==================== design 1
Figure 1. Routed metal, one colour a layer (design 1).
Two of the layers only.
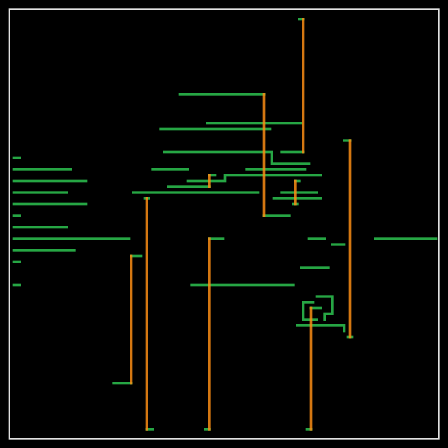

[src/rtl/mc_ctrl.sv]
// Multicycle control FSM for the MIPS-lite CPU.
// Sequences PC, IR, register file, ALU and data memory; outputs decode from state, op/funct and zero.
module mc_ctrl #(
   parameter int ST_W = 4
) (
   input  logic       clk,
   input  logic       rst,
   input  logic [5:0] op,
   input  logic [5:0] funct,
   input  logic       zero,
   output logic       pc_wr,
   output logic [1:0] npc_sel,
   output logic       ir_wr,
   output logic       rf_wr,
   output logic       dm_wr,
   output logic [1:0] reg_dst,
   output logic [1:0] wd_sel,
   output logic       alu_src,
   output logic [1:0] ext_op,
   output logic [1:0] alu_op,
   output logic       instr_done
);

   typedef enum logic [ST_W-1:0] {
      FETCH   = ST_W'(0),
      DECODE  = ST_W'(1),
      MEM_ADR = ST_W'(2),
      MEM_RD  = ST_W'(3),
      MEM_WB  = ST_W'(4),
      MEM_WR  = ST_W'(5),
      EXE     = ST_W'(6),
      ALU_WB  = ST_W'(7),
      BRANCH  = ST_W'(8),
      JUMP    = ST_W'(9)
   } state_t;

   state_t r_state;

   logic w_rtype, w_addu, w_subu, w_jr, w_ori, w_lui, w_lw, w_sw, w_beq, w_j, w_jal;
   logic w_mem, w_alu, w_jmp;

   assign w_rtype = (op == 6'b000000);
   assign w_addu  = w_rtype && (funct == 6'b100001);
   assign w_subu  = w_rtype && (funct == 6'b100011);
   assign w_jr    = w_rtype && (funct == 6'b001000);
   assign w_ori   = (op == 6'b001101);
   assign w_lui   = (op == 6'b001111);
   assign w_lw    = (op == 6'b100011);
   assign w_sw    = (op == 6'b101011);
   assign w_beq   = (op == 6'b000100);
   assign w_j     = (op == 6'b000010);
   assign w_jal   = (op == 6'b000011);
   assign w_mem   = w_lw || w_sw;
   assign w_alu   = w_addu || w_subu || w_ori || w_lui;
   assign w_jmp   = w_j || w_jal || w_jr;

   always_ff @(posedge clk) begin
      if (rst) begin
         r_state <= FETCH;
      end else begin
         case (r_state)
            FETCH:   r_state <= DECODE;
            DECODE: begin
               if (w_mem)      r_state <= MEM_ADR;
               else if (w_alu) r_state <= EXE;
               else if (w_beq) r_state <= BRANCH;
               else if (w_jmp) r_state <= JUMP;
               else            r_state <= FETCH;
            end
            MEM_ADR: r_state <= w_lw ? MEM_RD : MEM_WR;
            MEM_RD:  r_state <= MEM_WB;
            EXE:     r_state <= ALU_WB;
            default: r_state <= FETCH;
         endcase
      end
   end

   always_comb begin
      pc_wr      = 1'b0;
      npc_sel    = 2'b00;
      ir_wr      = 1'b0;
      rf_wr      = 1'b0;
      dm_wr      = 1'b0;
      reg_dst    = 2'b00;
      wd_sel     = 2'b00;
      alu_src    = 1'b0;
      ext_op     = 2'b00;
      alu_op     = 2'b00;
      instr_done = 1'b0;
      case (r_state)
         FETCH: begin
            ir_wr = 1'b1;
            pc_wr = 1'b1;
         end
         DECODE: instr_done = !(w_mem || w_alu || w_beq || w_jmp);
         MEM_ADR, MEM_RD: begin
            alu_src = 1'b1;
            ext_op  = 2'b01;
         end
         MEM_WB: begin
            rf_wr      = 1'b1;
            wd_sel     = 2'b01;
            instr_done = 1'b1;
         end
         MEM_WR: begin
            dm_wr      = 1'b1;
            alu_src    = 1'b1;
            ext_op     = 2'b01;
            instr_done = 1'b1;
         end
         EXE, ALU_WB: begin
            // ALU controls held across both states so the result is stable at the write edge
            if (w_subu) alu_op = 2'b01;
            if (w_ori || w_lui) begin
               alu_op  = 2'b10;
               alu_src = 1'b1;
               ext_op  = w_lui ? 2'b10 : 2'b00;
            end
            if (r_state == ALU_WB) begin
               rf_wr      = 1'b1;
               reg_dst    = w_rtype ? 2'b01 : 2'b00;
               instr_done = 1'b1;
            end
         end
         BRANCH: begin
            alu_op     = 2'b01;
            npc_sel    = 2'b01;
            pc_wr      = zero;
            instr_done = 1'b1;
         end
         JUMP: begin
            pc_wr      = 1'b1;
            instr_done = 1'b1;
            npc_sel    = w_jr ? 2'b11 : 2'b10;
            if (w_jal) begin
               rf_wr   = 1'b1;
               reg_dst = 2'b10;
               wd_sel  = 2'b10;
            end
         end
         default: ;
      endcase
      if (rst) begin
         pc_wr      = 1'b0;
         ir_wr      = 1'b0;
         rf_wr      = 1'b0;
         dm_wr      = 1'b0;
         instr_done = 1'b0;
      end
   end

endmodule

[config.mk]
export PLATFORM = sky130hd
export DESIGN_NAME = mc_ctrl
export DESIGN_NICKNAME = d
export VERILOG_FILES = /design/src/rtl/mc_ctrl.sv
export SDC_FILE = /design/constraint.sdc
export NUM_CORES = 1
export LEC_CHECK = 0
export CAP_MARGIN = 20
export CORE_MARGIN = 5
export CORE_UTILIZATION = 33
export CTS_CLUSTER_DIAMETER = 80
export DETAILED_ROUTE_END_ITERATION = 8
export GPL_TIMING_DRIVEN = 0
export PLACE_DENSITY = 0.75
export SETUP_SLACK_MARGIN = 0.3
export SLEW_MARGIN = 30
export SYNTH_ARGS = -nofsm -noshare
export SYNTH_HDL_FRONTEND = slang
export SYNTH_SLANG_ARGS = --single-unit
[constraint.sdc]
create_clock -name clk -period 2.6 [get_ports clk]
set_input_delay 0.78 -clock clk [delete_from_list [all_inputs] [get_ports clk]]
set_output_delay 0.78 -clock clk [all_outputs]
set_load 0.02 [all_outputs]
==================== design 2
<file path="src/rtl/mem_stage_pkg.sv">
// Shared definitions for the MEM pipeline stage: funct3 size codes, FSM states
// and the store byte-enable helper.
package mem_stage_pkg;

    localparam logic [2:0] F3_B  = 3'b000;
    localparam logic [2:0] F3_H  = 3'b001;
    localparam logic [2:0] F3_W  = 3'b010;
    localparam logic [2:0] F3_BU = 3'b100;
    localparam logic [2:0] F3_HU = 3'b101;

    typedef enum logic [1:0] {
        ST_IDLE      = 2'd0,
        ST_ACCESS    = 2'd1,
        ST_LOAD_DATA = 2'd2
    } mem_state_t;

    function automatic logic [3:0] byte_enable_for(input logic [2:0] funct3,
                                                   input logic [1:0] offset);
        logic [3:0] be;
        case (funct3)
            F3_B:    be = 4'b0001 << offset;
            F3_H:    be = 4'b0011 << offset;
            F3_W:    be = 4'b1111;
            default: be = 4'b0000;
        endcase
        return be;
    endfunction

endpackage

</file>
<file path="src/rtl/load_align.sv">
// Picks the addressed byte/half out of a cache word and sign- or zero-extends it.
module load_align
    import mem_stage_pkg::*;
(
    input  logic [31:0] i_read_data,
    input  logic [2:0]  i_funct3,
    input  logic [1:0]  i_offset,
    output logic [31:0] o_result
);

    logic [7:0]  w_byte;
    logic [15:0] w_half;

    always_comb begin
        w_byte = i_read_data[{i_offset, 3'b000} +: 8];
        w_half = i_read_data[{i_offset[1], 4'b0000} +: 16];
        case (i_funct3)
            F3_B:    o_result = {{24{w_byte[7]}}, w_byte};
            F3_H:    o_result = {{16{w_half[15]}}, w_half};
            F3_BU:   o_result = {24'd0, w_byte};
            F3_HU:   o_result = {16'd0, w_half};
            default: o_result = i_read_data;
        endcase
    end

endmodule

</file>
<file path="src/rtl/memory_access_stage.sv">
// MEM pipeline stage: drives the single-port data cache for loads/stores and
// forwards every op (or its fault) to writeback through a one-entry output register.
module memory_access_stage
    import mem_stage_pkg::*;
#(
    parameter int DATA_WIDTH = 32,
    parameter int ADDR_WIDTH = 32
) (
    input  logic                  clk,
    input  logic                  rst_n,
    input  logic                  in_valid,
    output logic                  in_ready,
    input  logic                  in_is_load,
    input  logic                  in_is_store,
    input  logic [2:0]            in_funct3,
    input  logic [ADDR_WIDTH-1:0] in_alu_result,
    input  logic [DATA_WIDTH-1:0] in_store_data,
    input  logic [4:0]            in_rd,
    input  logic                  in_write_rd,
    output logic [ADDR_WIDTH-1:0] mem_address,
    output logic                  mem_enable,
    output logic [3:0]            mem_byte_enable,
    output logic [DATA_WIDTH-1:0] mem_write_data,
    input  logic [DATA_WIDTH-1:0] mem_read_data,
    output logic                  out_valid,
    input  logic                  out_ready,
    output logic [4:0]            out_rd,
    output logic [DATA_WIDTH-1:0] out_result,
    output logic                  out_write_rd,
    output logic                  out_fault
);

    mem_state_t r_state;
    logic [4:0] r_rd;
    logic [2:0] r_funct3;
    logic [1:0] r_offset;
    logic       r_is_store;

    logic                  w_is_mem;
    logic                  w_f3_legal;
    logic                  w_misaligned;
    logic                  w_fault;
    logic                  w_accept;
    logic [DATA_WIDTH-1:0] w_store_lanes;
    logic [DATA_WIDTH-1:0] w_load_value;

    assign in_ready = (r_state == ST_IDLE) && (!out_valid || out_ready);
    assign w_accept = in_valid && in_ready;
    assign w_is_mem = in_is_load || in_is_store;

    always_comb begin
        w_f3_legal = 1'b0;
        if (in_is_load) begin
            case (in_funct3)
                F3_B, F3_H, F3_W, F3_BU, F3_HU: w_f3_legal = 1'b1;
                default:                        w_f3_legal = 1'b0;
            endcase
        end else if (in_is_store) begin
            case (in_funct3)
                F3_B, F3_H, F3_W: w_f3_legal = 1'b1;
                default:          w_f3_legal = 1'b0;
            endcase
        end
    end

    // funct3[1:0] carries the access size for every legal code (01 half, 10 word)
    assign w_misaligned = ((in_funct3[1:0] == 2'b01) && in_alu_result[0]) ||
                          ((in_funct3[1:0] == 2'b10) && (in_alu_result[1:0] != 2'b00));
    assign w_fault      = w_is_mem && (!w_f3_legal || w_misaligned);

    always_comb begin
        case (in_funct3)
            F3_B:    w_store_lanes = {4{in_store_data[7:0]}};
            F3_H:    w_store_lanes = {2{in_store_data[15:0]}};
            default: w_store_lanes = in_store_data;
        endcase
    end

    load_align u_load_align (
        .i_read_data (mem_read_data),
        .i_funct3    (r_funct3),
        .i_offset    (r_offset),
        .o_result    (w_load_value)
    );

    always_ff @(posedge clk or negedge rst_n) begin
        if (!rst_n) begin
            r_state         <= ST_IDLE;
            r_rd            <= '0;
            r_funct3        <= '0;
            r_offset        <= '0;
            r_is_store      <= 1'b0;
            mem_address     <= '0;
            mem_enable      <= 1'b0;
            mem_byte_enable <= '0;
            mem_write_data  <= '0;
            out_valid       <= 1'b0;
            out_rd          <= '0;
            out_result      <= '0;
            out_write_rd    <= 1'b0;
            out_fault       <= 1'b0;
        end else begin
            if (out_valid && out_ready) begin
                out_valid <= 1'b0;
            end
            case (r_state)
                ST_IDLE: begin
                    if (w_accept) begin
                        if (w_is_mem && !w_fault) begin
                            r_state     <= ST_ACCESS;
                            r_rd        <= in_rd;
                            r_funct3    <= in_funct3;
                            r_offset    <= in_alu_result[1:0];
                            r_is_store  <= in_is_store;
                            mem_address <= {in_alu_result[ADDR_WIDTH-1:2], 2'b00};
                            if (in_is_store) begin
                                mem_enable      <= 1'b1;
                                mem_byte_enable <= byte_enable_for(in_funct3, in_alu_result[1:0]);
                                mem_write_data  <= w_store_lanes;
                            end
                        end else begin
                            out_valid    <= 1'b1;
                            out_rd       <= in_rd;
                            out_result   <= in_alu_result;
                            out_write_rd <= in_write_rd && !w_is_mem;
                            out_fault    <= w_fault;
                        end
                    end
                end
                ST_ACCESS: begin
                    if (r_is_store) begin
                        mem_enable      <= 1'b0;
                        mem_byte_enable <= '0;
                        out_valid       <= 1'b1;
                        out_rd          <= r_rd;
                        out_result      <= '0;
                        out_write_rd    <= 1'b0;
                        out_fault       <= 1'b0;
                        r_state         <= ST_IDLE;
                    end else begin
                        r_state <= ST_LOAD_DATA;
                    end
                end
                ST_LOAD_DATA: begin
                    out_valid    <= 1'b1;
                    out_rd       <= r_rd;
                    out_result   <= w_load_value;
                    out_write_rd <= 1'b1;
                    out_fault    <= 1'b0;
                    r_state      <= ST_IDLE;
                end
                default: r_state <= ST_IDLE;
            endcase
        end
    end

endmodule

</file>
<file path="config.mk">
export PLATFORM = sky130hd
export DESIGN_NAME = memory_access_stage
export DESIGN_NICKNAME = d
export VERILOG_FILES = /design/src/rtl/mem_stage_pkg.sv /design/src/rtl/load_align.sv /design/src/rtl/memory_access_stage.sv
export SDC_FILE = /design/constraint.sdc
export NUM_CORES = 1
export LEC_CHECK = 0
export CAP_MARGIN = 20
export CELL_PAD_IN_SITES_DETAIL_PLACEMENT = 1
export CELL_PAD_IN_SITES_GLOBAL_PLACEMENT = 2
export CORE_MARGIN = 2
export CORE_UTILIZATION = 29
export CTS_CLUSTER_SIZE = 30
export DETAILED_ROUTE_END_ITERATION = 12
export PLACE_DENSITY_LB_ADDON = 0.1
export SLEW_MARGIN = 25
export SYNTH_ARGS = -nofsm -noshare
export SYNTH_HDL_FRONTEND = slang
export SYNTH_SLANG_ARGS = --single-unit
export TNS_END_PERCENT = 30
</file>
<file path="constraint.sdc">
create_clock -name clk -period 6.2 [get_ports clk]
set_input_delay 0.62 -clock clk [delete_from_list [all_inputs] [get_ports clk]]
set_output_delay 0.62 -clock clk [all_outputs]
set_load 0.005 [all_outputs]
</file>
==================== design 3
==> src/rtl/sort_checker_pkg.sv <==
// Shared types and constants for the sort_checker Avalon-ST scoreboard.
// Optional macro SORT_CHECKER_BACKPRESSURE_EN is consumed by sort_checker.sv.
package sort_checker_pkg;

  localparam int unsigned CNT_W      = 16;
  localparam int unsigned LFSR_W     = 16;
  localparam int unsigned STAT_LEN_W = 8;

  // Galois feedback mask for taps 16,14,13,11 (right-shifting form)
  localparam logic [LFSR_W-1:0] LFSR_TAPS = 16'hB400;

  typedef enum logic [1:0] {
    ST_IDLE   = 2'd0,
    ST_RECV   = 2'd1,
    ST_REPORT = 2'd2
  } state_t;

  typedef struct packed {
    logic [STAT_LEN_W-1:0] len;
    logic                  order_err;
    logic                  frame_err;
    logic                  len_err;
  } stat_t;

  function automatic logic [CNT_W-1:0] sat_inc(input logic [CNT_W-1:0] v);
    return (v == '1) ? v : v + CNT_W'(1);
  endfunction

endpackage

==> src/rtl/lfsr_bp.sv <==
// Pseudo-random backpressure source: free-running 16-bit Galois LFSR whose
// LSB gates sink readiness.
module lfsr_bp
  import sort_checker_pkg::*;
#(
  parameter logic [LFSR_W-1:0] SEED = 16'hACE1
) (
  input  logic clk,
  input  logic rst_n,
  output logic ready_bit
);

  logic [LFSR_W-1:0] lfsr;

  // Advance every cycle; a non-zero seed never reaches the all-zero lock-up state
  always_ff @(posedge clk or negedge rst_n) begin
    if (!rst_n) begin
      lfsr <= SEED;
    end else begin
      lfsr <= {1'b0, lfsr[LFSR_W-1:1]} ^ (lfsr[0] ? LFSR_TAPS : '0);
    end
  end

  assign ready_bit = lfsr[0];

endmodule

==> config.mk <==
export PLATFORM = sky130hd
export DESIGN_NAME = lfsr_bp
export DESIGN_NICKNAME = d
export VERILOG_FILES = /design/src/rtl/sort_checker_pkg.sv /design/src/rtl/lfsr_bp.sv
export SDC_FILE = /design/constraint.sdc
export NUM_CORES = 1
export LEC_CHECK = 0
export CORE_AREA = 2 2 39 41
export CTS_CLUSTER_SIZE = 10
export DETAILED_ROUTE_END_ITERATION = 7
export DIE_AREA = 0 0 41 43
export SYNTH_ARGS = -nofsm -noshare
export SYNTH_HDL_FRONTEND = slang
export SYNTH_SLANG_ARGS = --single-unit
==> constraint.sdc <==
create_clock -name clk -period 2 [get_ports clk]
set_clock_uncertainty 0.1 [all_clocks]
set_input_delay 0.4 -clock clk [delete_from_list [all_inputs] [get_ports clk]]
set_output_delay 0.4 -clock clk [all_outputs]
set_load 0.02 [all_outputs]
==================== design 4
==> config.mk <==
export PLATFORM = sky130hd
export DESIGN_NAME = i2s_dac_tx
export DESIGN_NICKNAME = d
export VERILOG_FILES = /design/src/rtl/synth_pkg.sv /design/src/rtl/sample_fifo.sv /design/src/rtl/i2s_dac_tx.sv
export SDC_FILE = /design/constraint.sdc
export NUM_CORES = 1
export LEC_CHECK = 0
export ABC_AREA = 0
export CORE_MARGIN = 2
export CORE_UTILIZATION = 40
export DETAILED_ROUTE_END_ITERATION = 12
export PLACE_DENSITY_LB_ADDON = 0.05
export SETUP_SLACK_MARGIN = 0.2
export SYNTH_ARGS = -nofsm -noshare
export SYNTH_HDL_FRONTEND = slang
export SYNTH_SLANG_ARGS = --single-unit
export TNS_END_PERCENT = 10
==> constraint.sdc <==
create_clock -name clk -period 9.4 [get_ports clk]
set_clock_uncertainty 0.1 [all_clocks]
set_input_delay 1.88 -clock clk [delete_from_list [all_inputs] [get_ports clk]]
set_output_delay 1.88 -clock clk [all_outputs]
set_load 0.02 [all_outputs]
==> src/rtl/synth_pkg.sv <==
// synth_pkg: shared sample type and I2S constants for the synth audio path.
package synth_pkg;
  localparam int SAMPLE_W = 24;
  typedef logic signed [SAMPLE_W-1:0] sample_t;
  localparam int SLOT_BITS_DEF = 32;
  localparam logic LRCK_LEFT = 1'b0;
  localparam logic LRCK_RIGHT = 1'b1;
endpackage

==> src/rtl/sample_fifo.sv <==
// sample_fifo: synchronous FIFO with registered occupancy.
module sample_fifo #(
  parameter int W = 24,
  parameter int DEPTH = 8
) (
  input  logic                     clk,
  input  logic                     rst,
  input  logic                     push,
  input  logic [W-1:0]             din,
  input  logic                     pop,
  output logic [W-1:0]             dout,
  output logic                     full,
  output logic                     empty,
  output logic [$clog2(DEPTH):0]   level
);
  localparam int AW = $clog2(DEPTH);
  logic [W-1:0] mem [DEPTH];
  logic [AW-1:0] wp, rp;
  assign full = level == (AW+1)'(DEPTH);
  assign empty = level == '0;
  assign dout = mem[rp];
  always_ff @(posedge clk)
    if (push) mem[wp] <= din;
  always_ff @(posedge clk) begin
    if (rst) begin
      wp <= '0;
      rp <= '0;
      level <= '0;
    end else begin
      if (push) wp <= wp + 1'b1;
      if (pop) rp <= rp + 1'b1;
      level <= level + (AW+1)'(push) - (AW+1)'(pop);
    end
  end
endmodule

==> src/rtl/i2s_dac_tx.sv <==
// i2s_dac_tx: buffers mixer samples and serialises them as mono Philips I2S with master BCLK/LRCK.
module i2s_dac_tx import synth_pkg::*; #(
  parameter int BCLK_HALF = 4,
  parameter int FIFO_DEPTH = 8,
  parameter int SLOT_BITS = SLOT_BITS_DEF
) (
  input  logic                          clk,
  input  logic                          rst,
  input  logic [SAMPLE_W-1:0]           i_sample,
  input  logic                          i_valid,
  input  logic                          i_clr_flags,
  output logic                          o_bclk,
  output logic                          o_lrck,
  output logic                          o_dacdat,
  output logic                          o_frame,
  output logic [$clog2(FIFO_DEPTH):0]   o_level,
  output logic                          o_overflow,
  output logic                          o_underrun
);
  localparam int DW = $clog2(BCLK_HALF);
  localparam int SW = $clog2(2*SLOT_BITS);
  localparam logic [DW-1:0] DIV_LAST = DW'(BCLK_HALF-1);
  localparam logic [SW-1:0] SLOT_R = SW'(SLOT_BITS);
  localparam logic [SW-1:0] SLOT_LAST = SW'(2*SLOT_BITS-1);
  logic [DW-1:0] div;
  logic [SW-1:0] s, c;
  logic fall, right, frame_start, pop, push, full, empty;
  logic [SAMPLE_W-1:0] head;
  sample_t hold, sh;
  assign fall = o_bclk && div == DIV_LAST;
  assign right = s >= SLOT_R;
  assign c = right ? s - SLOT_R : s;
  assign frame_start = fall && s == '0;
  assign pop = frame_start && !empty;
  // a pop in the same cycle frees the slot a full-FIFO write needs
  assign push = i_valid && (!full || pop);
  sample_fifo #(.W(SAMPLE_W), .DEPTH(FIFO_DEPTH)) u_fifo (
    .clk(clk), .rst(rst), .push(push), .din(i_sample), .pop(pop),
    .dout(head), .full(full), .empty(empty), .level(o_level)
  );
  always_ff @(posedge clk) begin
    if (rst) begin
      div <= '0;
      s <= '0;
      sh <= '0;
      hold <= '0;
      o_bclk <= 1'b0;
      o_lrck <= 1'b0;
      o_dacdat <= 1'b0;
      o_frame <= 1'b0;
      o_overflow <= 1'b0;
      o_underrun <= 1'b0;
    end else begin
      div <= div == DIV_LAST ? '0 : div + 1'b1;
      if (div == DIV_LAST) o_bclk <= ~o_bclk;
      o_frame <= frame_start;
      o_overflow <= (i_valid && full && !pop) || (o_overflow && !i_clr_flags);
      o_underrun <= (frame_start && empty) || (o_underrun && !i_clr_flags);
      if (fall) begin
        s <= s == SLOT_LAST ? '0 : s + 1'b1;
        o_lrck <= right ? LRCK_RIGHT : LRCK_LEFT;
        // c=0 is the I2S delay bit; the shifter drains to zero after bit 0
        o_dacdat <= c != '0 && sh[SAMPLE_W-1];
        if (c == '0) sh <= right ? hold : (empty ? '0 : head);
        else sh <= sh << 1;
        if (frame_start) hold <= empty ? '0 : head;
      end
    end
  end
endmodule

==================== design 5
--- config.mk ---
export PLATFORM = sky130hd
export DESIGN_NAME = pq_op_sequencer
export DESIGN_NICKNAME = d
export VERILOG_FILES = /design/src/rtl/pq_op_sequencer.sv
export SDC_FILE = /design/constraint.sdc
export NUM_CORES = 1
export LEC_CHECK = 0
export CORE_MARGIN = 2
export CORE_UTILIZATION = 69
export DETAILED_ROUTE_END_ITERATION = 16
export DONT_BUFFER_PORTS = 1
export GPL_TIMING_DRIVEN = 0
export PLACE_DENSITY = 0.89
export SLEW_MARGIN = 10
export SYNTH_ARGS = -nofsm -noshare
export SYNTH_HDL_FRONTEND = slang
export SYNTH_SLANG_ARGS = --single-unit
--- constraint.sdc ---
create_clock -name i_CLK -period 3.5 [get_ports i_CLK]
set_input_delay 0.7 -clock i_CLK [delete_from_list [all_inputs] [get_ports i_CLK]]
set_output_delay 0.7 -clock i_CLK [all_outputs]
set_load 0.05 [all_outputs]
--- src/rtl/pq_op_sequencer.sv ---
// Round-robin operation sequencer sharing one max-first priority queue between NUM_REQ requesters.
// Optional statistics counters (o_stat_ops, o_stat_errs) are built when PQ_SEQ_STATS_EN is defined.
module pq_op_sequencer #(
  parameter int NUM_REQ    = 4,
  parameter int DATA_WIDTH = 16,
  parameter int QUEUE_SIZE = 8,
  parameter int ENQ_WAIT   = QUEUE_SIZE / 2,
  parameter int RD_WAIT    = 1
) (
  input  logic                           i_CLK,
  input  logic                           i_RSTn,
  input  logic [NUM_REQ-1:0]             i_req_valid,
  input  logic [2*NUM_REQ-1:0]           i_req_op,
  input  logic [DATA_WIDTH*NUM_REQ-1:0]  i_req_data,
  output logic [NUM_REQ-1:0]             o_req_ready,
  output logic [NUM_REQ-1:0]             o_rsp_valid,
  output logic [DATA_WIDTH-1:0]          o_rsp_data,
  output logic                           o_rsp_err,
  output logic                           o_busy,
  output logic                           o_pq_wrt,
  output logic                           o_pq_read,
  output logic [DATA_WIDTH-1:0]          o_pq_data,
`ifdef PQ_SEQ_STATS_EN
  output logic [15:0]                    o_stat_ops,
  output logic [15:0]                    o_stat_errs,
`endif
  input  logic                           i_pq_full,
  input  logic                           i_pq_empty,
  input  logic [DATA_WIDTH-1:0]          i_pq_data
);

  localparam int ID_W   = (NUM_REQ > 1) ? $clog2(NUM_REQ) : 1;
  localparam int MAX_W  = (ENQ_WAIT > RD_WAIT) ? ENQ_WAIT : RD_WAIT;
  localparam int CNT_W  = $clog2(MAX_W + 1);

  if (NUM_REQ < 2 || QUEUE_SIZE < 1) begin : g_param_check
    $error("pq_op_sequencer: NUM_REQ must be >= 2 and QUEUE_SIZE >= 1");
  end

  typedef enum logic [1:0] {S_IDLE, S_ISSUE, S_WAIT, S_RESP} state_e;
  typedef enum logic [1:0] {OP_RSVD = 2'b00, OP_ENQ = 2'b01, OP_DEQ = 2'b10, OP_REPL = 2'b11} op_e;

  state_e                 state_q, state_d;
  op_e                    op_q, op_d;
  logic [ID_W-1:0]        rr_ptr_q, rr_ptr_d;
  logic [ID_W-1:0]        id_q, id_d;
  logic [DATA_WIDTH-1:0]  data_q, data_d;
  logic [DATA_WIDTH-1:0]  cap_q, cap_d;
  logic                   err_q, err_d;
  logic [CNT_W-1:0]       cnt_q, cnt_d;

  logic                   grant_valid;
  logic [ID_W-1:0]        grant_id;

  // Search starts just past the last winner so every requester gets a turn.
  always_comb begin
    grant_valid = 1'b0;
    grant_id    = '0;
    for (int i = 1; i <= NUM_REQ; i++) begin
      if (!grant_valid && i_req_valid[(int'(rr_ptr_q) + i) % NUM_REQ]) begin
        grant_valid = 1'b1;
        grant_id    = ID_W'((int'(rr_ptr_q) + i) % NUM_REQ);
      end
    end
  end

  // State register.
  always_ff @(posedge i_CLK) begin
    // NOTE: non-blocking assignments in clocked blocks so every flop samples pre-edge values.
    if (!i_RSTn) begin
      // NOTE: the small datapath registers are reset too, so RESP can never present stale data.
      state_q  <= S_IDLE;
      op_q     <= OP_RSVD;
      rr_ptr_q <= ID_W'(NUM_REQ - 1);
      id_q     <= '0;
      data_q   <= '0;
      cap_q    <= '0;
      err_q    <= 1'b0;
      cnt_q    <= '0;
    end else begin
      state_q  <= state_d;
      op_q     <= op_d;
      rr_ptr_q <= rr_ptr_d;
      id_q     <= id_d;
      data_q   <= data_d;
      cap_q    <= cap_d;
      err_q    <= err_d;
      cnt_q    <= cnt_d;
    end
  end

  // Next-state logic.
  always_comb begin
    // NOTE: every variable gets a hold default first so no path leaves it unassigned (no latches).
    state_d  = state_q;
    op_d     = op_q;
    rr_ptr_d = rr_ptr_q;
    id_d     = id_q;
    data_d   = data_q;
    cap_d    = cap_q;
    err_d    = err_q;
    cnt_d    = cnt_q;
    unique case (state_q)
      S_IDLE: begin
        if (grant_valid) begin
          state_d  = S_ISSUE;
          rr_ptr_d = grant_id;
          id_d     = grant_id;
          op_d     = op_e'(i_req_op[2*grant_id +: 2]);
          data_d   = i_req_data[DATA_WIDTH*grant_id +: DATA_WIDTH];
        end
      end
      S_ISSUE: begin
        err_d = 1'b0;
        cap_d = '0;
        unique case (op_q)
          OP_ENQ: begin
            if (i_pq_full) err_d = 1'b1;
            else           cnt_d = CNT_W'(ENQ_WAIT);
          end
          OP_DEQ: begin
            if (i_pq_empty) begin
              err_d = 1'b1;
            end else begin
              cap_d = i_pq_data;
              cnt_d = CNT_W'(RD_WAIT);
            end
          end
          OP_REPL: begin
            cap_d = i_pq_empty ? '0 : i_pq_data;
            cnt_d = CNT_W'(RD_WAIT);
          end
          default: err_d = 1'b1;
        endcase
        state_d = err_d ? S_RESP : S_WAIT;
      end
      S_WAIT: begin
        cnt_d = cnt_q - CNT_W'(1);
        if (cnt_q <= CNT_W'(1)) state_d = S_RESP;
      end
      S_RESP: state_d = S_IDLE;
      default: state_d = S_IDLE;
    endcase
  end

  // Output logic.
  always_comb begin
    o_req_ready = '0;
    o_rsp_valid = '0;
    o_rsp_data  = '0;
    o_rsp_err   = 1'b0;
    o_pq_wrt    = 1'b0;
    o_pq_read   = 1'b0;
    o_pq_data   = '0;
    o_busy      = (state_q != S_IDLE);
    unique case (state_q)
      S_IDLE: begin
        if (grant_valid) o_req_ready[grant_id] = 1'b1;
      end
      S_ISSUE: begin
        unique case (op_q)
          OP_ENQ:  o_pq_wrt  = !i_pq_full;
          OP_DEQ:  o_pq_read = !i_pq_empty;
          OP_REPL: begin
            o_pq_wrt  = 1'b1;
            o_pq_read = 1'b1;
          end
          default: ;
        endcase
        if (o_pq_wrt || o_pq_read) o_pq_data = data_q;
      end
      S_RESP: begin
        o_rsp_valid[id_q] = 1'b1;
        o_rsp_data        = cap_q;
        o_rsp_err         = err_q;
      end
      default: ;
    endcase
  end

`ifdef PQ_SEQ_STATS_EN
  logic [15:0] stat_ops_q, stat_ops_d;
  logic [15:0] stat_errs_q, stat_errs_d;

  // Saturating counters, bumped once per response.
  always_comb begin
    stat_ops_d  = stat_ops_q;
    stat_errs_d = stat_errs_q;
    if (state_q == S_RESP) begin
      if (stat_ops_q != '1)           stat_ops_d  = stat_ops_q + 16'd1;
      if (err_q && stat_errs_q != '1) stat_errs_d = stat_errs_q + 16'd1;
    end
  end

  always_ff @(posedge i_CLK) begin
    if (!i_RSTn) begin
      stat_ops_q  <= '0;
      stat_errs_q <= '0;
    end else begin
      stat_ops_q  <= stat_ops_d;
      stat_errs_q <= stat_errs_d;
    end
  end

  assign o_stat_ops  = stat_ops_q;
  assign o_stat_errs = stat_errs_q;
`endif

endmodule


==> notes/layouts.md <==
Pictures saved along the way, in no particular order.

Placement by cell class.
shot_01.png
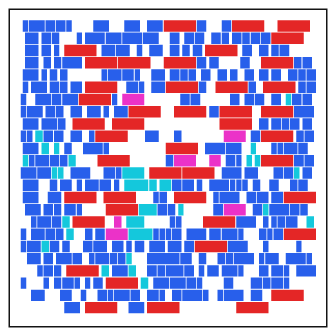
shot_02.png
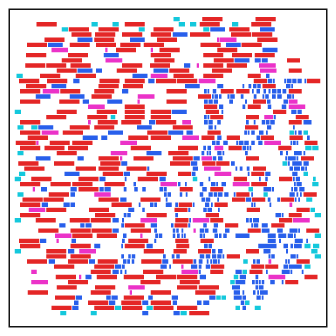
shot_03.png
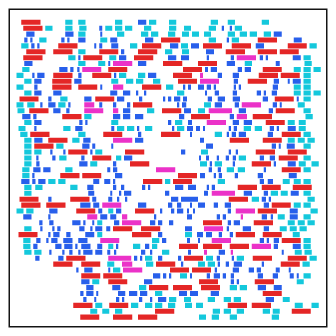
shot_04.png
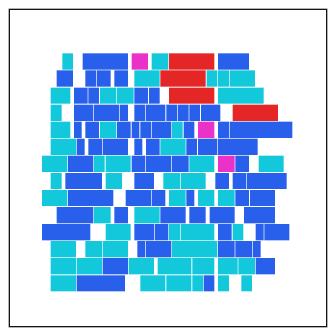
shot_05.png
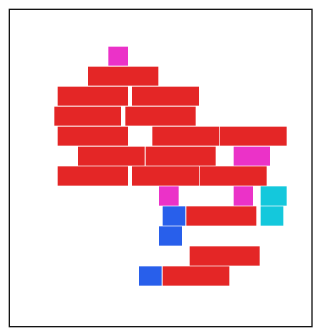
For design 2, see shot_03.png.
For design 1, see shot_04.png.
For design 3, see shot_05.png.
For design 4, see shot_02.png.
For design 5, see shot_01.png.

Key to shot_05.png:
| colour | class | cells | share of their area |
|---|---|---|---|
| red | registers | 16 | 83% |
| blue | remaining logic cells | 3 | 5.3% |
| cyan | remaining buffers and delay cells | 2 | 3.8% |
| magenta | clock drivers and dummy loads | 4 | 7.4% |

Figure 2. Clock network drawn from the DEF (design 3).
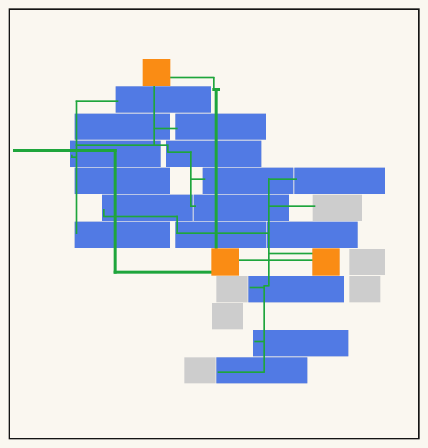
[green] clock wires | length: 178 microns
[blue] flip-flops | count: 16
[orange] clock-net drivers | count: 3
routed clock nets: 4
P_clk: 0.000204 W
Late-Pin Clk Latency: 280 ps

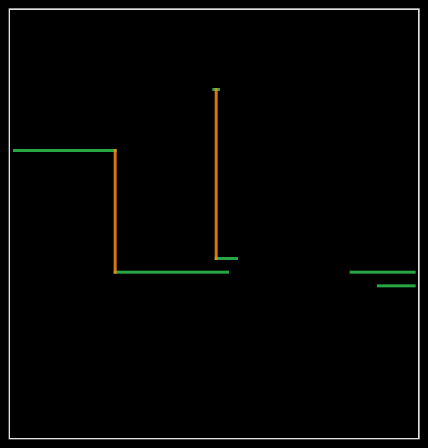
Figure 3: design 3, routed metal, one colour a layer.
Two of the layers only.
| colour | layer | wire length |
|---|---|---|
| orange | M4 | 29.2 microns |
| green | M3 | 33.6 microns |

==> results_slide.txt, design 3 <==
Implementation Results

Floorplan
  • Die area: approximately 0.0018 sq mm
  • IO Pins: 3
  • Die Width: 41 microns
  • Placement row count: 14
  • Core Util at FP: 31.6%
  • Die Ht: 43 microns

Logic synthesis
  • Cell count after synthesis: 19
  • Cell area leaders: dfstp_2 48%, dfrtp_1 46%, xor2_1 6.0%
  • Warnings, synthesis: 0
  • Comb area leader: XOR/XNOR gates
  • Simple share: 0%
  • Mapped Nets: 21
  • Flops after synth: 16

Worst setup path
  • CP Capture Type: primary output
  • Crit-path slowest cell: dfstp_2
  • FF-to-FF path depth: 1
  • Worst Path Max Fanout: 5
  • Bufs and invs on worst path: 1

Finish
  • Finished Layout Cells: roughly 40
  • Net count, final: 28
  • Area delta synth->final: 17.2%

Placed design
  • Placed instance area: 477 sq um
  • RePlAce Congestion: 0.588

Routing
  • Number of remaining DRC errors: 0
  • Final ANT Viol Nets: 0

Clock network
  • CTS-repair resized insts: 1
  • Post-cts hold buffer count: 0
  • Clk sinks: 16

GRT
  • First-pass GRT wire length: between 900 and 1000 microns
  • Largest net degree at the start of global routing: 17

Hold path
  • HP Start: lfsr[3]

STA
  • Tmin final: 1730 ps
  • Setup-failing EPs final: 0
  • Actual slew at the worst max-slew pin: 631 ps
  • Setup repair after global routing missed its margin: no

Outcome
  • Status: complete, no violations

Power and ir drop
  • P_leak: around 0.26 nW

Job
  • Max_cap viols: 0
==> design 3: cells in the mapped netlist, drive strengths merged <==
cell type  instances
dfrtp              8
dfstp              8
xor2               3
==> design 3: report_power, final <==
group	internal (W)	switching, W	leakage (nW)
Combinational	0.00000171	0.00000533	0.0407
Sequential	0.000324	0	0.194
Clock	0.000111	0.0000936	0.0210
Total	0.000437	0.0000989	0.256
==> design 3: kinds of logic after synthesis <==
kind of cell / count (synthesis)
xor+xnor: 3
flops: 16
==> design 3: final cells by class <==
| type | instances | area, sq um |
|---|---|---|
| Sequential cell | 16 | 410 |
| Timing Repair Buffer | 2 | 18.8 |
| Tap cell | 16 | 20.0 |
| Fill cell | 128 | 872 |
| Clock buffer | 4 | 36.3 |
| Multi-Input combinational cell | 3 | 26.3 |
==> design 3: layer usage <==
metal  track usage, %  vias to the layer above  wire (microns)
li1                 -                       69               -
met1             10.6                       86             232
met2             10.3                        5             219
met3             7.85                        4              33
met4             10.0                        0              29
met5                0                        -               0
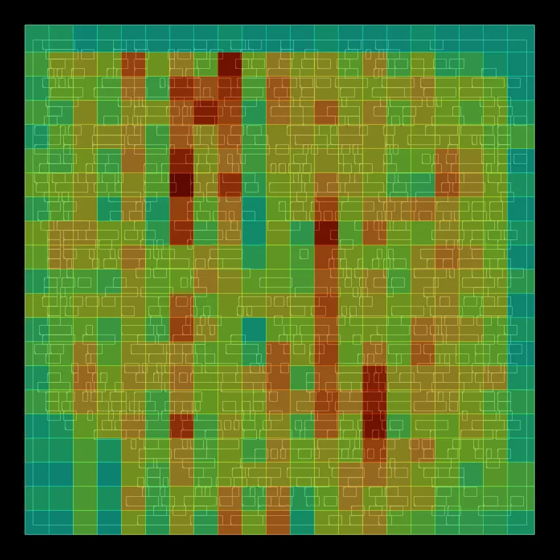
Figure 4: design 2, track usage over the die.
GR Util All Layers: 19.2%
Most Used Layer, Global Route: met2
wire length per cell: 19.4 microns

==> results_slide.txt, design 2 <==
Implementation Results

GRT
  • Global route overflow: 0

Logic synthesis
  • Number of enable flip-flop cells: 0
  • Warnings, synthesis: 0
  • Cell count after synthesis: about 550
  • Mapped Area: ~0.006 sq mm
  • Yosys adder share: 0.859%
  • Yosys cell count: 546

Finish
  • # clk buffers: 24
  • Combinational share of cell area: 29.8%
  • Finished Cell Area: about 0.0089 sq mm
  • Clock-cell share: 6.96%
  • Flop area: ~0.003 sq mm
  • Non-clk invs: 7

Routing
  • DRT iter0 DRCs: 179
  • WL final: 20000 microns

Placed design
  • Placed instance area: about 0.0082 sq mm
  • RePlAce Congestion: 0.714

Clock network
  • Late-Pin Clk Latency: 420 ps
  • CTS-repair resized insts: 0

STA
  • Final setup TNS: 0 ps
  • Max Freq: between 200 and 300 MHz
  • Final Max Tran Viols: 0
  • Tmin final: 3610 ps
  • Fin. Hold Viols: 0

Worst setup path
  • Bufs and invs on worst path: 2
  • Crit Path Category: input pin to flop
  • R2R Setup Slk: between 3000 and 4000 ps
  • WP data arrival: 3940 ps

Power and ir drop
  • VDD IR-drop max: 250 uV

Floorplan
  • Core Util at FP: 29.7%

Job
  • Max_cap viols: 0

Outcome
  • Status: complete, no violations
design 2: sequential cells by signal, summed over array words and instances (netlist names), 2 cells and up:
name,flops
r_state,2
r_funct3,3
mem_byte_enable,4
r_offset,2
mem_address,30
mem_write_data,32
r_rd,5
out_result,32
out_rd,5
design 2: worst reg2reg max path, cell delays in order, from the launching register on:
cell and delay [ps]:
dfrtp_1 400, inv_1 90, ha_1 560, and2_1 420, nor3b_1 300, nand2_1 470, a31oi_1 370
design 2: synth_stat cells (5+ instances only):
cell	count	area share (%)
clkbuf_1	30	1.9
nand2_1	42	2.7
a2bb2oi_1	7	1.1
a32oi_1	7	1.1
mux2i_1	39	6.7
a21oi_1	36	3.1
o21ai_0	32	2.7
nor2b_1	5	0.54
a31oi_1	18	1.9
mux2_2	57	11
dfrtp_1	120	52
nor2_1	56	3.6
o22ai_1	8	0.86
inv_1	7	0.45
a22oi_1	16	2.1
nand2b_1	13	1.4
design 2: routing by layer:
metal,vias up,global-route usage [%]
met5,-,0
met4,0,6.67
met3,32,4.92
met2,154,32.1
met1,2500,24.1
li1,2383,-
design 2: where the power goes:
part	switching [W]	internal (W)
combinational	0.000844	0.00113
sequential	0.000271	0.00118
clock	0.000353	0.000682
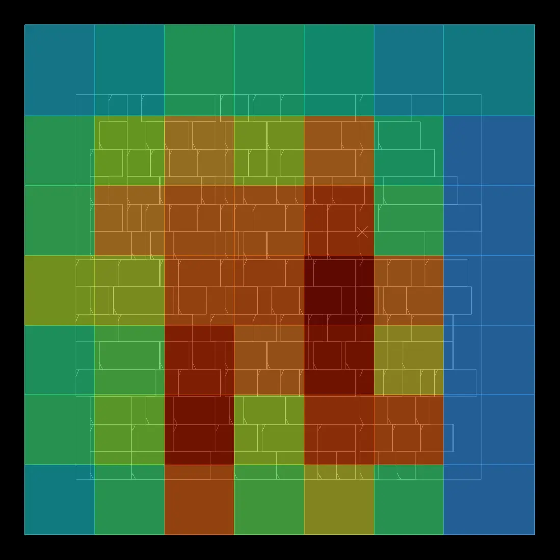
Figure 5: design 1, track usage over the die.
GRT met1 Usage: 24.0%
wire length per cell: 18.8 microns

About Figure 1:
| colour | layer | wire length |
|---|---|---|
| orange | M4 | 136 microns |
| green | M3 | 226 microns |

==> results_slide.txt, design 1 <==
Implementation Results

Logic synthesis
  • Mapped Area: between 500 and 600 sq um
  • Mapped Avg Cell Area: 6.64 sq um
  • Flops after synth: 4
  • Post-synth top cells: 11 x nor2_1, 7 x a21oi_1, 6 x nand2b_1, 5 x nand2_1
  • Yosys synthesis chip area: ~540 sq um
  • Cell area leaders: dfxtp_1 15%, nor2_1 7.7%, nand2b_1 7.0%
  • Library cells used by synthesis: 33
  • Register share after synthesis: 14.9%

Outcome
  • Failing checks: design-rule violations, negative setup slack
  • Status: complete, but fails checks

Clock network
  • CTS max path bufs: 2
  • Clock transition at path regs: 30 ps

Job
  • Max_cap viols: 0

Power and ir drop
  • Int Power: ~0.00018 W

Worst setup path
  • RR Startpoint: r_state[2]
  • WP data arrival: 2230 ps

Finish
  • Reg with most FFs: r_state
  • Non-clk invs: 2
  • Max FFs per register: 4
  • Finished Cell Area: between 0.001 and 0.0015 sq mm
  • MI comb area: 627 sq um
  • Final Core Density: 81.4%
  • Flop area: 80.1 sq um
  • Signal buffers: 52

Routing
  • WL final: 2780 microns
  • Number of remaining DRC errors: 1

STA
  • Final worst setup slack: -412 ps
  • Setup repair after global routing missed its margin: yes
  • Actual slew at the worst max-slew pin: 651 ps
  • Setup-failing EPs final: 9

Floorplan
  • Die Width: a little over 50 microns
  • Die Ht: 50.4 microns

Placed design
  • Placed instance area: 978 sq um
  • RePlAce Congestion: between 0.8 and 0.9

Hold path
  • Worst hold endpoint: r_state[1]
## design 1: per-stage QoR
step | std cells | worst slack, ps
floorplan | 81 | -126
global placement | 127 | -1210
detailed placement | 127 | -1250
CTS | 144 | -384
global route | 148 | -414
finish | 148 | -412
## design 1: layout by cell type, fill, tap and decap left out, types with 2 or more instances in the layout
cell type / instances
or4_4: 2
a21oi_1: 5
clkbuf_2: 5
nor3_1: 2
nand3_4: 2
buf_12: 2
and3_1: 2
buf_2: 7
nand3_1: 2
or3_4: 2
o22ai_4: 2
nand2b_1: 5
or2_2: 3
nor4_4: 2
nor2_1: 5
clkbuf_4: 4
dlygate4sd2_1: 3
buf_8: 2
nand2_4: 2
buf_4: 11
a21o_1: 3
nand2_1: 3
buf_6: 18
nor2_4: 5
clkdlybuf4s15_2: 2
dfxtp_1: 4
o21ai_0: 3
## design 1: repair_timing
action                     4_1_cts  5_1_grt
hold buffers                     0        0
resized                        145       25
pin swaps                       16        6
setup endpoints to repair       20       16
setup buffers                   14        4
## design 1: logic make-up (layout without fill, tap and decap cells)
logic type      count (synthesis)  count (layout)  share of synthesized area (%)
flops                           4               4                           14.9
compound gates                 22              22                           26.7
buf+inv                         6              57                           4.19
simple gates                   49              49                           54.2
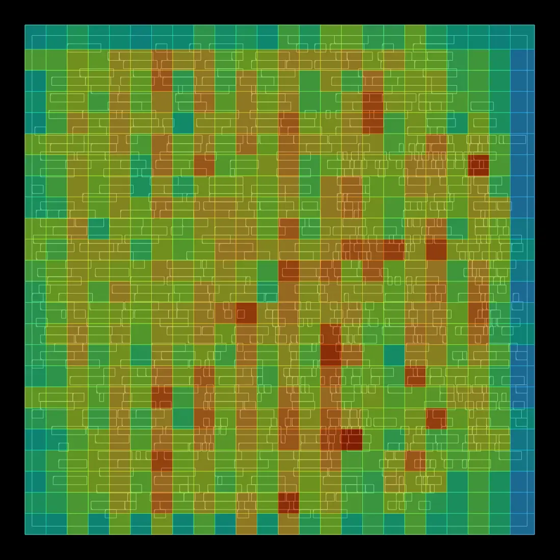
Figure 6: design 4, track usage over the die.
GRT met1 Usage: 24.5%
Final Core Density: 47.3%
Most Used Layer, Global Route: met2
wire length per cell: 20.6 microns
GR Util met3: 2.78%

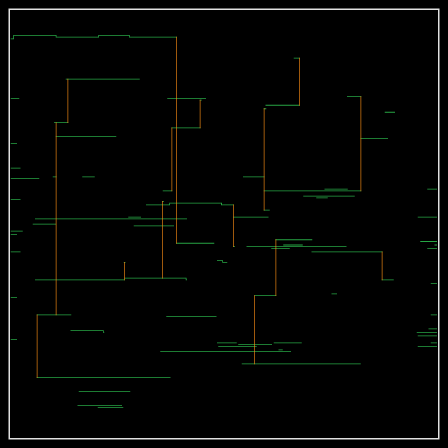
Figure 7: design 4, routed metal, one colour a layer.
Two of the layers only.
| colour | layer | wire length |
|---|---|---|
| green | M3 | 977 microns |
| orange | M4 | 439 microns |
GR Util All Layers: 16.7%
via count: 6076
WL final: 23000 microns

==> results_slide.txt, design 4 <==
Implementation Results

Outcome
  • Status: complete, no violations

GRT
  • First-pass GRT wire length: approximately 36000 microns
  • Met2 Use GR: between 20% and 30%

Finish
  • Largest cell class: sequential cells
  • Signal buffers: roughly 54
  • Area delta synth->final: 16.2%
  • Finished Layout Cells: 1121
  • Clock-cell share: 7.51%
  • Data buffer area share: 4.01%
  • Diodes inserted: 1

Logic synthesis
  • Cell count after synthesis: between 700 and 800
  • Post-synth top cells: 192 x edfxtp_1, 75 x dfxtp_1, 56 x mux2i_1, 47 x nand2_1, 44 x a211oi_1

Hold path
  • Hold Path Stages: 1

Worst setup path
  • Crit path cell chain: clkdlybuf4s50_1
  • Crit Path Category: flop to primary output
  • Family with the most delay on the worst path: buffers and inverters
  • R2R Setup Slk: slightly above 6000 ps

Power and ir drop
  • PwrDens: 218 mW/mm^2

Placed design
  • RePlAce Congestion: 0.723

Floorplan
  • Core ar.: 0.0260 sq mm
  • Tapcells: between 300 and 400
  • Placement row count: 59

Routing
  • Met3 routed WL: 976 microns

Job
  • Tool warnings: 28

STA
  • Tmin final: ~3700 ps

Clock network
  • CTS max path bufs: 3
-- design 4: registers in the layout, summed over array words and instances, names as in the netlist, named ones only --
name,cells
o_lrck,1
u_fifo.wp,3
u_fifo.level,4
u_fifo.rp,3
o_overflow,1
o_bclk,1
u_fifo.mem,192
div,2
hold,24
sh,24
s,6
o_frame,1
o_underrun,1
o_dacdat,1
-- design 4: power by group through the flow --
stage	Sequential, W	Clock, W	Combinational (W)
after detailed placement	0.00135	0	0.000272
after global placement	0.00135	0	0.000269
after global routing	0.00133	0.00116	0.000301
after CTS	0.00133	0.00111	0.000274
final	0.00133	0.00108	0.000271
after floorplan	0.00136	0	0.000163
-- design 4: cells by family (layout without fill, tap and decap cells) --
kind of cell	Yosys count	in the layout	share of synthesized area, %
XOR/XNOR	9	9	0.745
AND/OR/NAND/NOR	178	178	8.61
other	0	1	0
buffers and inverters	59	123	2.22
AND-OR/OR-AND	113	113	7.19
adder cells (fa/ha/maj)	12	12	1.49
flip-flops	267	267	68.7
multiplexers	83	83	11.0
-- design 4: path summary, 6_finish.rpt --
check | endpoint
max reg2reg | u_fifo.level[2]
min reg2reg | div[0]
min | div[0]
max | o_level[1]
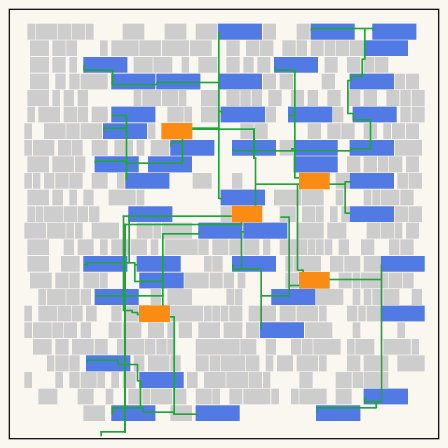
Figure 8: design 5, clock network drawn from the DEF.
[blue] flip-flops | count: 44
[orange] clock-net drivers | count: 5
[green] clock wires | length: 553 microns
flops lie: all over the die

==> results_slide.txt, design 5 <==
Implementation Results

Outcome
  • Status: complete, no violations

Hold path
  • Worst Hold Class: flop to flop

Routing
  • Number of remaining DRC errors: 0
  • Vias per inst: between 5 and 6

Finish
  • Share of cells above drive strength 1: 14.7%
  • Combinational share of cell area: 59.7%
  • MI comb area: 0.00192 sq mm
  • Biggest regs: cap_q: 16 flops, data_q: 16 flops, cnt_q: 3 flops
  • Fillers: 342
  • Finished Layout Cells: 434
  • #MultiIn Comb: 277

Logic synthesis
  • Commonest register cell after synthesis: dfxtp_1
  • Flops after synth: roughly 44
  • Warnings, synthesis: 0
  • Register share after synthesis: just under 30%
  • Library cells used by synthesis: 47
  • Yosys xor share: 0%
  • Mapped Nets: 481
  • Mapped Area: 0.00302 sq mm

Power and ir drop
  • P_seq: 0.000756 W
  • Pwr top: combinational logic
  • Sw Ratio: roughly 44%
  • P_clk: between 0.0003 and 0.0004 W

STA
  • Max Freq: 301 MHz
  • Fin. Hold Viols: 0
  • Final worst setup slack: 173 ps
  • Final Max Tran Viols: 0
  • Setup repair after global routing missed its margin: no
  • Actual slew at the worst max-slew pin: 1020 ps

Clock network
  • Setup Buffers After CTS: 0
  • CTS max path bufs: 2
  • Post-cts hold buffer count: 0

Placed design
  • Number of buffers added on ports: 0

Floorplan
  • Core Util at FP: between 70% and 80%

GRT
  • First-pass GRT wire length: 11000 microns
  • Largest net degree at the start of global routing: 14

Job
  • Tool warnings: 34
## design 5: critical path: stages (launching register included)
cell,delay (ps)
dfxtp_1,360
inv_1,90
ha_1,220
nor2b_1,150
o21a_1,480
nor2_2,200
clkbuf_2,290
nor2b_2,550
## design 5: cell usage in the layout, fill, tap and decap left out, drive strengths merged, types with 3 or more instances in the layout
cell type / n
nand2: 27
nand2b: 3
o211ai: 19
and2: 17
dfxtp: 44
clkbuf: 21
o21ai: 27
nor2b: 55
a31oi: 18
inv: 25
nor3: 3
ha: 10
a21oi: 18
mux2i: 19
and4: 18
nor2: 16
a21boi: 5
buf: 13
## design 5: worst paths after layout
kind             endpoint  cells after the start      start  slack [ps]
min reg2reg     data_q[2]                      2  data_q[2]         480
max          o_pq_data[5]                      7    op_q[0]         170
max reg2reg      cnt_q[0]                      7    op_q[0]        1540
min             data_q[2]                      2  data_q[2]         480
## design 5: routing by layer
metal / GRT usage [%] / vias to the layer above / routed length (microns)
met2: 51.3 / 114 / 3550
met3: 6.20 / 10 / 435
met1: 31.4 / 1167 / 2820
met4: 8.55 / 0 / 92
met5: 0 / - / 0
li1: - / 1309 / -

==================== design 6
--- src/rtl/mem_stage_pkg.sv ---
// Shared constants and types for the memory-access stage: access sizes,
// FSM encoding, datapath widths and the MEM/WB register layout.
package mem_stage_pkg;

  localparam int XLEN   = 32;
  localparam int REG_AW = 5;

  // funct3 encodings for loads and stores
  localparam logic [2:0] F3_LB  = 3'b000;
  localparam logic [2:0] F3_LH  = 3'b001;
  localparam logic [2:0] F3_LW  = 3'b010;
  localparam logic [2:0] F3_LBU = 3'b100;
  localparam logic [2:0] F3_LHU = 3'b101;
  localparam logic [2:0] F3_SB  = 3'b000;
  localparam logic [2:0] F3_SH  = 3'b001;
  localparam logic [2:0] F3_SW  = 3'b010;

  // Access size taken from funct3[1:0]; 2'b10 and 2'b11 are both word
  localparam logic [1:0] SZ_BYTE = 2'b00;
  localparam logic [1:0] SZ_HALF = 2'b01;

  // FSM encoding
  localparam logic [0:0] ST_IDLE = 1'b0;
  localparam logic [0:0] ST_BUSY = 1'b1;

  // MEM/WB pipeline register contents
  typedef struct packed {
    logic              valid;
    logic              reg_write;
    logic              mem_to_reg;
    logic [2:0]        funct3;
    logic [REG_AW-1:0] rd;
    logic [XLEN-1:0]   mem_out;
    logic [XLEN-1:0]   rd_data;
    logic              misaligned;
    logic              bus_err;
  } wb_t;

  // Byte-lane mask for an access of the given size at offset 0
  function automatic logic [3:0] size_mask(input logic [1:0] size);
    case (size)
      SZ_BYTE: size_mask = 4'b0001;
      SZ_HALF: size_mask = 4'b0011;
      default: size_mask = 4'b1111;
    endcase
  endfunction

endpackage

--- src/rtl/mem_stage_if.sv ---
// Signal bundle between EX/MEM, the data-memory bus and WB.
//
// Bus handshake: dmem_req is a valid that stays high until dmem_ready is
// seen high; while dmem_req & ~dmem_ready, dmem_we/addr/wstrb/wdata are
// held stable. The cycle with dmem_req & dmem_ready completes the access
// and dmem_rdata is valid in that same cycle. dmem_ready without dmem_req
// is ignored.
interface mem_stage_if;
  import mem_stage_pkg::*;

  // EX/MEM side
  logic              ex_valid;
  logic              ex_MemRead;
  logic              ex_MemWrite;
  logic              ex_RegWrite;
  logic              ex_MemtoReg;
  logic [2:0]        ex_funct3;
  logic [REG_AW-1:0] ex_rd;
  logic [XLEN-1:0]   ex_alu_result;
  logic [XLEN-1:0]   ex_rs2_data;

  // Data-memory bus
  logic              dmem_req;
  logic              dmem_we;
  logic [XLEN-1:0]   dmem_addr;
  logic [3:0]        dmem_wstrb;
  logic [XLEN-1:0]   dmem_wdata;
  logic              dmem_ready;
  logic [XLEN-1:0]   dmem_rdata;

  // Pipeline control and MEM/WB outputs
  logic              mem_stall;
  logic              wb_valid;
  logic              wb_RegWrite;
  logic              wb_MemtoReg;
  logic [2:0]        wb_funct3;
  logic [REG_AW-1:0] wb_rd;
  logic [XLEN-1:0]   wb_Mem_out;
  logic [XLEN-1:0]   wb_rd_data;
  logic              wb_misaligned;
  logic              wb_bus_err;

  // Debug view of the access FSM
  logic [0:0]        dbg_state;

  // The stage itself
  modport slave (
    input  ex_valid, ex_MemRead, ex_MemWrite, ex_RegWrite, ex_MemtoReg,
    input  ex_funct3, ex_rd, ex_alu_result, ex_rs2_data,
    input  dmem_ready, dmem_rdata,
    output dmem_req, dmem_we, dmem_addr, dmem_wstrb, dmem_wdata,
    output mem_stall, wb_valid, wb_RegWrite, wb_MemtoReg, wb_funct3, wb_rd,
    output wb_Mem_out, wb_rd_data, wb_misaligned, wb_bus_err, dbg_state
  );

  // The surrounding pipeline and memory
  modport master (
    output ex_valid, ex_MemRead, ex_MemWrite, ex_RegWrite, ex_MemtoReg,
    output ex_funct3, ex_rd, ex_alu_result, ex_rs2_data,
    output dmem_ready, dmem_rdata,
    input  dmem_req, dmem_we, dmem_addr, dmem_wstrb, dmem_wdata,
    input  mem_stall, wb_valid, wb_RegWrite, wb_MemtoReg, wb_funct3, wb_rd,
    input  wb_Mem_out, wb_rd_data, wb_misaligned, wb_bus_err, dbg_state
  );

endinterface

--- src/rtl/mem_stage_st_align.sv ---
// Store lane steering: byte strobes, replicated store data and the
// alignment check for an access of a given size at a given byte offset.
// Purely combinational so a store buffer can reuse it.
module mem_stage_st_align
  import mem_stage_pkg::*;
(
  input  logic [1:0]      size_i,
  input  logic [1:0]      off_i,
  input  logic [XLEN-1:0] rs2_i,
  output logic [3:0]      wstrb_o,
  output logic [XLEN-1:0] wdata_o,
  output logic            misaligned_o
);

  // Strobes shifted to the offset, data replicated so every lane carries it
  always_comb begin
    wstrb_o = 4'b1111;
    wdata_o = rs2_i;
    case (size_i)
      SZ_BYTE: begin
        wstrb_o = size_mask(size_i) << off_i;
        wdata_o = {4{rs2_i[7:0]}};
      end
      SZ_HALF: begin
        wstrb_o = size_mask(size_i) << off_i;
        wdata_o = {2{rs2_i[15:0]}};
      end
      default: begin
        wstrb_o = 4'b1111;
        wdata_o = rs2_i;
      end
    endcase
  end

  // Halves need an even offset, words need offset zero
  always_comb begin
    misaligned_o = ((size_i == SZ_HALF) & off_i[0]) |
                   (size_i[1] & (off_i != 2'b00));
  end

endmodule

--- src/rtl/mem_stage.sv ---
// Memory-access stage with built-in MEM/WB register. Issues the data bus
// request, freezes the upstream pipeline while the bus inserts wait
// states, aborts after TIMEOUT wait cycles, and right-aligns load data.
module mem_stage
  import mem_stage_pkg::*;
#(
  parameter int TIMEOUT = 255,
  parameter int CNT_W   = 8
) (
  input logic        clk,
  input logic        rst,
  mem_stage_if.slave bus
);

  localparam logic [CNT_W-1:0] TMO = CNT_W'(TIMEOUT);

  logic             mem_op;
  logic             mis_raw;
  logic             misaligned;
  logic             is_load;
  logic             req;
  logic             stall;
  logic             timeout_hit;
  logic [1:0]       off;
  logic [3:0]       st_wstrb;
  logic [XLEN-1:0]  st_wdata;
  logic [0:0]       state_q, state_d;
  logic [CNT_W-1:0] cnt_q, cnt_d;
  wb_t              wb_q, wb_d;

  mem_stage_st_align u_st_align (
    .size_i       (bus.ex_funct3[1:0]),
    .off_i        (off),
    .rs2_i        (bus.ex_rs2_data),
    .wstrb_o      (st_wstrb),
    .wdata_o      (st_wdata),
    .misaligned_o (mis_raw)
  );

  // Request, abort and stall decisions for the current cycle
  always_comb begin
    off         = bus.ex_alu_result[1:0];
    mem_op      = bus.ex_valid & (bus.ex_MemRead | bus.ex_MemWrite);
    misaligned  = mem_op & mis_raw;
    is_load     = bus.ex_MemRead & ~bus.ex_MemWrite;
    // In BUSY the upstream is frozen, so the held request is still valid
    req         = ~rst & ((state_q == ST_BUSY) | (mem_op & ~misaligned));
    // cnt_q counts wait cycles already spent, including the first IDLE one
    timeout_hit = (TIMEOUT != 0) & (state_q == ST_BUSY) & (cnt_q == TMO) &
                  ~bus.dmem_ready;
    stall       = req & ~bus.dmem_ready & ~timeout_hit;
  end

  assign bus.dmem_req   = req;
  assign bus.mem_stall  = stall;
  assign bus.dmem_we    = bus.ex_MemWrite;
  assign bus.dmem_addr  = {bus.ex_alu_result[XLEN-1:2], 2'b00};
  assign bus.dmem_wstrb = bus.ex_MemWrite ? st_wstrb : 4'b0000;
  assign bus.dmem_wdata = st_wdata;
  assign bus.dbg_state  = state_q;

  // Access FSM: leave IDLE only when the bus inserts a wait state
  always_comb begin
    state_d = state_q;
    cnt_d   = cnt_q;
    case (state_q)
      ST_IDLE: begin
        if (req & ~bus.dmem_ready) begin
          state_d = ST_BUSY;
          cnt_d   = CNT_W'(1);
        end
      end
      ST_BUSY: begin
        if (bus.dmem_ready | timeout_hit) begin
          state_d = ST_IDLE;
          cnt_d   = '0;
        end else begin
          cnt_d = cnt_q + CNT_W'(1);
        end
      end
      default: begin
        state_d = ST_IDLE;
        cnt_d   = '0;
      end
    endcase
  end

  // Next MEM/WB contents: a bubble while stalled or for an invalid slot
  always_comb begin
    wb_d = '0;
    if (~stall & bus.ex_valid) begin
      wb_d.valid      = 1'b1;
      wb_d.reg_write  = bus.ex_RegWrite & ~bus.ex_MemWrite & ~misaligned &
                        ~timeout_hit;
      wb_d.mem_to_reg = bus.ex_MemtoReg;
      wb_d.funct3     = bus.ex_funct3;
      wb_d.rd         = bus.ex_rd;
      wb_d.rd_data    = bus.ex_alu_result;
      wb_d.misaligned = misaligned;
      wb_d.bus_err    = timeout_hit;
      if (mem_op & is_load & ~misaligned & ~timeout_hit) begin
        wb_d.mem_out = bus.dmem_rdata >> {off, 3'b000};
      end
    end
  end

  // FSM state and wait counter
  always_ff @(posedge clk or posedge rst) begin
    if (rst) begin
      state_q <= ST_IDLE;
      cnt_q   <= '0;
    end else begin
      state_q <= state_d;
      cnt_q   <= cnt_d;
    end
  end

  // MEM/WB pipeline register
  always_ff @(posedge clk or posedge rst) begin
    if (rst) begin
      wb_q <= '0;
    end else begin
      wb_q <= wb_d;
    end
  end

  assign bus.wb_valid      = wb_q.valid;
  assign bus.wb_RegWrite   = wb_q.reg_write;
  assign bus.wb_MemtoReg   = wb_q.mem_to_reg;
  assign bus.wb_funct3     = wb_q.funct3;
  assign bus.wb_rd         = wb_q.rd;
  assign bus.wb_Mem_out    = wb_q.mem_out;
  assign bus.wb_rd_data    = wb_q.rd_data;
  assign bus.wb_misaligned = wb_q.misaligned;
  assign bus.wb_bus_err    = wb_q.bus_err;

endmodule

--- src/flat_wrapper.sv ---
// flat-port wrapper written by rule: the top's interface ports become plain ports
module mem_stage_flat import mem_stage_pkg::*;
#(
  parameter int TIMEOUT = 255,
  parameter int CNT_W   = 8
)
  (clk, rst, bus_ex_valid, bus_ex_MemRead, bus_ex_MemWrite, bus_ex_RegWrite, bus_ex_MemtoReg, bus_ex_funct3, bus_ex_rd, bus_ex_alu_result, bus_ex_rs2_data, bus_dmem_ready, bus_dmem_rdata, bus_dmem_req, bus_dmem_we, bus_dmem_addr, bus_dmem_wstrb, bus_dmem_wdata, bus_mem_stall, bus_wb_valid, bus_wb_RegWrite, bus_wb_MemtoReg, bus_wb_funct3, bus_wb_rd, bus_wb_Mem_out, bus_wb_rd_data, bus_wb_misaligned, bus_wb_bus_err, bus_dbg_state);
  mem_stage_if bus_i ();
  input logic clk;
  input logic rst;
  input wire logic [$bits(bus_i.ex_valid)-1:0] bus_ex_valid;
  input wire logic [$bits(bus_i.ex_MemRead)-1:0] bus_ex_MemRead;
  input wire logic [$bits(bus_i.ex_MemWrite)-1:0] bus_ex_MemWrite;
  input wire logic [$bits(bus_i.ex_RegWrite)-1:0] bus_ex_RegWrite;
  input wire logic [$bits(bus_i.ex_MemtoReg)-1:0] bus_ex_MemtoReg;
  input wire logic [$bits(bus_i.ex_funct3)-1:0] bus_ex_funct3;
  input wire logic [$bits(bus_i.ex_rd)-1:0] bus_ex_rd;
  input wire logic [$bits(bus_i.ex_alu_result)-1:0] bus_ex_alu_result;
  input wire logic [$bits(bus_i.ex_rs2_data)-1:0] bus_ex_rs2_data;
  input wire logic [$bits(bus_i.dmem_ready)-1:0] bus_dmem_ready;
  input wire logic [$bits(bus_i.dmem_rdata)-1:0] bus_dmem_rdata;
  output wire logic [$bits(bus_i.dmem_req)-1:0] bus_dmem_req;
  output wire logic [$bits(bus_i.dmem_we)-1:0] bus_dmem_we;
  output wire logic [$bits(bus_i.dmem_addr)-1:0] bus_dmem_addr;
  output wire logic [$bits(bus_i.dmem_wstrb)-1:0] bus_dmem_wstrb;
  output wire logic [$bits(bus_i.dmem_wdata)-1:0] bus_dmem_wdata;
  output wire logic [$bits(bus_i.mem_stall)-1:0] bus_mem_stall;
  output wire logic [$bits(bus_i.wb_valid)-1:0] bus_wb_valid;
  output wire logic [$bits(bus_i.wb_RegWrite)-1:0] bus_wb_RegWrite;
  output wire logic [$bits(bus_i.wb_MemtoReg)-1:0] bus_wb_MemtoReg;
  output wire logic [$bits(bus_i.wb_funct3)-1:0] bus_wb_funct3;
  output wire logic [$bits(bus_i.wb_rd)-1:0] bus_wb_rd;
  output wire logic [$bits(bus_i.wb_Mem_out)-1:0] bus_wb_Mem_out;
  output wire logic [$bits(bus_i.wb_rd_data)-1:0] bus_wb_rd_data;
  output wire logic [$bits(bus_i.wb_misaligned)-1:0] bus_wb_misaligned;
  output wire logic [$bits(bus_i.wb_bus_err)-1:0] bus_wb_bus_err;
  output wire logic [$bits(bus_i.dbg_state)-1:0] bus_dbg_state;
  assign bus_i.ex_valid = bus_ex_valid;
  assign bus_i.ex_MemRead = bus_ex_MemRead;
  assign bus_i.ex_MemWrite = bus_ex_MemWrite;
  assign bus_i.ex_RegWrite = bus_ex_RegWrite;
  assign bus_i.ex_MemtoReg = bus_ex_MemtoReg;
  assign bus_i.ex_funct3 = bus_ex_funct3;
  assign bus_i.ex_rd = bus_ex_rd;
  assign bus_i.ex_alu_result = bus_ex_alu_result;
  assign bus_i.ex_rs2_data = bus_ex_rs2_data;
  assign bus_i.dmem_ready = bus_dmem_ready;
  assign bus_i.dmem_rdata = bus_dmem_rdata;
  assign bus_dmem_req = bus_i.dmem_req;
  assign bus_dmem_we = bus_i.dmem_we;
  assign bus_dmem_addr = bus_i.dmem_addr;
  assign bus_dmem_wstrb = bus_i.dmem_wstrb;
  assign bus_dmem_wdata = bus_i.dmem_wdata;
  assign bus_mem_stall = bus_i.mem_stall;
  assign bus_wb_valid = bus_i.wb_valid;
  assign bus_wb_RegWrite = bus_i.wb_RegWrite;
  assign bus_wb_MemtoReg = bus_i.wb_MemtoReg;
  assign bus_wb_funct3 = bus_i.wb_funct3;
  assign bus_wb_rd = bus_i.wb_rd;
  assign bus_wb_Mem_out = bus_i.wb_Mem_out;
  assign bus_wb_rd_data = bus_i.wb_rd_data;
  assign bus_wb_misaligned = bus_i.wb_misaligned;
  assign bus_wb_bus_err = bus_i.wb_bus_err;
  assign bus_dbg_state = bus_i.dbg_state;
  mem_stage #(.TIMEOUT(TIMEOUT), .CNT_W(CNT_W)) u_core (.clk(clk), .rst(rst), .bus(bus_i));
endmodule
--- config.mk ---
export PLATFORM = sky130hd
export DESIGN_NAME = mem_stage_flat
export DESIGN_NICKNAME = d
export VERILOG_FILES = /design/src/rtl/mem_stage_pkg.sv /design/src/rtl/mem_stage_if.sv /design/src/rtl/mem_stage_st_align.sv /design/src/rtl/mem_stage.sv /design/src/flat_wrapper.sv
export SDC_FILE = /design/constraint.sdc
export NUM_CORES = 1
export LEC_CHECK = 0
export ABC_AREA = 1
export CORE_MARGIN = 2
export CORE_UTILIZATION = 39
export DETAILED_ROUTE_END_ITERATION = 8
export GPL_ROUTABILITY_DRIVEN = 0
export PLACE_DENSITY = 0.82
export SYNTH_ARGS = -nofsm -noshare
export SYNTH_HDL_FRONTEND = slang
export SYNTH_HIERARCHICAL = 1
export SYNTH_SLANG_ARGS = --single-unit
--- constraint.sdc ---
create_clock -name clk -period 3.41 [get_ports clk]
set_input_delay 0.8525 -clock clk [delete_from_list [all_inputs] [get_ports clk]]
set_output_delay 0.8525 -clock clk [all_outputs]
set_load 0.02 [all_outputs]
==================== design 7
===== src/rtl/regfile_writeback_queue.sv =====
// Purpose: in-order writeback FIFO in front of the Register_File write port, with optional read bypass (REGFILE_WB_BYPASS_EN).
// Latency: a request accepted at edge N into an empty queue drives Write during cycle N+1; sustains one commit per cycle.
// Backpressure: in_ready drops when full or during flush; drain_en=0 holds the head; a full queue refuses pushes even while popping.
module regfile_writeback_queue #(
  parameter int DEPTH = 4,
  parameter int AW    = 5,
  parameter int DW    = 32
) (
  input  logic                     clk,
  input  logic                     rst,
  input  logic                     in_valid,
  output logic                     in_ready,
  input  logic [AW-1:0]            in_reg,
  input  logic [DW-1:0]            in_data,
  input  logic                     drain_en,
  input  logic                     flush,
  output logic                     Write,
  output logic [AW-1:0]            WriteRegister,
  output logic [DW-1:0]            WriteData,
  input  logic [AW-1:0]            ReadRegister1,
  input  logic [AW-1:0]            ReadRegister2,
  output logic                     byp_hit1,
  output logic                     byp_hit2,
  output logic [DW-1:0]            byp_data1,
  output logic [DW-1:0]            byp_data2,
  output logic [$clog2(DEPTH):0]   count
);

  localparam int PW = $clog2(DEPTH);
  localparam int CW = PW + 1;

  logic [AW-1:0] reg_mem  [DEPTH];
  logic [DW-1:0] data_mem [DEPTH];
  logic [PW-1:0] wr_ptr;
  logic [PW-1:0] rd_ptr;
  logic [AW-1:0] hold_reg;
  logic [DW-1:0] hold_data;
  logic          full;
  logic          empty;
  logic          push;
  logic          pop;

  assign full     = (count == CW'(DEPTH));
  assign empty    = (count == '0);
  assign in_ready = !full && !flush;
  assign push     = in_valid && in_ready;
  assign Write    = !empty && drain_en;
  assign pop      = Write;

  // When empty the write port shows the last head that was presented, not stale storage.
  assign WriteRegister = empty ? hold_reg  : reg_mem[rd_ptr];
  assign WriteData     = empty ? hold_data : data_mem[rd_ptr];

  // Entry storage: written on accepted push; contents are qualified by count so need no reset.
  always_ff @(posedge clk) begin
    if (push) begin
      reg_mem[wr_ptr]  <= in_reg;
      data_mem[wr_ptr] <= in_data;
    end
  end

  // Pointer and occupancy tracking; flush discards everything not committed this edge.
  always_ff @(posedge clk or negedge rst) begin
    if (!rst) begin
      wr_ptr <= '0;
      rd_ptr <= '0;
      count  <= '0;
    end else if (flush) begin
      rd_ptr <= wr_ptr;
      count  <= '0;
    end else begin
      if (push) wr_ptr <= wr_ptr + PW'(1);
      if (pop)  rd_ptr <= rd_ptr + PW'(1);
      case ({push, pop})
        2'b10:   count <= count + CW'(1);
        2'b01:   count <= count - CW'(1);
        default: count <= count;
      endcase
    end
  end

  // Track the current head so the write port can keep showing it once the queue drains.
  always_ff @(posedge clk or negedge rst) begin
    if (!rst) begin
      hold_reg  <= '0;
      hold_data <= '0;
    end else if (!empty) begin
      hold_reg  <= reg_mem[rd_ptr];
      hold_data <= data_mem[rd_ptr];
    end
  end

`ifdef REGFILE_WB_BYPASS_EN
  // Scan oldest to newest so the newest matching pending entry wins; the head counts even while committing.
  always_comb begin
    logic [PW-1:0] idx;
    byp_hit1  = 1'b0;
    byp_hit2  = 1'b0;
    byp_data1 = '0;
    byp_data2 = '0;
    idx       = '0;
    for (int i = 0; i < DEPTH; i++) begin
      idx = rd_ptr + PW'(i);
      if (CW'(i) < count) begin
        if (reg_mem[idx] == ReadRegister1) begin
          byp_hit1  = 1'b1;
          byp_data1 = data_mem[idx];
        end
        if (reg_mem[idx] == ReadRegister2) begin
          byp_hit2  = 1'b1;
          byp_data2 = data_mem[idx];
        end
      end
    end
  end
`else
  logic unused_read_addr;
  assign unused_read_addr = ^{ReadRegister1, ReadRegister2};
  assign byp_hit1  = 1'b0;
  assign byp_hit2  = 1'b0;
  assign byp_data1 = '0;
  assign byp_data2 = '0;
`endif

endmodule

===== config.mk =====
export PLATFORM = sky130hd
export DESIGN_NAME = regfile_writeback_queue
export DESIGN_NICKNAME = d
export VERILOG_FILES = /design/src/rtl/regfile_writeback_queue.sv
export SDC_FILE = /design/constraint.sdc
export NUM_CORES = 1
export LEC_CHECK = 0
export CAP_MARGIN = 20
export CORE_MARGIN = 2
export CORE_UTILIZATION = 45
export CTS_BUF_LIST = sky130_fd_sc_hd__clkbuf_8
export DETAILED_ROUTE_END_ITERATION = 8
export PLACE_DENSITY = 0.74
export SYNTH_ARGS = -nofsm -noshare
export SYNTH_HDL_FRONTEND = slang
export SYNTH_SLANG_ARGS = --single-unit

===== constraint.sdc =====
create_clock -name clk -period 3 [get_ports clk]
set_input_delay 0.3 -clock clk [delete_from_list [all_inputs] [get_ports clk]]
set_output_delay 0.3 -clock clk [all_outputs]
set_load 0.05 [all_outputs]

Figure 9. Placement by cell class (design 6).
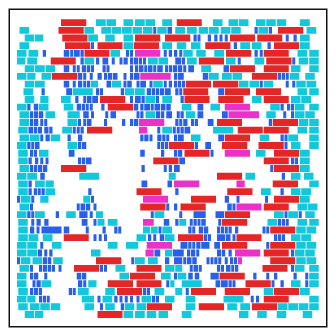
| colour | class | cells | share of their area |
|---|---|---|---|
| blue | remaining logic cells | 430 | 26% |
| cyan | remaining buffers and delay cells | 275 | 39% |
| magenta | clock drivers and dummy loads | 16 | 4.6% |
| red | registers | 86 | 30% |
Core ar.: 0.0114 sq mm
sequential share of cell area: 29.4%
Final Core Density: 64.3%

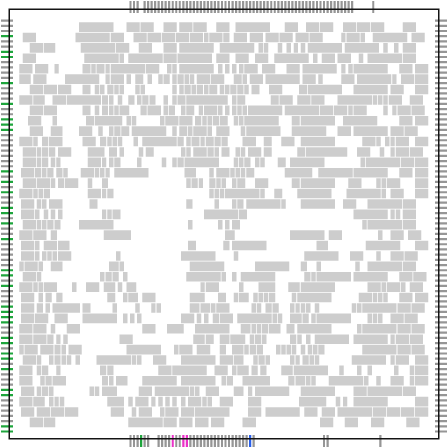
Figure 10: design 6, ports around the boundary.
Pins as bars across the die edge, other pins in grey.
| colour | port | pins | direction | edge |
|---|---|---|---|---|
| blue | `bus_dmem_ready` | 1 | input | south |
| green | `bus_ex_rs2_data` | 32 | input | 31 west, 1 south |
| magenta | `bus_wb_funct3` | 3 | output | south |
all pins by edge: 80 west, 80 east, 64 north, 37 south
Die Ht: 112 microns
number of buffers added on ports: 258
Die Width: 112 microns

==> results_slide.txt, design 6 <==
Implementation Results

Outcome
  • Status: complete, no violations

GRT
  • GRT met1 Usage: 25.3%
  • First-pass GRT wire length: between 20000 and 25000 microns
  • Largest net degree at the start of global routing: 87
  • Most Used Layer, Global Route: met2

Clock network
  • Clock transition at path regs: about 60 ps

Logic synthesis
  • Yosys xor share: less than 1%
  • Commonest register cell after synthesis: dfrtp_1
  • Comb area leader: simple AND/OR/NAND/NOR gates

Finish
  • # clk buffers: 9
  • Commonest Layout Cell: clkdlybuf4s50_1
  • Top cells excl fill/tap: 244 x clkdlybuf4s50_1, 160 x nand2_1, 86 x dfrtp_1, 70 x nor2_1, 65 x inv_1

Worst setup path
  • Worst Path Max Fanout: 29
  • Crit path cell chain: clkdlybuf4s50_1 > buf_12 > nand2_1 > nand2_1 > nand2_1 > inv_1 > clkdlybuf4s50_1

Power and ir drop
  • PwrDens: 392 mW/mm^2

STA
  • Hold WS: 545 ps
  • Setup-failing EPs final: 0

Routing
  • Via count: 4627
  • WL final: 14500 microns
==> design 6: logic make-up (layout without fill, tap and decap cells) <==
logic type | after synthesis | in the layout
AND-OR/OR-AND | 39 | 39
XOR/XNOR | 4 | 4
adder cells (fa/ha/maj) | 1 | 1
buffers and inverters | 142 | 362
flip-flops | 86 | 86
other | 1 | 2
AND/OR/NAND/NOR | 313 | 313
==> design 6: how the worst max path moves through the flow <==
stage	startpoint	endpoint	slack, ps	depth (start not counted)
after floorplan	rst	u_core/cnt_q[0]	440	5
after global placement	bus_ex_funct3[1]	bus_mem_stall	-260	10
after detailed placement	bus_ex_funct3[1]	bus_mem_stall	-270	10
after CTS	bus_ex_funct3[1]	bus_dmem_wdata[31]	2	6
after global routing	bus_ex_alu_result[1]	bus_dmem_wstrb[3]	10	7
final	bus_ex_alu_result[1]	bus_dmem_wstrb[3]	60	7
==> design 6: critical path, delay by kind of cell <==
family / cells / cell delay (ps)
simple gates: 3 / 180
buf+inv: 4 / 1470
==> design 6: power by group <==
part / switching [W] / internal (W)
sequential: 0.0000222 / 0.00107
clock: 0.000423 / 0.000653
combinational: 0.000364 / 0.000334
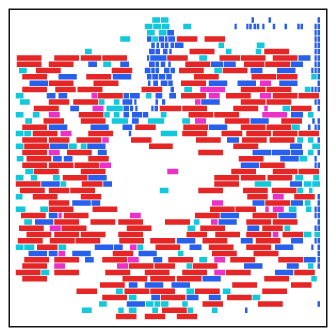
Figure 11: design 7, placement by cell class.
| colour | class | cells | share of their area |
|---|---|---|---|
| red | registers | 192 | 62% |
| magenta | clock drivers and dummy loads | 32 | 4.6% |
| blue | remaining logic cells | 194 | 22% |
| cyan | remaining buffers and delay cells | 103 | 11% |

==> results_slide.txt, design 7 <==
Implementation Results

Routing
  • WL final: between 10000 and 15000 microns

STA
  • Clock skew: 10.4 ps
  • Hold WS: 230 ps

Worst setup path
  • Worst Path Max Fanout: 18
  • FF-to-FF path depth: 6

Logic synthesis
  • Commonest register cell after synthesis: edfxtp_1
  • Mapped Avg Cell Area: between 15 and 20 sq um
  • Yosys cell count: 404

GRT
  • GRT met1 Usage: roughly a fifth
  • Global route overflow: 0
  • Most Used Layer, Global Route: met2

Clock network
  • CTS tree: built

Placed design
  • Number of buffers added on ports: roughly 83

Outcome
  • Status: complete, no violations

Power and ir drop
  • Total power: 0.00914 W
## design 7: worst reg2reg max path, cell delays in order, from the launching register on
cell and delay [ps]:
dfrtp_1 500, or3_4 580, and2_1 260, nor2b_1 160
fa_1 540, o22ai_1 80, a2111oi_0 480
## design 7: kinds of logic after synthesis
| group | after synthesis |
|---|---|
| AOI/OAI and AO/OA | 16 |
| xor gates and xnor gates | 4 |
| adders and majority gates | 5 |
| buffers and inverters | 86 |
| DFF | 192 |
| muxes | 74 |
| other | 1 |
| and+or+nand+nor | 26 |
## design 7: power groups by stage
stage / registers, W / logic [W] / clock network [W]
floorplan: 0.00354 / 0.00307 / 0
global placement: 0.00368 / 0.00381 / 0
detailed placement: 0.00371 / 0.00385 / 0
CTS: 0.00360 / 0.00393 / 0.00175
global route: 0.00364 / 0.00408 / 0.00185
finish: 0.00359 / 0.00386 / 0.00169
## design 7: placed cells by master, fill, tap and decap left out, drive strengths merged, types with 6 or more instances in the layout
cell	count
mux4	37
conb	66
clkbuf	20
clkdlybuf4s50	45
dfrtp	44
buf	43
mux2	37
dlygate4sd2	9
edfxtp	148
clkinv	6

==================== design 8
Figure 12. Clock network drawn from the DEF (design 8).
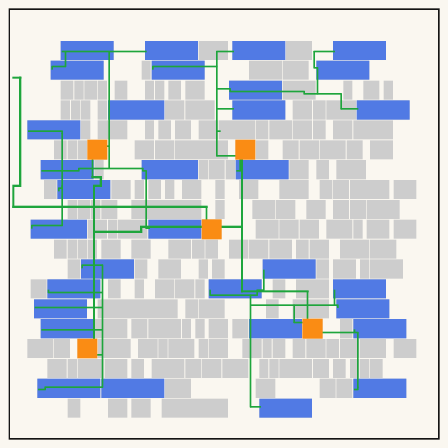

`src/rtl/handshake_receiver.sv`:
```
// Receive side of the single-wire handshake lane: synchronizes the line, captures a
// 12-bit frame after the start bit and decodes ACK / GAME_LOST. Optional: HND_MAJORITY_VOTE_EN.
module handshake_receiver #(
    parameter int HEAD_BITS     = 12,
    parameter int SYNC_STAGES   = 2,
    parameter int ERR_CNT_WIDTH = 8
) (
    input  logic                     clk,
    input  logic                     rst,
    input  logic                     game_active,
    input  logic                     serial_in,
    output logic                     ack_received,
    output logic                     game_lost_received,
    output logic                     received_seqNum_h,
    output logic                     frame_error,
    output logic [ERR_CNT_WIDTH-1:0] err_cnt,
    output logic                     rx_busy
);

    localparam int CNT_W = $clog2(HEAD_BITS);
    localparam logic [CNT_W-1:0] LAST_BIT = CNT_W'(HEAD_BITS - 1);

    typedef enum logic [1:0] {
        IDLE   = 2'd0,
        RECV   = 2'd1,
        DECODE = 2'd2,
        GAP    = 2'd3
    } state_t;

    state_t                 state;
    logic [SYNC_STAGES-1:0] sync_q;
    logic                   sin;
    logic [HEAD_BITS-1:0]   shift_q;
    logic [CNT_W-1:0]       bit_cnt;

    logic                   pad_ok;
    logic                   seq_ok;
    logic                   seq_bit;
    logic                   is_ack;
    logic                   is_lost;
    logic                   frame_ok;

    always_ff @(posedge clk) begin
        if (rst) begin
            sync_q <= '0;
        end else begin
            sync_q <= {sync_q[SYNC_STAGES-2:0], serial_in};
        end
    end

    assign sin = sync_q[SYNC_STAGES-1];

`ifdef HND_MAJORITY_VOTE_EN
    function automatic logic [2:0] popcnt4(input logic [3:0] v);
        return {2'b00, v[0]} + {2'b00, v[1]} + {2'b00, v[2]} + {2'b00, v[3]};
    endfunction

    logic [2:0] seq_ones;
    logic [2:0] type_ones;

    // Each field tolerates one flipped bit; a 2-2 split is ambiguous and rejected.
    always_comb begin
        seq_ones  = popcnt4(shift_q[7:4]);
        type_ones = popcnt4(shift_q[3:0]);
        pad_ok    = (shift_q[HEAD_BITS-1:8] == '0);
        seq_ok    = (seq_ones != 3'd2);
        seq_bit   = (seq_ones >= 3'd3);
        is_ack    = (type_ones >= 3'd3);
        is_lost   = (type_ones <= 3'd1);
        frame_ok  = pad_ok && seq_ok && (is_ack || is_lost);
    end
`else
    always_comb begin
        pad_ok   = (shift_q[HEAD_BITS-1:8] == '0);
        seq_ok   = (shift_q[7:4] == 4'b0000) || (shift_q[7:4] == 4'b1111);
        seq_bit  = shift_q[4];
        is_ack   = (shift_q[3:0] == 4'b1111);
        is_lost  = (shift_q[3:0] == 4'b0000);
        frame_ok = pad_ok && seq_ok && (is_ack || is_lost);
    end
`endif

    always_ff @(posedge clk) begin
        if (rst) begin
            state              <= IDLE;
            shift_q            <= '0;
            bit_cnt            <= '0;
            ack_received       <= 1'b0;
            game_lost_received <= 1'b0;
            frame_error        <= 1'b0;
            received_seqNum_h  <= 1'b0;
            err_cnt            <= '0;
        end else begin
            ack_received       <= 1'b0;
            game_lost_received <= 1'b0;
            frame_error        <= 1'b0;
            case (state)
                IDLE: begin
                    if (sin && game_active) begin
                        state   <= RECV;
                        bit_cnt <= '0;
                    end
                end
                RECV: begin
                    if (!game_active) begin
                        state   <= GAP;
                        shift_q <= '0;
                        bit_cnt <= '0;
                    end else begin
                        shift_q <= {shift_q[HEAD_BITS-2:0], sin};
                        bit_cnt <= bit_cnt + 1'b1;
                        if (bit_cnt == LAST_BIT) begin
                            state <= DECODE;
                        end
                    end
                end
                DECODE: begin
                    state <= GAP;
                    if (!game_active) begin
                        shift_q <= '0;
                    end else if (frame_ok) begin
                        ack_received       <= is_ack;
                        game_lost_received <= !is_ack;
                        received_seqNum_h  <= seq_bit;
                    end else begin
                        frame_error <= 1'b1;
                        if (err_cnt != {ERR_CNT_WIDTH{1'b1}}) begin
                            err_cnt <= err_cnt + 1'b1;
                        end
                    end
                end
                GAP: begin
                    // A line stuck high must not re-trigger; require a low cycle first.
                    if (!sin) begin
                        state <= IDLE;
                    end
                end
                default: state <= IDLE;
            endcase
        end
    end

    assign rx_busy = (state == RECV) || (state == DECODE);

endmodule
```
`config.mk`:
```
export PLATFORM = sky130hd
export DESIGN_NAME = handshake_receiver
export DESIGN_NICKNAME = d
export VERILOG_FILES = /design/src/rtl/handshake_receiver.sv
export SDC_FILE = /design/constraint.sdc
export NUM_CORES = 1
export LEC_CHECK = 0
export CORE_MARGIN = 2
export CORE_UTILIZATION = 49
export DETAILED_ROUTE_END_ITERATION = 10
export PLACE_DENSITY_LB_ADDON = 0.08
export SLEW_MARGIN = 20
export SYNTH_ARGS = -nofsm -noshare
export SYNTH_HDL_FRONTEND = slang
export SYNTH_SLANG_ARGS = --single-unit
```
`constraint.sdc`:
```
create_clock -name clk -period 1.7 [get_ports clk]
set_input_delay 0.34 -clock clk [delete_from_list [all_inputs] [get_ports clk]]
set_output_delay 0.34 -clock clk [all_outputs]
set_load 0.02 [all_outputs]
```
==================== design 9
**src/rtl/adding_bytes.sv**
```systemverilog
// adding_bytes: registered WIDTH-bit ripple-carry adder with carry-in.
//
// {cout, out} is loaded every rising clk edge with in0 + in1 + i, computed by a
// chain of WIDTH full-adder cells. Each cell is built from two half adders and an OR gate.
// Reset is asynchronous and active-high, and it clears both outputs immediately.
//
// Ports:
//   clk  - clock; all state changes on its rising edge
//   rst  - asynchronous active-high reset
//   i    - carry-in into bit 0
//   in0  - first unsigned operand  [WIDTH-1:0]
//   in1  - second unsigned operand [WIDTH-1:0]
//   out  - registered sum bits     [WIDTH-1:0]
//   cout - registered carry out of bit WIDTH-1
module adding_bytes #(
    parameter int unsigned WIDTH = 8
) (
    input  logic             clk,
    input  logic             rst,
    input  logic             i,
    input  logic [WIDTH-1:0] in0,
    input  logic [WIDTH-1:0] in1,
    output logic [WIDTH-1:0] out,
    output logic             cout
);

    // w_carry[k] is the carry into cell k; w_carry[WIDTH] is the final carry out.
    logic [WIDTH:0]   w_carry;
    logic [WIDTH-1:0] w_prop;   // first half adder sum: a ^ b
    logic [WIDTH-1:0] w_gen;    // first half adder carry: a & b
    logic [WIDTH-1:0] w_sum;    // second half adder sum: a ^ b ^ c
    logic [WIDTH-1:0] w_pcarry; // second half adder carry: c & (a ^ b)

    logic [WIDTH-1:0] r_out;
    logic             r_cout;

    assign w_carry[0] = i;

    for (genvar k = 0; k < WIDTH; k++) begin : g_fa
        assign w_prop[k]      = in0[k] ^ in1[k];
        assign w_gen[k]       = in0[k] & in1[k];
        assign w_sum[k]       = w_prop[k] ^ w_carry[k];
        assign w_pcarry[k]    = w_carry[k] & w_prop[k];
        assign w_carry[k + 1] = w_gen[k] | w_pcarry[k];
    end

    always_ff @(posedge clk or posedge rst) begin
        if (rst) begin
            r_out  <= '0;
            r_cout <= 1'b0;
        end else begin
            r_out  <= w_sum;
            r_cout <= w_carry[WIDTH];
        end
    end

    assign out  = r_out;
    assign cout = r_cout;

endmodule

```
**config.mk**
```make
export PLATFORM = sky130hd
export DESIGN_NAME = adding_bytes
export DESIGN_NICKNAME = d
export VERILOG_FILES = /design/src/rtl/adding_bytes.sv
export SDC_FILE = /design/constraint.sdc
export NUM_CORES = 1
export LEC_CHECK = 0
export CELL_PAD_IN_SITES_DETAIL_PLACEMENT = 0
export CELL_PAD_IN_SITES_GLOBAL_PLACEMENT = 1
export CORE_MARGIN = 3
export CORE_UTILIZATION = 25
export CTS_CLUSTER_SIZE = 10
export DETAILED_ROUTE_END_ITERATION = 10
export PLACE_DENSITY = 0.84
export SLEW_MARGIN = 20
export SYNTH_ARGS = -nofsm -noshare
export SYNTH_HDL_FRONTEND = slang
export SYNTH_SLANG_ARGS = --single-unit
```
**constraint.sdc**
```tcl
create_clock -name clk -period 0.8 [get_ports clk]
set_clock_uncertainty 0.2 [all_clocks]
set_input_delay 0.16 -clock clk [delete_from_list [all_inputs] [get_ports clk]]
set_output_delay 0.16 -clock clk [all_outputs]
set_load 0.1 [all_outputs]
```
==================== design 10
### config.mk
export PLATFORM = sky130hd
export DESIGN_NAME = mem_write_buffer
export DESIGN_NICKNAME = d
export VERILOG_FILES = /design/src/rtl/mem_write_buffer.sv
export SDC_FILE = /design/constraint.sdc
export NUM_CORES = 1
export LEC_CHECK = 0
export ABC_CLOCK_PERIOD_IN_PS = 8550
export CAP_MARGIN = 0
export CORE_MARGIN = 1
export CORE_UTILIZATION = 59
export CTS_BUF_LIST = sky130_fd_sc_hd__clkbuf_4
export CTS_CLUSTER_SIZE = 40
export DETAILED_ROUTE_END_ITERATION = 8
export GPL_ROUTABILITY_DRIVEN = 0
export HOLD_SLACK_MARGIN = 0.12
export PLACE_DENSITY = 0.83
export SLEW_MARGIN = 20
export SYNTH_ARGS = -nofsm -noshare
export SYNTH_HDL_FRONTEND = slang
export SYNTH_SLANG_ARGS = --single-unit
### constraint.sdc
create_clock -name clk -period 8.55 [get_ports clk]
set_input_delay 0.855 -clock clk [delete_from_list [all_inputs] [get_ports clk]]
set_output_delay 0.855 -clock clk [all_outputs]
set_load 0.02 [all_outputs]
### src/rtl/mem_write_buffer.sv
// Write buffer between a CPU and a single-port RAM: stores are queued in a
// circular FIFO (with coalescing), loads are forwarded from it or fetched from RAM.
module mem_write_buffer #(
  parameter int WIDTH    = 32,
  parameter int ADDRSIZE = 12,
  parameter int DEPTH    = 4
) (
  input  logic                       clk,
  input  logic                       rst,
  input  logic [ADDRSIZE-1:0]        cpu_addr,
  input  logic [WIDTH-1:0]           cpu_wdata,
  input  logic                       cpu_we,
  input  logic                       cpu_re,
  output logic [WIDTH-1:0]           cpu_rdata,
  output logic                       cpu_rvalid,
  output logic                       cpu_stall,
  output logic                       ram_req,
  output logic                       ram_we,
  output logic [ADDRSIZE-1:0]        ram_addr,
  output logic [WIDTH-1:0]           ram_wdata,
  input  logic                       ram_ack,
  input  logic [WIDTH-1:0]           ram_rdata,
  output logic [$clog2(DEPTH):0]     buf_count
);
  localparam int PW = $clog2(DEPTH);
  localparam int CW = PW + 1;

  typedef enum logic [1:0] {IDLE, WR, RD} state_t;

  state_t                state_q, state_d;
  logic [ADDRSIZE-1:0]   addr_q [DEPTH];
  logic [ADDRSIZE-1:0]   addr_d [DEPTH];
  logic [WIDTH-1:0]      data_q [DEPTH];
  logic [WIDTH-1:0]      data_d [DEPTH];
  logic [PW-1:0]         head_q, head_d, tail_q, tail_d;
  logic [CW-1:0]         count_q, count_d;
  logic                  rd_pend_q, rd_pend_d;
  logic [ADDRSIZE-1:0]   rd_addr_q, rd_addr_d;
  logic [WIDTH-1:0]      rdata_q, rdata_d;
  logic                  rvalid_q, rvalid_d;

  logic                  hit, co_hit, store_acc, load_acc, alloc, pop;
  logic [WIDTH-1:0]      hit_data;
  logic [PW-1:0]         idx, co_idx;

  // Walk entries oldest to newest so the last match is the newest data.
  // The head entry is excluded from coalescing while it is on the RAM port.
  always_comb begin
    hit      = 1'b0;
    hit_data = '0;
    co_hit   = 1'b0;
    co_idx   = '0;
    idx      = '0;
    for (int k = 0; k < DEPTH; k++) begin
      idx = head_q + PW'(k);
      if (CW'(k) < count_q && addr_q[idx] == cpu_addr) begin
        hit      = 1'b1;
        hit_data = data_q[idx];
        if (!(state_q == WR && k == 0)) begin
          co_hit = 1'b1;
          co_idx = idx;
        end
      end
    end
  end

  assign cpu_stall = (count_q == CW'(DEPTH) && cpu_we) || rd_pend_q;
  assign store_acc = cpu_we && !cpu_stall;
  assign load_acc  = cpu_re && !cpu_stall;
  assign alloc     = store_acc && !co_hit;
  assign pop       = (state_q == WR) && ram_ack;

  always_comb begin
    state_d   = state_q;
    addr_d    = addr_q;
    data_d    = data_q;
    head_d    = head_q;
    tail_d    = tail_q;
    rd_pend_d = rd_pend_q;
    rd_addr_d = rd_addr_q;
    rdata_d   = rdata_q;
    rvalid_d  = 1'b0;

    if (store_acc) begin
      if (co_hit) begin
        data_d[co_idx] = cpu_wdata;
      end else begin
        addr_d[tail_q] = cpu_addr;
        data_d[tail_q] = cpu_wdata;
        tail_d         = tail_q + 1'b1;
      end
    end
    if (pop) head_d = head_q + 1'b1;
    count_d = count_q + CW'(alloc) - CW'(pop);

    // A same-cycle store shares cpu_addr, so the load always forwards it.
    if (load_acc) begin
      if (store_acc) begin
        rvalid_d = 1'b1;
        rdata_d  = cpu_wdata;
      end else if (hit) begin
        rvalid_d = 1'b1;
        rdata_d  = hit_data;
      end else begin
        rd_pend_d = 1'b1;
        rd_addr_d = cpu_addr;
      end
    end

    case (state_q)
      IDLE: begin
        if (rd_pend_q)          state_d = RD;
        else if (count_q != '0) state_d = WR;
      end
      WR: if (ram_ack) state_d = IDLE;
      RD: begin
        if (ram_ack) begin
          state_d   = IDLE;
          rd_pend_d = 1'b0;
          rvalid_d  = 1'b1;
          rdata_d   = ram_rdata;
        end
      end
      default: state_d = IDLE;
    endcase
  end

  always_ff @(posedge clk) begin
    if (rst) begin
      state_q   <= IDLE;
      head_q    <= '0;
      tail_q    <= '0;
      count_q   <= '0;
      rd_pend_q <= 1'b0;
      rd_addr_q <= '0;
      rdata_q   <= '0;
      rvalid_q  <= 1'b0;
    end else begin
      state_q   <= state_d;
      head_q    <= head_d;
      tail_q    <= tail_d;
      count_q   <= count_d;
      rd_pend_q <= rd_pend_d;
      rd_addr_q <= rd_addr_d;
      rdata_q   <= rdata_d;
      rvalid_q  <= rvalid_d;
    end
  end

  // Entry storage needs no reset: only entries covered by count_q are looked at.
  always_ff @(posedge clk) begin
    for (int i = 0; i < DEPTH; i++) begin
      addr_q[i] <= addr_d[i];
      data_q[i] <= data_d[i];
    end
  end

  assign ram_req    = (state_q == WR) || (state_q == RD);
  assign ram_we     = (state_q == WR);
  assign ram_addr   = (state_q == WR) ? addr_q[head_q] :
                      (state_q == RD) ? rd_addr_q : '0;
  assign ram_wdata  = (state_q == WR) ? data_q[head_q] : '0;
  assign cpu_rdata  = rdata_q;
  assign cpu_rvalid = rvalid_q;
  assign buf_count  = count_q;

endmodule

Figure 13. Placement by cell class (design 10).
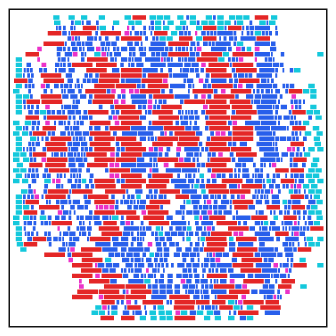
| colour | class | cells | share of their area |
|---|---|---|---|
| cyan | remaining buffers and delay cells | 184 | 10% |
| blue | remaining logic cells | 1118 | 48% |
| red | registers | 231 | 37% |
| magenta | clock drivers and dummy loads | 108 | 4.2% |

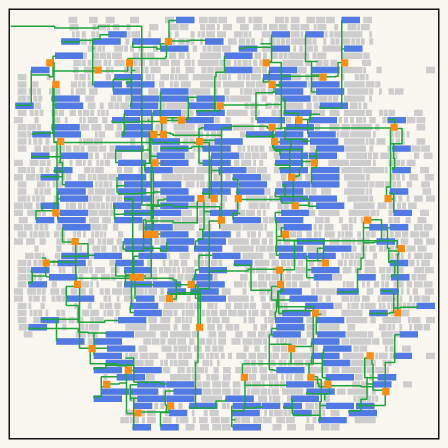
Figure 14: design 10, clock network drawn from the DEF.
[orange] clock-net drivers | count: 59
[blue] flip-flops | count: 231
[green] clock wires | length: 3290 microns
routed clock nets: 60

==> results_slide.txt, design 10 <==
Implementation Results

Outcome
  • Status: complete, no violations

Placed design
  • Placed instance area: 0.0169 sq mm
  • Post-Place Cells: ~1900

STA
  • Final setup TNS: 0 ps
  • Clock skew: 43.2 ps
  • Setup repair after global routing missed its margin: no
  • Tmin final: 6420 ps

Power and ir drop
  • P_seq: 0.00150 W
  • Clock power frac: 24.1%

Clock network
  • CTS tree: built

Floorplan
  • Core Util at FP: 60.3%

GRT
  • Global route overflow: 0

Logic synthesis
  • Yosys synthesis chip area: roughly 0.015 sq mm
  • Register share after synthesis: a little over two fifths
  • Yosys adder share: ~1.0%
  • Post-synth top area cell: edfxtp_1
  • Mapped Avg Cell Area: 10.3 sq um
  • Aoi share: 13.9%
  • Yosys cell count: between 1000 and 1500
  • Flops after synth: 231
  • Synth mux share: 20.6%
  • Mapped Nets: 1571

Worst setup path
  • WP data arrival: 6720 ps
  • Crit Path Category: flop to flop
  • RR Startpoint: head_q[0]
  • CP Capture Type: flop

Routing
  • Number of remaining DRC errors: 0

Hold path
  • Worst Hold Class: flop to flop

Finish
  • Finished Cell Area: 0.0177 sq mm
-- design 10: cell type report --
class,instances,area (sq um)
diodes,1,2.50
clock buffers,82,616
clock inverters,26,110
fillers,1852,7670
inverters,16,60.1
multi-input cells,1102,8280
flip-flops and latches,231,6390
well taps,330,413
repair buffers,184,1790
-- design 10: worst min path at each step --
stage	end	cells after the start	startpoint	slack, ps
after floorplan	rd_pend_q	2	rd_pend_q	460
after global placement	cpu_rdata[26]	2	cpu_rdata[26]	450
after detailed placement	cpu_rdata[22]	2	cpu_rdata[22]	460
final	cpu_rdata[17]	2	cpu_rdata[17]	470
after global routing	cpu_rdata[17]	2	cpu_rdata[17]	490
after CTS	cpu_rdata[17]	2	cpu_rdata[17]	470
-- design 10: layer usage --
layer	wire [microns]	part of all wire, %	vias to the layer above	track usage, %
li1	-	-	5761	-
met1	16600	39	6102	43.8
met2	19300	46	821	49.9
met3	5260	12	105	7.46
met4	1170	2.8	0	13.4
met5	0	0	-	0
-- design 10: worst max-delay path, stage by stage, from the launching register on --
cell and delay [ps]:
dfxtp_4 910, buf_4 750, mux2i_1 410, o22ai_1 150, or4_1 480, a211o_1 370
nor3_1 710, a211o_1 220, and3_1 270, a22o_1 850, and2_2 820
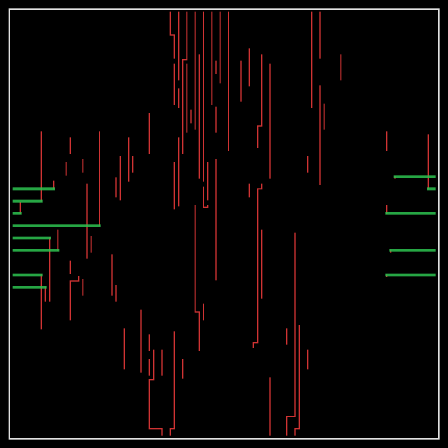
Figure 15: design 9, routed metal, one colour a layer.
Two of the layers only.
| colour | layer | wire length |
|---|---|---|
| green | M3 | 53.1 microns |
| red | M2 | 452 microns |

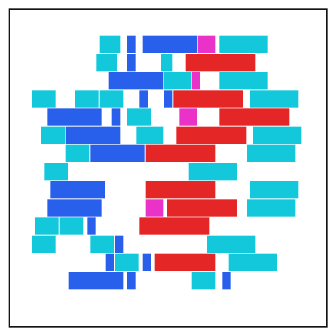
Figure 16: design 9, placement by cell class.
| colour | class | cells | share of their area |
|---|---|---|---|
| cyan | remaining buffers and delay cells | 28 | 43% |
| magenta | clock drivers and dummy loads | 4 | 3.0% |
| red | registers | 9 | 29% |
| blue | remaining logic cells | 19 | 25% |
placement row count: 14
Final Core Density: 57.6%
Finished Cell Area: 898 sq um
Core ar.: 0.00156 sq mm
sequential share of cell area: 28.4%

==> results_slide.txt, design 9 <==
Implementation Results

STA
  • Setup-failing EPs final: 18
  • Final worst setup slack: -2380 ps
  • Final Max Tran Viols: 0
  • Hold WS: -10.5 ps
  • Fin. Hold Viols: 10

Clock network
  • CTS tree: built
  • CTS-repair resized insts: 16
  • CTS Buf Count: 3
  • CTS H-tree depth: 1

Finish
  • #MultiIn Comb: 8
  • Diodes inserted: 0
  • Clock-cell share: under 10%
  • Area delta synth->final: 111%
  • Net count, final: around 88
  • Signal buffers: 28

Floorplan
  • Die Ht: about 47 microns
  • Tapcells: 16
  • IO Pins: 28

Routing
  • DRT iter0 DRCs: 2
  • Vias per inst: approximately 3.8
  • Routed wl met2: 451 microns
  • WL final: 747 microns
  • Met1 WL: around 240 microns
  • First-pass iteration count of the detailed router: 2
  • Met3 routed WL: 53 microns

Outcome
  • Failing checks: negative hold slack, negative setup slack
  • Status: complete, but fails checks

Job
  • Max_cap viols: 0
  • Tool warnings: 31

GRT
  • Number of global-route vias before repair: around 320
  • Most Used Layer, Global Route: met2
  • GR Util All Layers: 8.33%
  • First-pass GRT wire length: 1250 microns
  • GR Util met3: between 1.5 and 2%

Logic synthesis
  • Warnings, synthesis: 0
  • Library cells used by synthesis: 3
  • Yosys cell count: 28
  • Mapped Avg Cell Area: around 15 sq um
  • Cell count after synthesis: 28

Worst setup path
  • CP Capture Type: flop
  • Worst endpoint required time: 790 ps
  • Bufs and invs on worst path: 5

Hold path
  • Worst Hold Class: input pin to flop
[design 9: where the power goes]
part           leakage [nW]  switching [W]  internal [W]  total [W]
combinational         0.276       0.000748      0.000461    0.00121
sequential           0.0977      0.0000658      0.000585   0.000651
clock                0.0150       0.000133      0.000191   0.000324
[design 9: synthesized netlist by cell type]
cell	number	area (sq um)
dfrtp_1	9	225
fa_1	8	160
inv_1	11	41.3
[design 9: worst paths after layout]
kind | depth (start not counted) | slack [ps] | end | start
max | 13 | -2380 | out[7] | i
min | 2 | -10 | out[0] | in1[0]
max in group asynchronous | 3 | 290 | out[4] | rst
min in group asynchronous | 3 | 0 | out[2] | rst
[design 9: through the flow]
stage / power, W / instance area [sq um] / std cells / utilization [%] / hold WS, ps
global placement: 0.00187 / 877 / 72 / 56.3 / 262
detailed placement: 0.00188 / 877 / 72 / 56.3 / 266
CTS: 0.00222 / 892 / 76 / 57.2 / -16.3
floorplan: 0.00134 / 477 / 28 / - / -212
global route: 0.00230 / 898 / 76 / 57.6 / -13.5
finish: 0.00218 / 898 / 76 / 57.6 / -10.5
[design 9: cells by family after synthesis]
kind of cell / count (synthesis) / synth area share (%)
DFF: 9 / 52.8
adders and majority gates: 8 / 37.5
buffers and inverters: 11 / 9.68
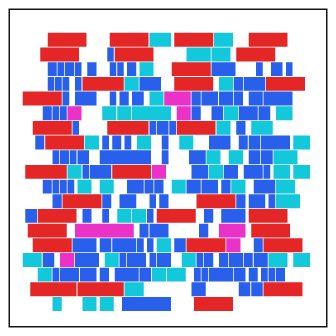
Figure 17: design 8, placement by cell class.
| colour | class | cells | share of their area |
|---|---|---|---|
| blue | remaining logic cells | 132 | 43% |
| red | registers | 32 | 32% |
| cyan | remaining buffers and delay cells | 47 | 20% |
| magenta | clock drivers and dummy loads | 8 | 4.7% |
placement row count: 19
Final Core Density: 73.7%
Core ar.: 0.00278 sq mm
sequential share of cell area: 31.8%

About Figure 12:
[blue] flip-flops | count: 32
[orange] clock-net drivers | count: 5
[green] clock wires | length: 396 microns
routed clock nets: 6

==> results_slide.txt, design 8 <==
Implementation Results

Outcome
  • Status: complete, but fails checks
  • Failing checks: negative setup slack

Clock network
  • Late-Pin Clk Latency: 330 ps
  • Clk sinks: 32

Power and ir drop
  • Switching power: 0.000539 W
  • VDD IR-drop max: about 1200 uV
  • P_leak: 0.864 nW

Worst setup path
  • Family with the most delay on the worst path: simple AND/OR/NAND/NOR gates
  • WP data arrival: roughly 2000 ps
  • CP Capture Type: flop
  • End of the critical path: err_cnt[3]
  • Startpoint Class: flop
  • CP peak stage delay: 540 ps
  • Worst path depth: 7
  • Worst Setup SP: shift_q[4]

Logic synthesis
  • Warnings, synthesis: 0
  • Cell count after synthesis: 170
  • Synth mux share: 3.00%
  • Synth top cell by count: dfxtp_1

Placed design
  • Hpwl dp: 2220 microns

Routing
  • Wire length per cell: around 13 microns
  • Top Metal Used: met4
  • First-pass iteration count of the detailed router: 4

GRT
  • Number of global-route vias before repair: 1293
  • GRT met1 Usage: 24.7%

STA
  • Setup-failing EPs final: 11
  • Final worst setup slack: -131 ps
  • Tmin final: 1830 ps

Job
  • Tool warnings: 33

Hold path
  • Worst hold endpoint: sync_q[1]
==> design 8: power by group through the flow <==
stage	combinational [W]	sequential, W	clock (W)
5_1_grt	0.000521	0.000803	0.000688
4_1_cts	0.000462	0.000788	0.000661
6_report	0.000474	0.000799	0.000645
3_5_place_dp	0.000446	0.000804	0
3_3_place_gp	0.000432	0.000803	0
2_1_floorplan	0.000271	0.000802	0
==> design 8: stage by stage <==
step / total power (W) / instance area [sq um] / std cells / hold WS (ps) / setup slack, ps
after CTS: 0.00191 / 2000 / 248 / 462 / -123
after floorplan: 0.00107 / 1480 / 170 / 414 / -70.2
final: 0.00192 / 2050 / 250 / 459 / -131
after global routing: 0.00201 / 2050 / 250 / 489 / -192
after global placement: 0.00123 / 1850 / 236 / 425 / -252
after detailed placement: 0.00125 / 1850 / 236 / 436 / -279
==> design 8: layout make-up <==
type | instances | area [sq um]
multi-input combinational | 130 | 845
fill | 203 | 732
sequential | 32 | 652
timing repair buffer | 47 | 409
clock buffer | 7 | 65.1
tap | 31 | 38.8
clock inverter | 1 | 30.0
inverter | 2 | 10.0
==> design 8: repair_timing <==
action                     CTS  global route
pin swaps                    4             5
setup endpoints to repair   17            18
setup buffers                4             2
gates resized               17            15
cloned                       0             0

==> screenshots <==
Track usage over the die.
Plate I
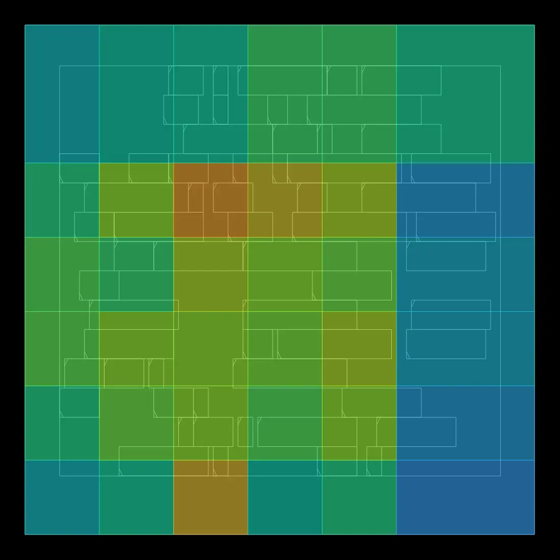
Plate II
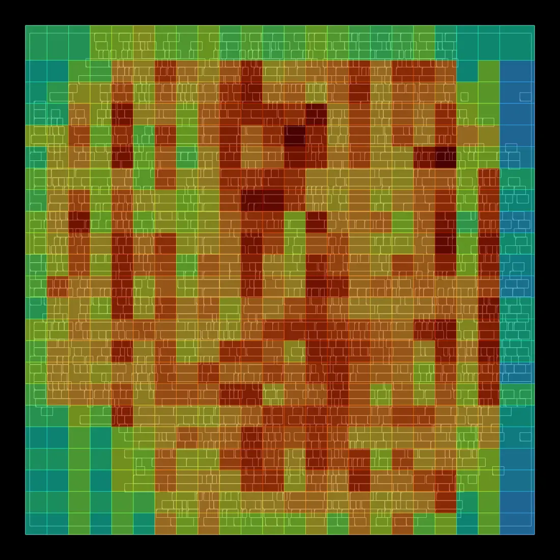
Plate III
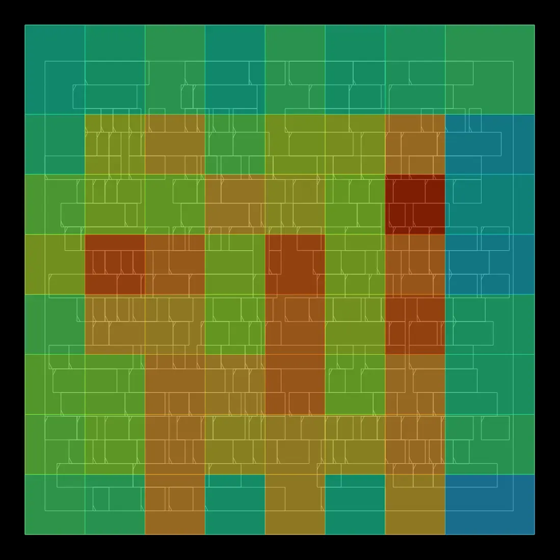
- lowest utilization: Plate I
| picture | from |
|---|---|
| Plate I | design 9 |
| Plate II | design 10 |
| Plate III | design 8 |


==================== design 11
Figure 18. Ports around the boundary (design 11).
Pins as bars across the die edge, other pins in grey.
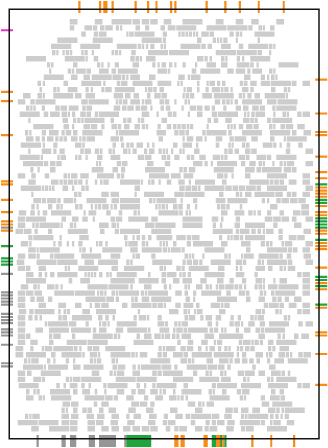

<file path="config.mk">
export PLATFORM = sky130hd
export DESIGN_NAME = eqs_mul_shadd32u
export DESIGN_NICKNAME = d
export VERILOG_FILES = /design/src/rtl/eqs_mul_shadd32u.sv
export SDC_FILE = /design/constraint.sdc
export NUM_CORES = 1
export LEC_CHECK = 0
export ABC_CLOCK_PERIOD_IN_PS = 14000
export CAP_MARGIN = 20
export CELL_PAD_IN_SITES_DETAIL_PLACEMENT = 0
export CELL_PAD_IN_SITES_GLOBAL_PLACEMENT = 1
export CORE_ASPECT_RATIO = 1.4
export CORE_MARGIN = 2
export CORE_UTILIZATION = 47
export CTS_CLUSTER_DIAMETER = 30
export DETAILED_ROUTE_END_ITERATION = 10
export GPL_ROUTABILITY_DRIVEN = 0
export PLACE_DENSITY_LB_ADDON = 0.15
export RECOVER_POWER = 100
export SLEW_MARGIN = 30
export SYNTH_ARGS = -nofsm -noshare
export SYNTH_HDL_FRONTEND = slang
export SYNTH_SLANG_ARGS = --single-unit
</file>
<file path="constraint.sdc">
create_clock -name clk -period 14 [get_ports clk]
set_input_delay 4.2 -clock clk [delete_from_list [all_inputs] [get_ports clk]]
set_output_delay 4.2 -clock clk [all_outputs]
set_load 0.05 [all_outputs]
</file>
<file path="src/rtl/eqs_mul_shadd32u.sv">
// eqs_mul_shadd32u: sequential radix-2 shift-add unsigned multiplier
// with early exit on exhausted multiplier bits and a combinational zero bypass.
module eqs_mul_shadd32u #(
    parameter int WIDTH = 32
) (
    input  logic               clk,
    input  logic               rst,
    input  logic [WIDTH-1:0]   a_in,
    input  logic [WIDTH-1:0]   b_in,
    input  logic               start_in,
    output logic [2*WIDTH-1:0] p_out,
    output logic               busy
);
    localparam int CW = (WIDTH > 1) ? $clog2(WIDTH) : 1;

    typedef enum logic [1:0] {FINISH = 2'd0, PREP = 2'd1, LOOP = 2'd2, FREE = 2'd3} state_t;

    state_t             state_q, state_d;
    logic [2*WIDTH-1:0] acc_q, acc_d, mcand_q, mcand_d;
    logic [WIDTH-1:0]   mplier_q, mplier_d;
    logic [CW-1:0]      count_q, count_d;
    logic               zero, last;

    assign zero  = (a_in == '0) || (b_in == '0);
    assign busy  = (state_q == PREP) || (state_q == LOOP);
    assign p_out = zero ? '0 : acc_q;
    // Stop once only bit 0 of the multiplier remains to be consumed
    assign last  = ((mplier_q >> 1) == '0) || (count_q == CW'(WIDTH - 1));

    always_comb begin
        state_d  = state_q;
        acc_d    = acc_q;
        mcand_d  = mcand_q;
        mplier_d = mplier_q;
        count_d  = count_q;
        case (state_q)
            PREP: begin
                state_d  = LOOP;
                acc_d    = '0;
                mcand_d  = {{WIDTH{1'b0}}, a_in};
                mplier_d = b_in;
                count_d  = '0;
            end
            LOOP: begin
                acc_d    = acc_q + (mplier_q[0] ? mcand_q : '0);
                mcand_d  = mcand_q << 1;
                mplier_d = mplier_q >> 1;
                count_d  = count_q + 1'b1;
                state_d  = last ? FINISH : LOOP;
            end
            default: state_d = (start_in && !zero) ? PREP : FINISH;
        endcase
    end

    always_ff @(posedge clk or posedge rst) begin
        if (rst) begin
            state_q  <= FINISH;
            acc_q    <= '0;
            mcand_q  <= '0;
            mplier_q <= '0;
            count_q  <= '0;
        end else begin
            state_q  <= state_d;
            acc_q    <= acc_d;
            mcand_q  <= mcand_d;
            mplier_q <= mplier_d;
            count_q  <= count_d;
        end
    end
endmodule

</file>
==================== design 12
==> config.mk <==
export PLATFORM = sky130hd
export DESIGN_NAME = rr_stream_mux
export DESIGN_NICKNAME = d
export VERILOG_FILES = /design/src/rtl/mux_pkg.sv /design/src/rtl/rr_arbiter.sv /design/src/rtl/rr_stream_mux.sv
export SDC_FILE = /design/constraint.sdc
export NUM_CORES = 1
export LEC_CHECK = 0
export ABC_AREA = 1
export CAP_MARGIN = 5
export CELL_PAD_IN_SITES_DETAIL_PLACEMENT = 1
export CELL_PAD_IN_SITES_GLOBAL_PLACEMENT = 2
export CORE_AREA = 2 2 69 104
export DETAILED_ROUTE_END_ITERATION = 6
export DIE_AREA = 0 0 71 106
export GPL_ROUTABILITY_DRIVEN = 0
export GPL_TIMING_DRIVEN = 0
export HOLD_SLACK_MARGIN = 0.08
export PLACE_DENSITY_LB_ADDON = 0.1
export RECOVER_POWER = 100
export SETUP_SLACK_MARGIN = 0.4
export SLEW_MARGIN = 10
export SYNTH_ARGS = -nofsm -noshare
export SYNTH_HDL_FRONTEND = slang
export SYNTH_HIERARCHICAL = 1
export SYNTH_SLANG_ARGS = --single-unit
==> constraint.sdc <==
create_clock -name clk -period 3.1 [get_ports clk]
set_clock_uncertainty 0.1 [all_clocks]
set_input_delay 0.62 -clock clk [delete_from_list [all_inputs] [get_ports clk]]
set_output_delay 0.62 -clock clk [all_outputs]
set_load 0.01 [all_outputs]
==> src/rtl/mux_pkg.sv <==
// Shared constants for the stream multiplexer family.
// DEF_N : default number of input channels
// DEF_W : default data width per channel
package mux_pkg;

  localparam int DEF_N = 4;
  localparam int DEF_W = 8;

endpackage : mux_pkg

==> src/rtl/rr_arbiter.sv <==
// Round-robin / forced-select arbiter for rr_stream_mux.
// Ports:
//   req       - per-channel request (the input valids)
//   ptr       - index of the last granted channel; ptr+1 has top priority
//   force_en  - 1 = grant only force_sel, 0 = round-robin
//   force_sel - channel index used when force_en=1 (values >= N grant nothing)
//   grant     - one-hot or all-zero grant
module rr_arbiter #(
  parameter int N = 4
) (
  input  logic [N-1:0]         req,
  input  logic [$clog2(N)-1:0] ptr,
  input  logic                 force_en,
  input  logic [$clog2(N)-1:0] force_sel,
  output logic [N-1:0]         grant
);

  localparam int SEL_W = $clog2(N);

  logic [SEL_W:0]   shamt;
  logic [2*N-1:0]   req_dbl;
  logic [N-1:0]     rot;
  logic [N-1:0]     rot_first;
  logic [2*N-1:0]   first_dbl;
  logic [N-1:0]     grant_rr;
  logic [N-1:0]     grant_force;

  // Rotate so that channel ptr+1 sits at bit 0. ptr+1 can equal N, which
  // the doubled vector still covers (ptr itself lands at bit N-1).
  assign shamt   = {1'b0, ptr} + (SEL_W+1)'(1);
  assign req_dbl = {req, req};
  assign rot     = N'(req_dbl >> shamt);

  // Lowest set bit of the rotated request is the winner.
  assign rot_first = rot & (~rot + N'(1));

  // Rotate the winner back; the upper half of the doubled vector holds the
  // result in channel order regardless of whether the rotation wrapped.
  assign first_dbl = {rot_first, rot_first} << shamt;
  assign grant_rr  = first_dbl[2*N-1:N];

  always_comb begin
    grant_force = '0;
    for (int i = 0; i < N; i++) begin
      grant_force[i] = req[i] && (force_sel == SEL_W'(i));
    end
  end

  assign grant = force_en ? grant_force : grant_rr;

endmodule : rr_arbiter

==> src/rtl/rr_stream_mux.sv <==
// N-channel registered stream multiplexer with valid/ready handshakes and
// round-robin (or forced) channel selection.
// Ports:
//   clk, rst              - clock, asynchronous active-high reset
//   in_data  [N*W]        - channel i at bits [i*W +: W]
//   in_valid [N]          - per-channel valid
//   in_ready [N]          - per-channel ready (combinational, at most one high)
//   force_en, force_sel   - fixed-select mode and its channel index
//   out_data, out_valid   - registered output beat
//   out_sel               - registered index of the channel behind out_data
//   out_ready             - consumer ready
module rr_stream_mux
  import mux_pkg::*;
#(
  parameter int N = DEF_N,
  parameter int W = DEF_W
) (
  input  logic                 clk,
  input  logic                 rst,
  input  logic [N*W-1:0]       in_data,
  input  logic [N-1:0]         in_valid,
  output logic [N-1:0]         in_ready,
  input  logic                 force_en,
  input  logic [$clog2(N)-1:0] force_sel,
  output logic [W-1:0]         out_data,
  output logic                 out_valid,
  output logic [$clog2(N)-1:0] out_sel,
  input  logic                 out_ready
);

  localparam int SEL_W = $clog2(N);

  logic [SEL_W-1:0] ptr;
  logic [N-1:0]     grant;
  logic             load_en;
  logic             any_grant;
  logic [SEL_W-1:0] gnt_idx;
  logic [W-1:0]     gnt_data;

  rr_arbiter #(.N(N)) u_arb (
    .req       (in_valid),
    .ptr       (ptr),
    .force_en  (force_en),
    .force_sel (force_sel),
    .grant     (grant)
  );

  // The register accepts a beat when empty or when being drained this cycle.
  assign load_en   = !out_valid || out_ready;
  assign in_ready  = grant & {N{load_en}};
  assign any_grant = |grant;

  // Grant is one-hot, so an AND-OR select is enough.
  always_comb begin
    gnt_idx  = '0;
    gnt_data = '0;
    for (int i = 0; i < N; i++) begin
      if (grant[i]) begin
        gnt_idx = SEL_W'(i);
      end
      gnt_data = gnt_data | (in_data[i*W +: W] & {W{grant[i]}});
    end
  end

  always_ff @(posedge clk or posedge rst) begin
    if (rst) begin
      out_valid <= 1'b0;
      out_data  <= '0;
      out_sel   <= '0;
      ptr       <= SEL_W'(N-1);
    end else if (load_en) begin
      if (any_grant) begin
        out_valid <= 1'b1;
        out_data  <= gnt_data;
        out_sel   <= gnt_idx;
        ptr       <= gnt_idx;
      end else begin
        out_valid <= 1'b0;
      end
    end
  end

endmodule : rr_stream_mux


==> layout pictures side by side <==
Routed metal, one colour a layer.
Two of the layers only.
(a)
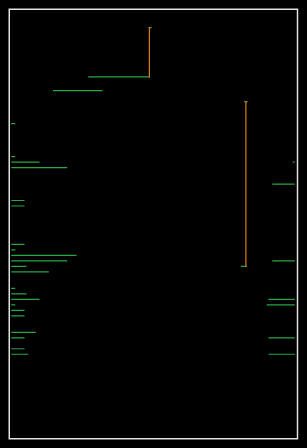
(b)
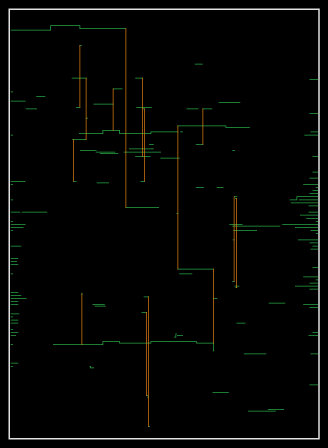
Of these, most wire: (b)
- (a) = design 12
- (b) = design 11

Figure 19. Placement by cell class (design 12).
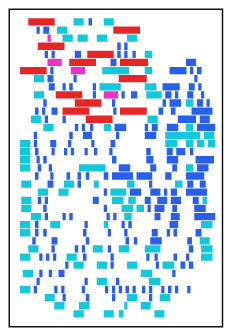
| colour | class | cells | share of their area |
|---|---|---|---|
| cyan | remaining buffers and delay cells | 84 | 37% |
| blue | remaining logic cells | 200 | 48% |
| red | registers | 13 | 14% |
| magenta | clock drivers and dummy loads | 4 | 1.9% |
Final Core Density: 36.8%
sequential share of cell area: 13.3%
placement row count: 37

==> results_slide.txt, design 12 <==
Implementation Results

Outcome
  • Status: complete, no violations

Routing
  • Number of remaining DRC errors: 0
  • Wire length per cell: ~13 microns

Finish
  • Flip-flops: 13
  • Top cells excl fill/tap: 92 x nand2_1, 36 x clkdlybuf4s50_1, 25 x inv_1, 25 x nand2_2, 14 x buf_4
  • Signal buffers: 84

GRT
  • Global route overflow: 0

Worst setup path
  • CP Capture Type: primary output
  • RR Startpoint: ptr[0]
  • CP peak stage delay: 560 ps

Logic synthesis
  • Mapped Area: 0.00130 sq mm

Clock network
  • Late-Pin Clk Latency: 240 ps
  • CTS tree: built
  • CTS Buf Count: 3

STA
  • Final setup TNS: 0 ps
  • Setup-failing EPs final: 0
  • Hold WS: 368 ps
  • Setup repair after global routing missed its margin: yes

Power and ir drop
  • P_leak: 1.25 nW

Floorplan
  • IO Pins: 57
design 12: report_power, final:
part / internal [W] / switching, W
logic: 0.00108 / 0.00124
clock network: 0.0000907 / 0.0000581
registers: 0.000270 / 0.0000596
design 12: cell usage after synthesis (all sizes together):
cell,number
a21oi,3
nor2,10
inv,32
buf,6
dfrtp,11
nand3b,1
ha,1
o21ai,6
dfstp,2
nand3,18
nand2,128
design 12: worst min-delay path by stage:
stage	endpoint	cells after the start	slack (ps)
3_5_place_dp	out_sel[1]	2	370
3_3_place_gp	out_sel[1]	2	360
4_1_cts	out_sel[1]	2	380
2_1_floorplan	ptr[0]	2	360
5_1_grt	out_sel[1]	2	400
6_report	out_sel[1]	2	370
design 12: cell families after synthesis:
logic type                 Yosys count  share of synthesized area, %
AOI/OAI and AO/OA                    9                          4.33
adders and majority gates            1                         0.961
DFF                                 13                          25.2
and+or+nand+nor                    157                          55.1
buffers and inverters               38                          14.4
design 12: per-layer routing:
metal | track usage, % | up-vias | part of all wire, %
met5 | 0 | - | 0
met2 | 30.2 | 35 | 63
met4 | 0.809 | 0 | 1.0
met3 | 2.56 | 4 | 3.3
met1 | 12.3 | 756 | 32
li1 | - | 820 | -
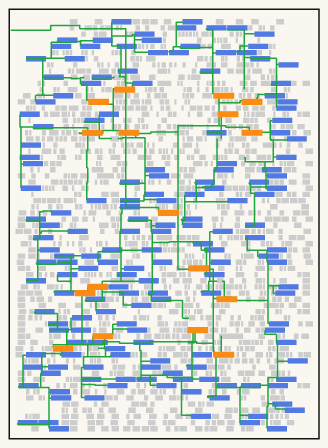
Figure 20: design 11, clock network drawn from the DEF.
[orange] clock-net drivers | count: 17
[green] clock wires | length: 2300 microns
[blue] flip-flops | count: 167
routed clock nets: 18

About Figure 18:
| colour | port | pins | direction | edge |
|---|---|---|---|---|
| green | `a_in` | 32 | input | 16 south, 12 east, 4 west |
| orange | `p_out` | 64 | output | 27 east, 15 north, 12 south, 10 west |
| magenta | `clk` | 1 | input | west |
all pins by edge: 46 south, 39 east, 32 west, 15 north

==> results_slide.txt, design 11 <==
Implementation Results

Outcome
  • Status: complete, but fails checks
  • Failing checks: max-capacitance violations, max-slew violations

Clock network
  • Post-cts hold buffer count: 0
  • Setup Buffers After CTS: 0

Logic synthesis
  • Yosys adder share: 7.49%
  • Aoi share: 19.9%
  • Post-synth top cells: 245 x nand2_1, 176 x o21ai_0, 167 x dfrtp_1, 130 x and2_1, 77 x a21oi_1
  • Comb area leader: simple AND/OR/NAND/NOR gates
  • Post-synth top area cell: dfrtp_1
  • Area leader share: a little over a third
  • Mapped Avg Cell Area: about 8.4 sq um
  • Cell count after synthesis: 1369
  • Yosys cell count: 1369

Finish
  • Combinational share of cell area: between 50% and 60%
  • Signal buffers: 138
  • #MultiIn Comb: 1090
  • Net count, final: 1575

Routing
  • First-pass iteration count of the detailed router: 6
  • Vias per inst: 5.60
  • Final ANT Viol Nets: 0

Power and ir drop
  • VDD IR-drop max: between 100 and 150 uV
  • Sequential share of power: between 30% and 40%
  • PwrDens: roughly 150 mW/mm^2

Floorplan
  • Die Width: 136 microns
  • Core Util at FP: around 48%

Hold path
  • Hold Path Stages: 2
  • Worst Hold Class: flop to flop

STA
  • Fin. Hold Viols: 0
  • Final Max Tran Viols: between 500 and 600
  • Clock skew: 9.97 ps

GRT
  • GR Util met3: ~3%
  • Met2 Use GR: 41.4%

Worst setup path
  • RR Startpoint: state_q[0]

Job
  • Max_cap viols: 8

Placed design
  • Number of buffers added on ports: 131
-- design 11: logic make-up (layout without fill, tap and decap cells) --
group	after synthesis	in the layout
xor gates and xnor gates	55	55
AOI/OAI and AO/OA	379	379
and+or+nand+nor	521	521
buffers and inverters	112	196
DFF	167	167
adders and majority gates	68	68
muxes	67	67
-- design 11: sequential cells by signal, summed over array words and instances, names as in the netlist --
signal	flops
count_q	5
acc_q	64
mcand_q	64
mplier_q	32
state_q	2
-- design 11: stage by stage --
step / std cells / util, % / area [sq um]
after floorplan: 1369 / - / 11500
after global placement: 1731 / 53.8 / 12900
after detailed placement: 1731 / 53.8 / 12900
after CTS: 1763 / 56.3 / 13500
after global routing: 1763 / 56.2 / 13500
final: 1763 / 56.2 / 13500
-- design 11: worst max-delay path: stages --
cell and delay [ps]:
dlygate4sd3_1 560, nor4_1 530, nand4_1 340, o22a_1 960, and2_1 470, dlygate4sd3_1 760
-- design 11: metal layers --
metal	wire, microns	part of all wire [%]	vias to the layer above
met4	541	1.8	0
li1	-	-	4955
met1	13400	45	4695
met3	789	2.7	37
met5	0	0	-
met2	14800	50	183


==> layout pictures side by side <==
Track usage over the die.
panel A
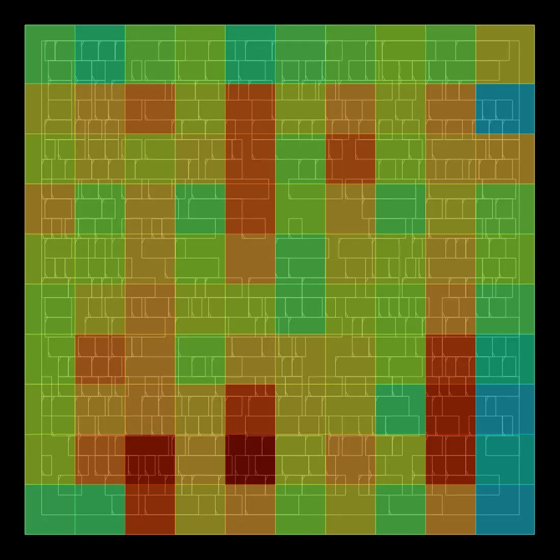
panel B
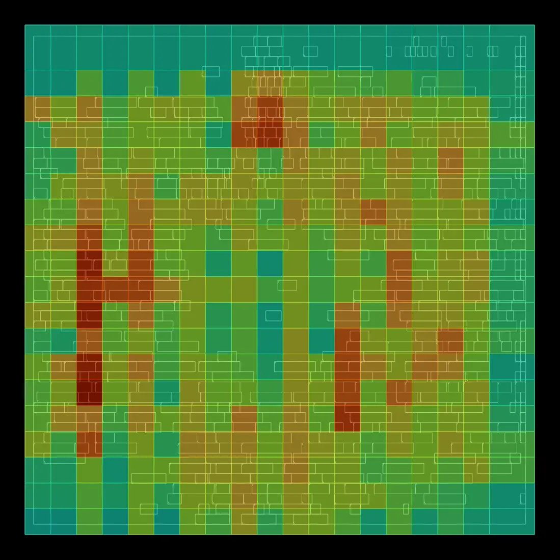
panel C
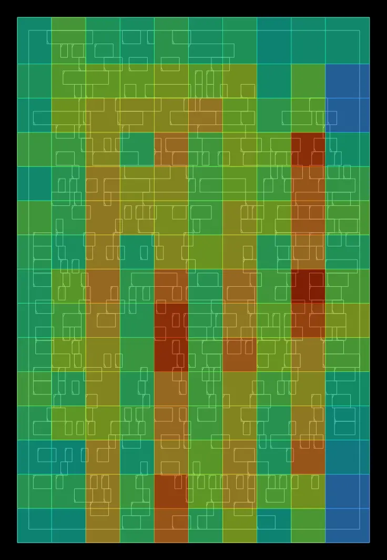
panel D
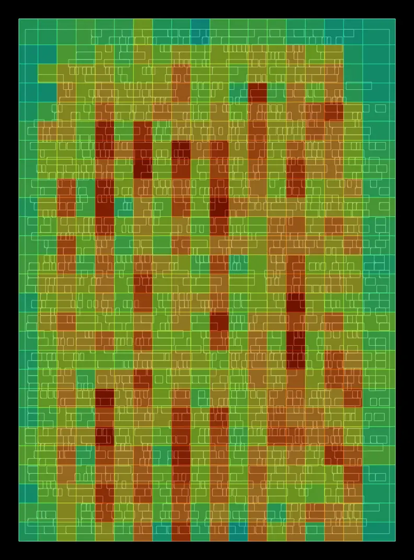
panel E
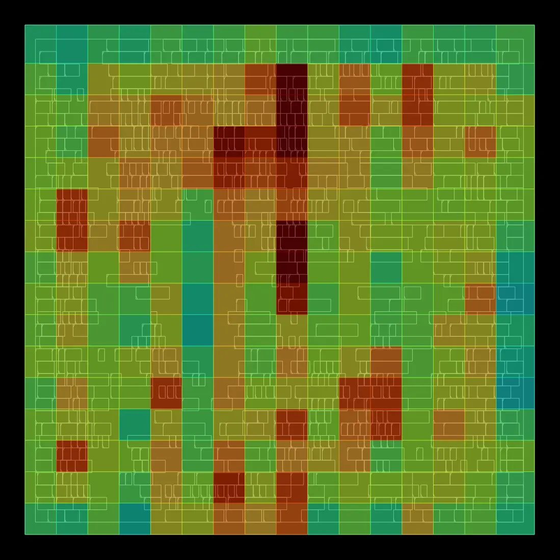
panel A -> design 5
panel B -> design 7
panel E -> design 6
panel D -> design 11
panel C -> design 12
- lowest utilization: panel C


## Gallery

Clock network drawn from the DEF.
picture 1
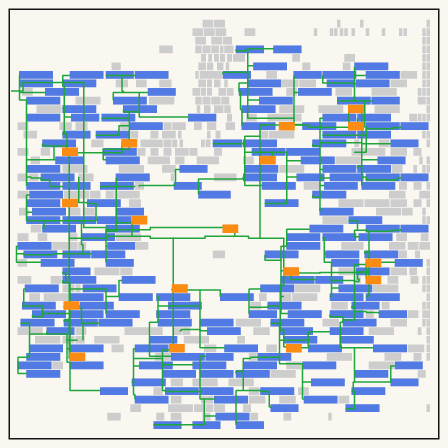
picture 2
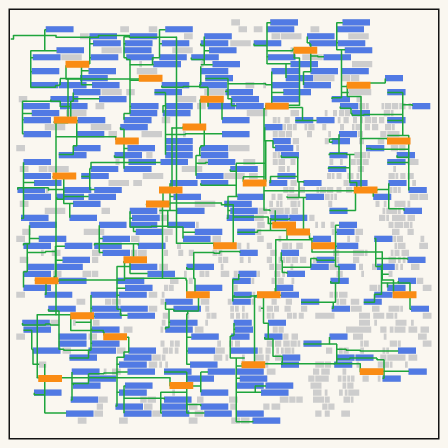
picture 3
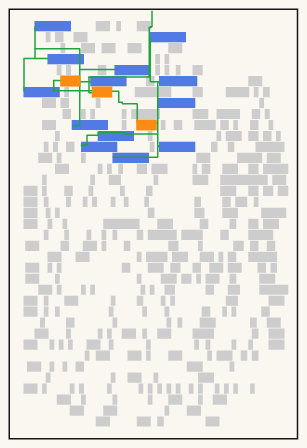
picture 4
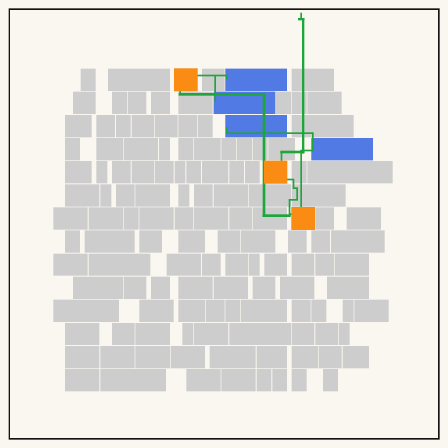
picture 5
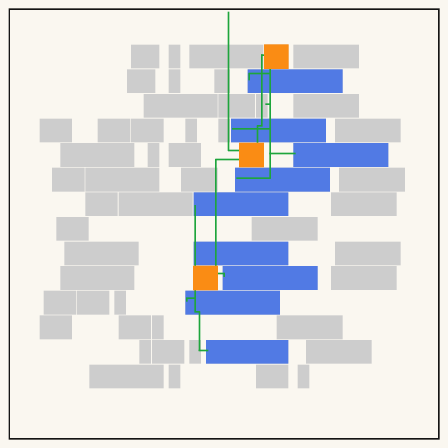
picture 6
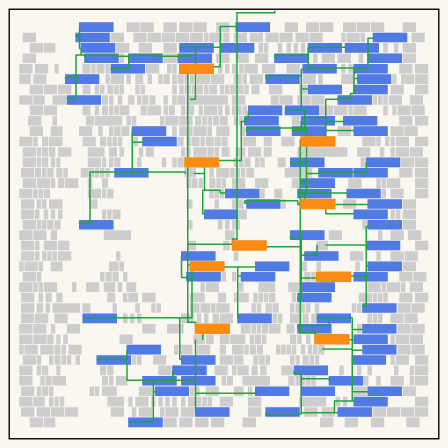
- most sequential cells: picture 2
- fewest sequential cells: picture 4
| picture | from |
|---|---|
| picture 1 | design 7 |
| picture 6 | design 6 |
| picture 5 | design 9 |
| picture 4 | design 1 |
| picture 2 | design 4 |
| picture 3 | design 12 |

Key to picture 2:
[orange] clock-net drivers | count: 30
[blue] flip-flops | count: 267
[green] clock wires | length: 3260 microns
flops lie: all over the die
routed clock nets: 31

No activity file was given, so power comes from the tool's default toggle rates.
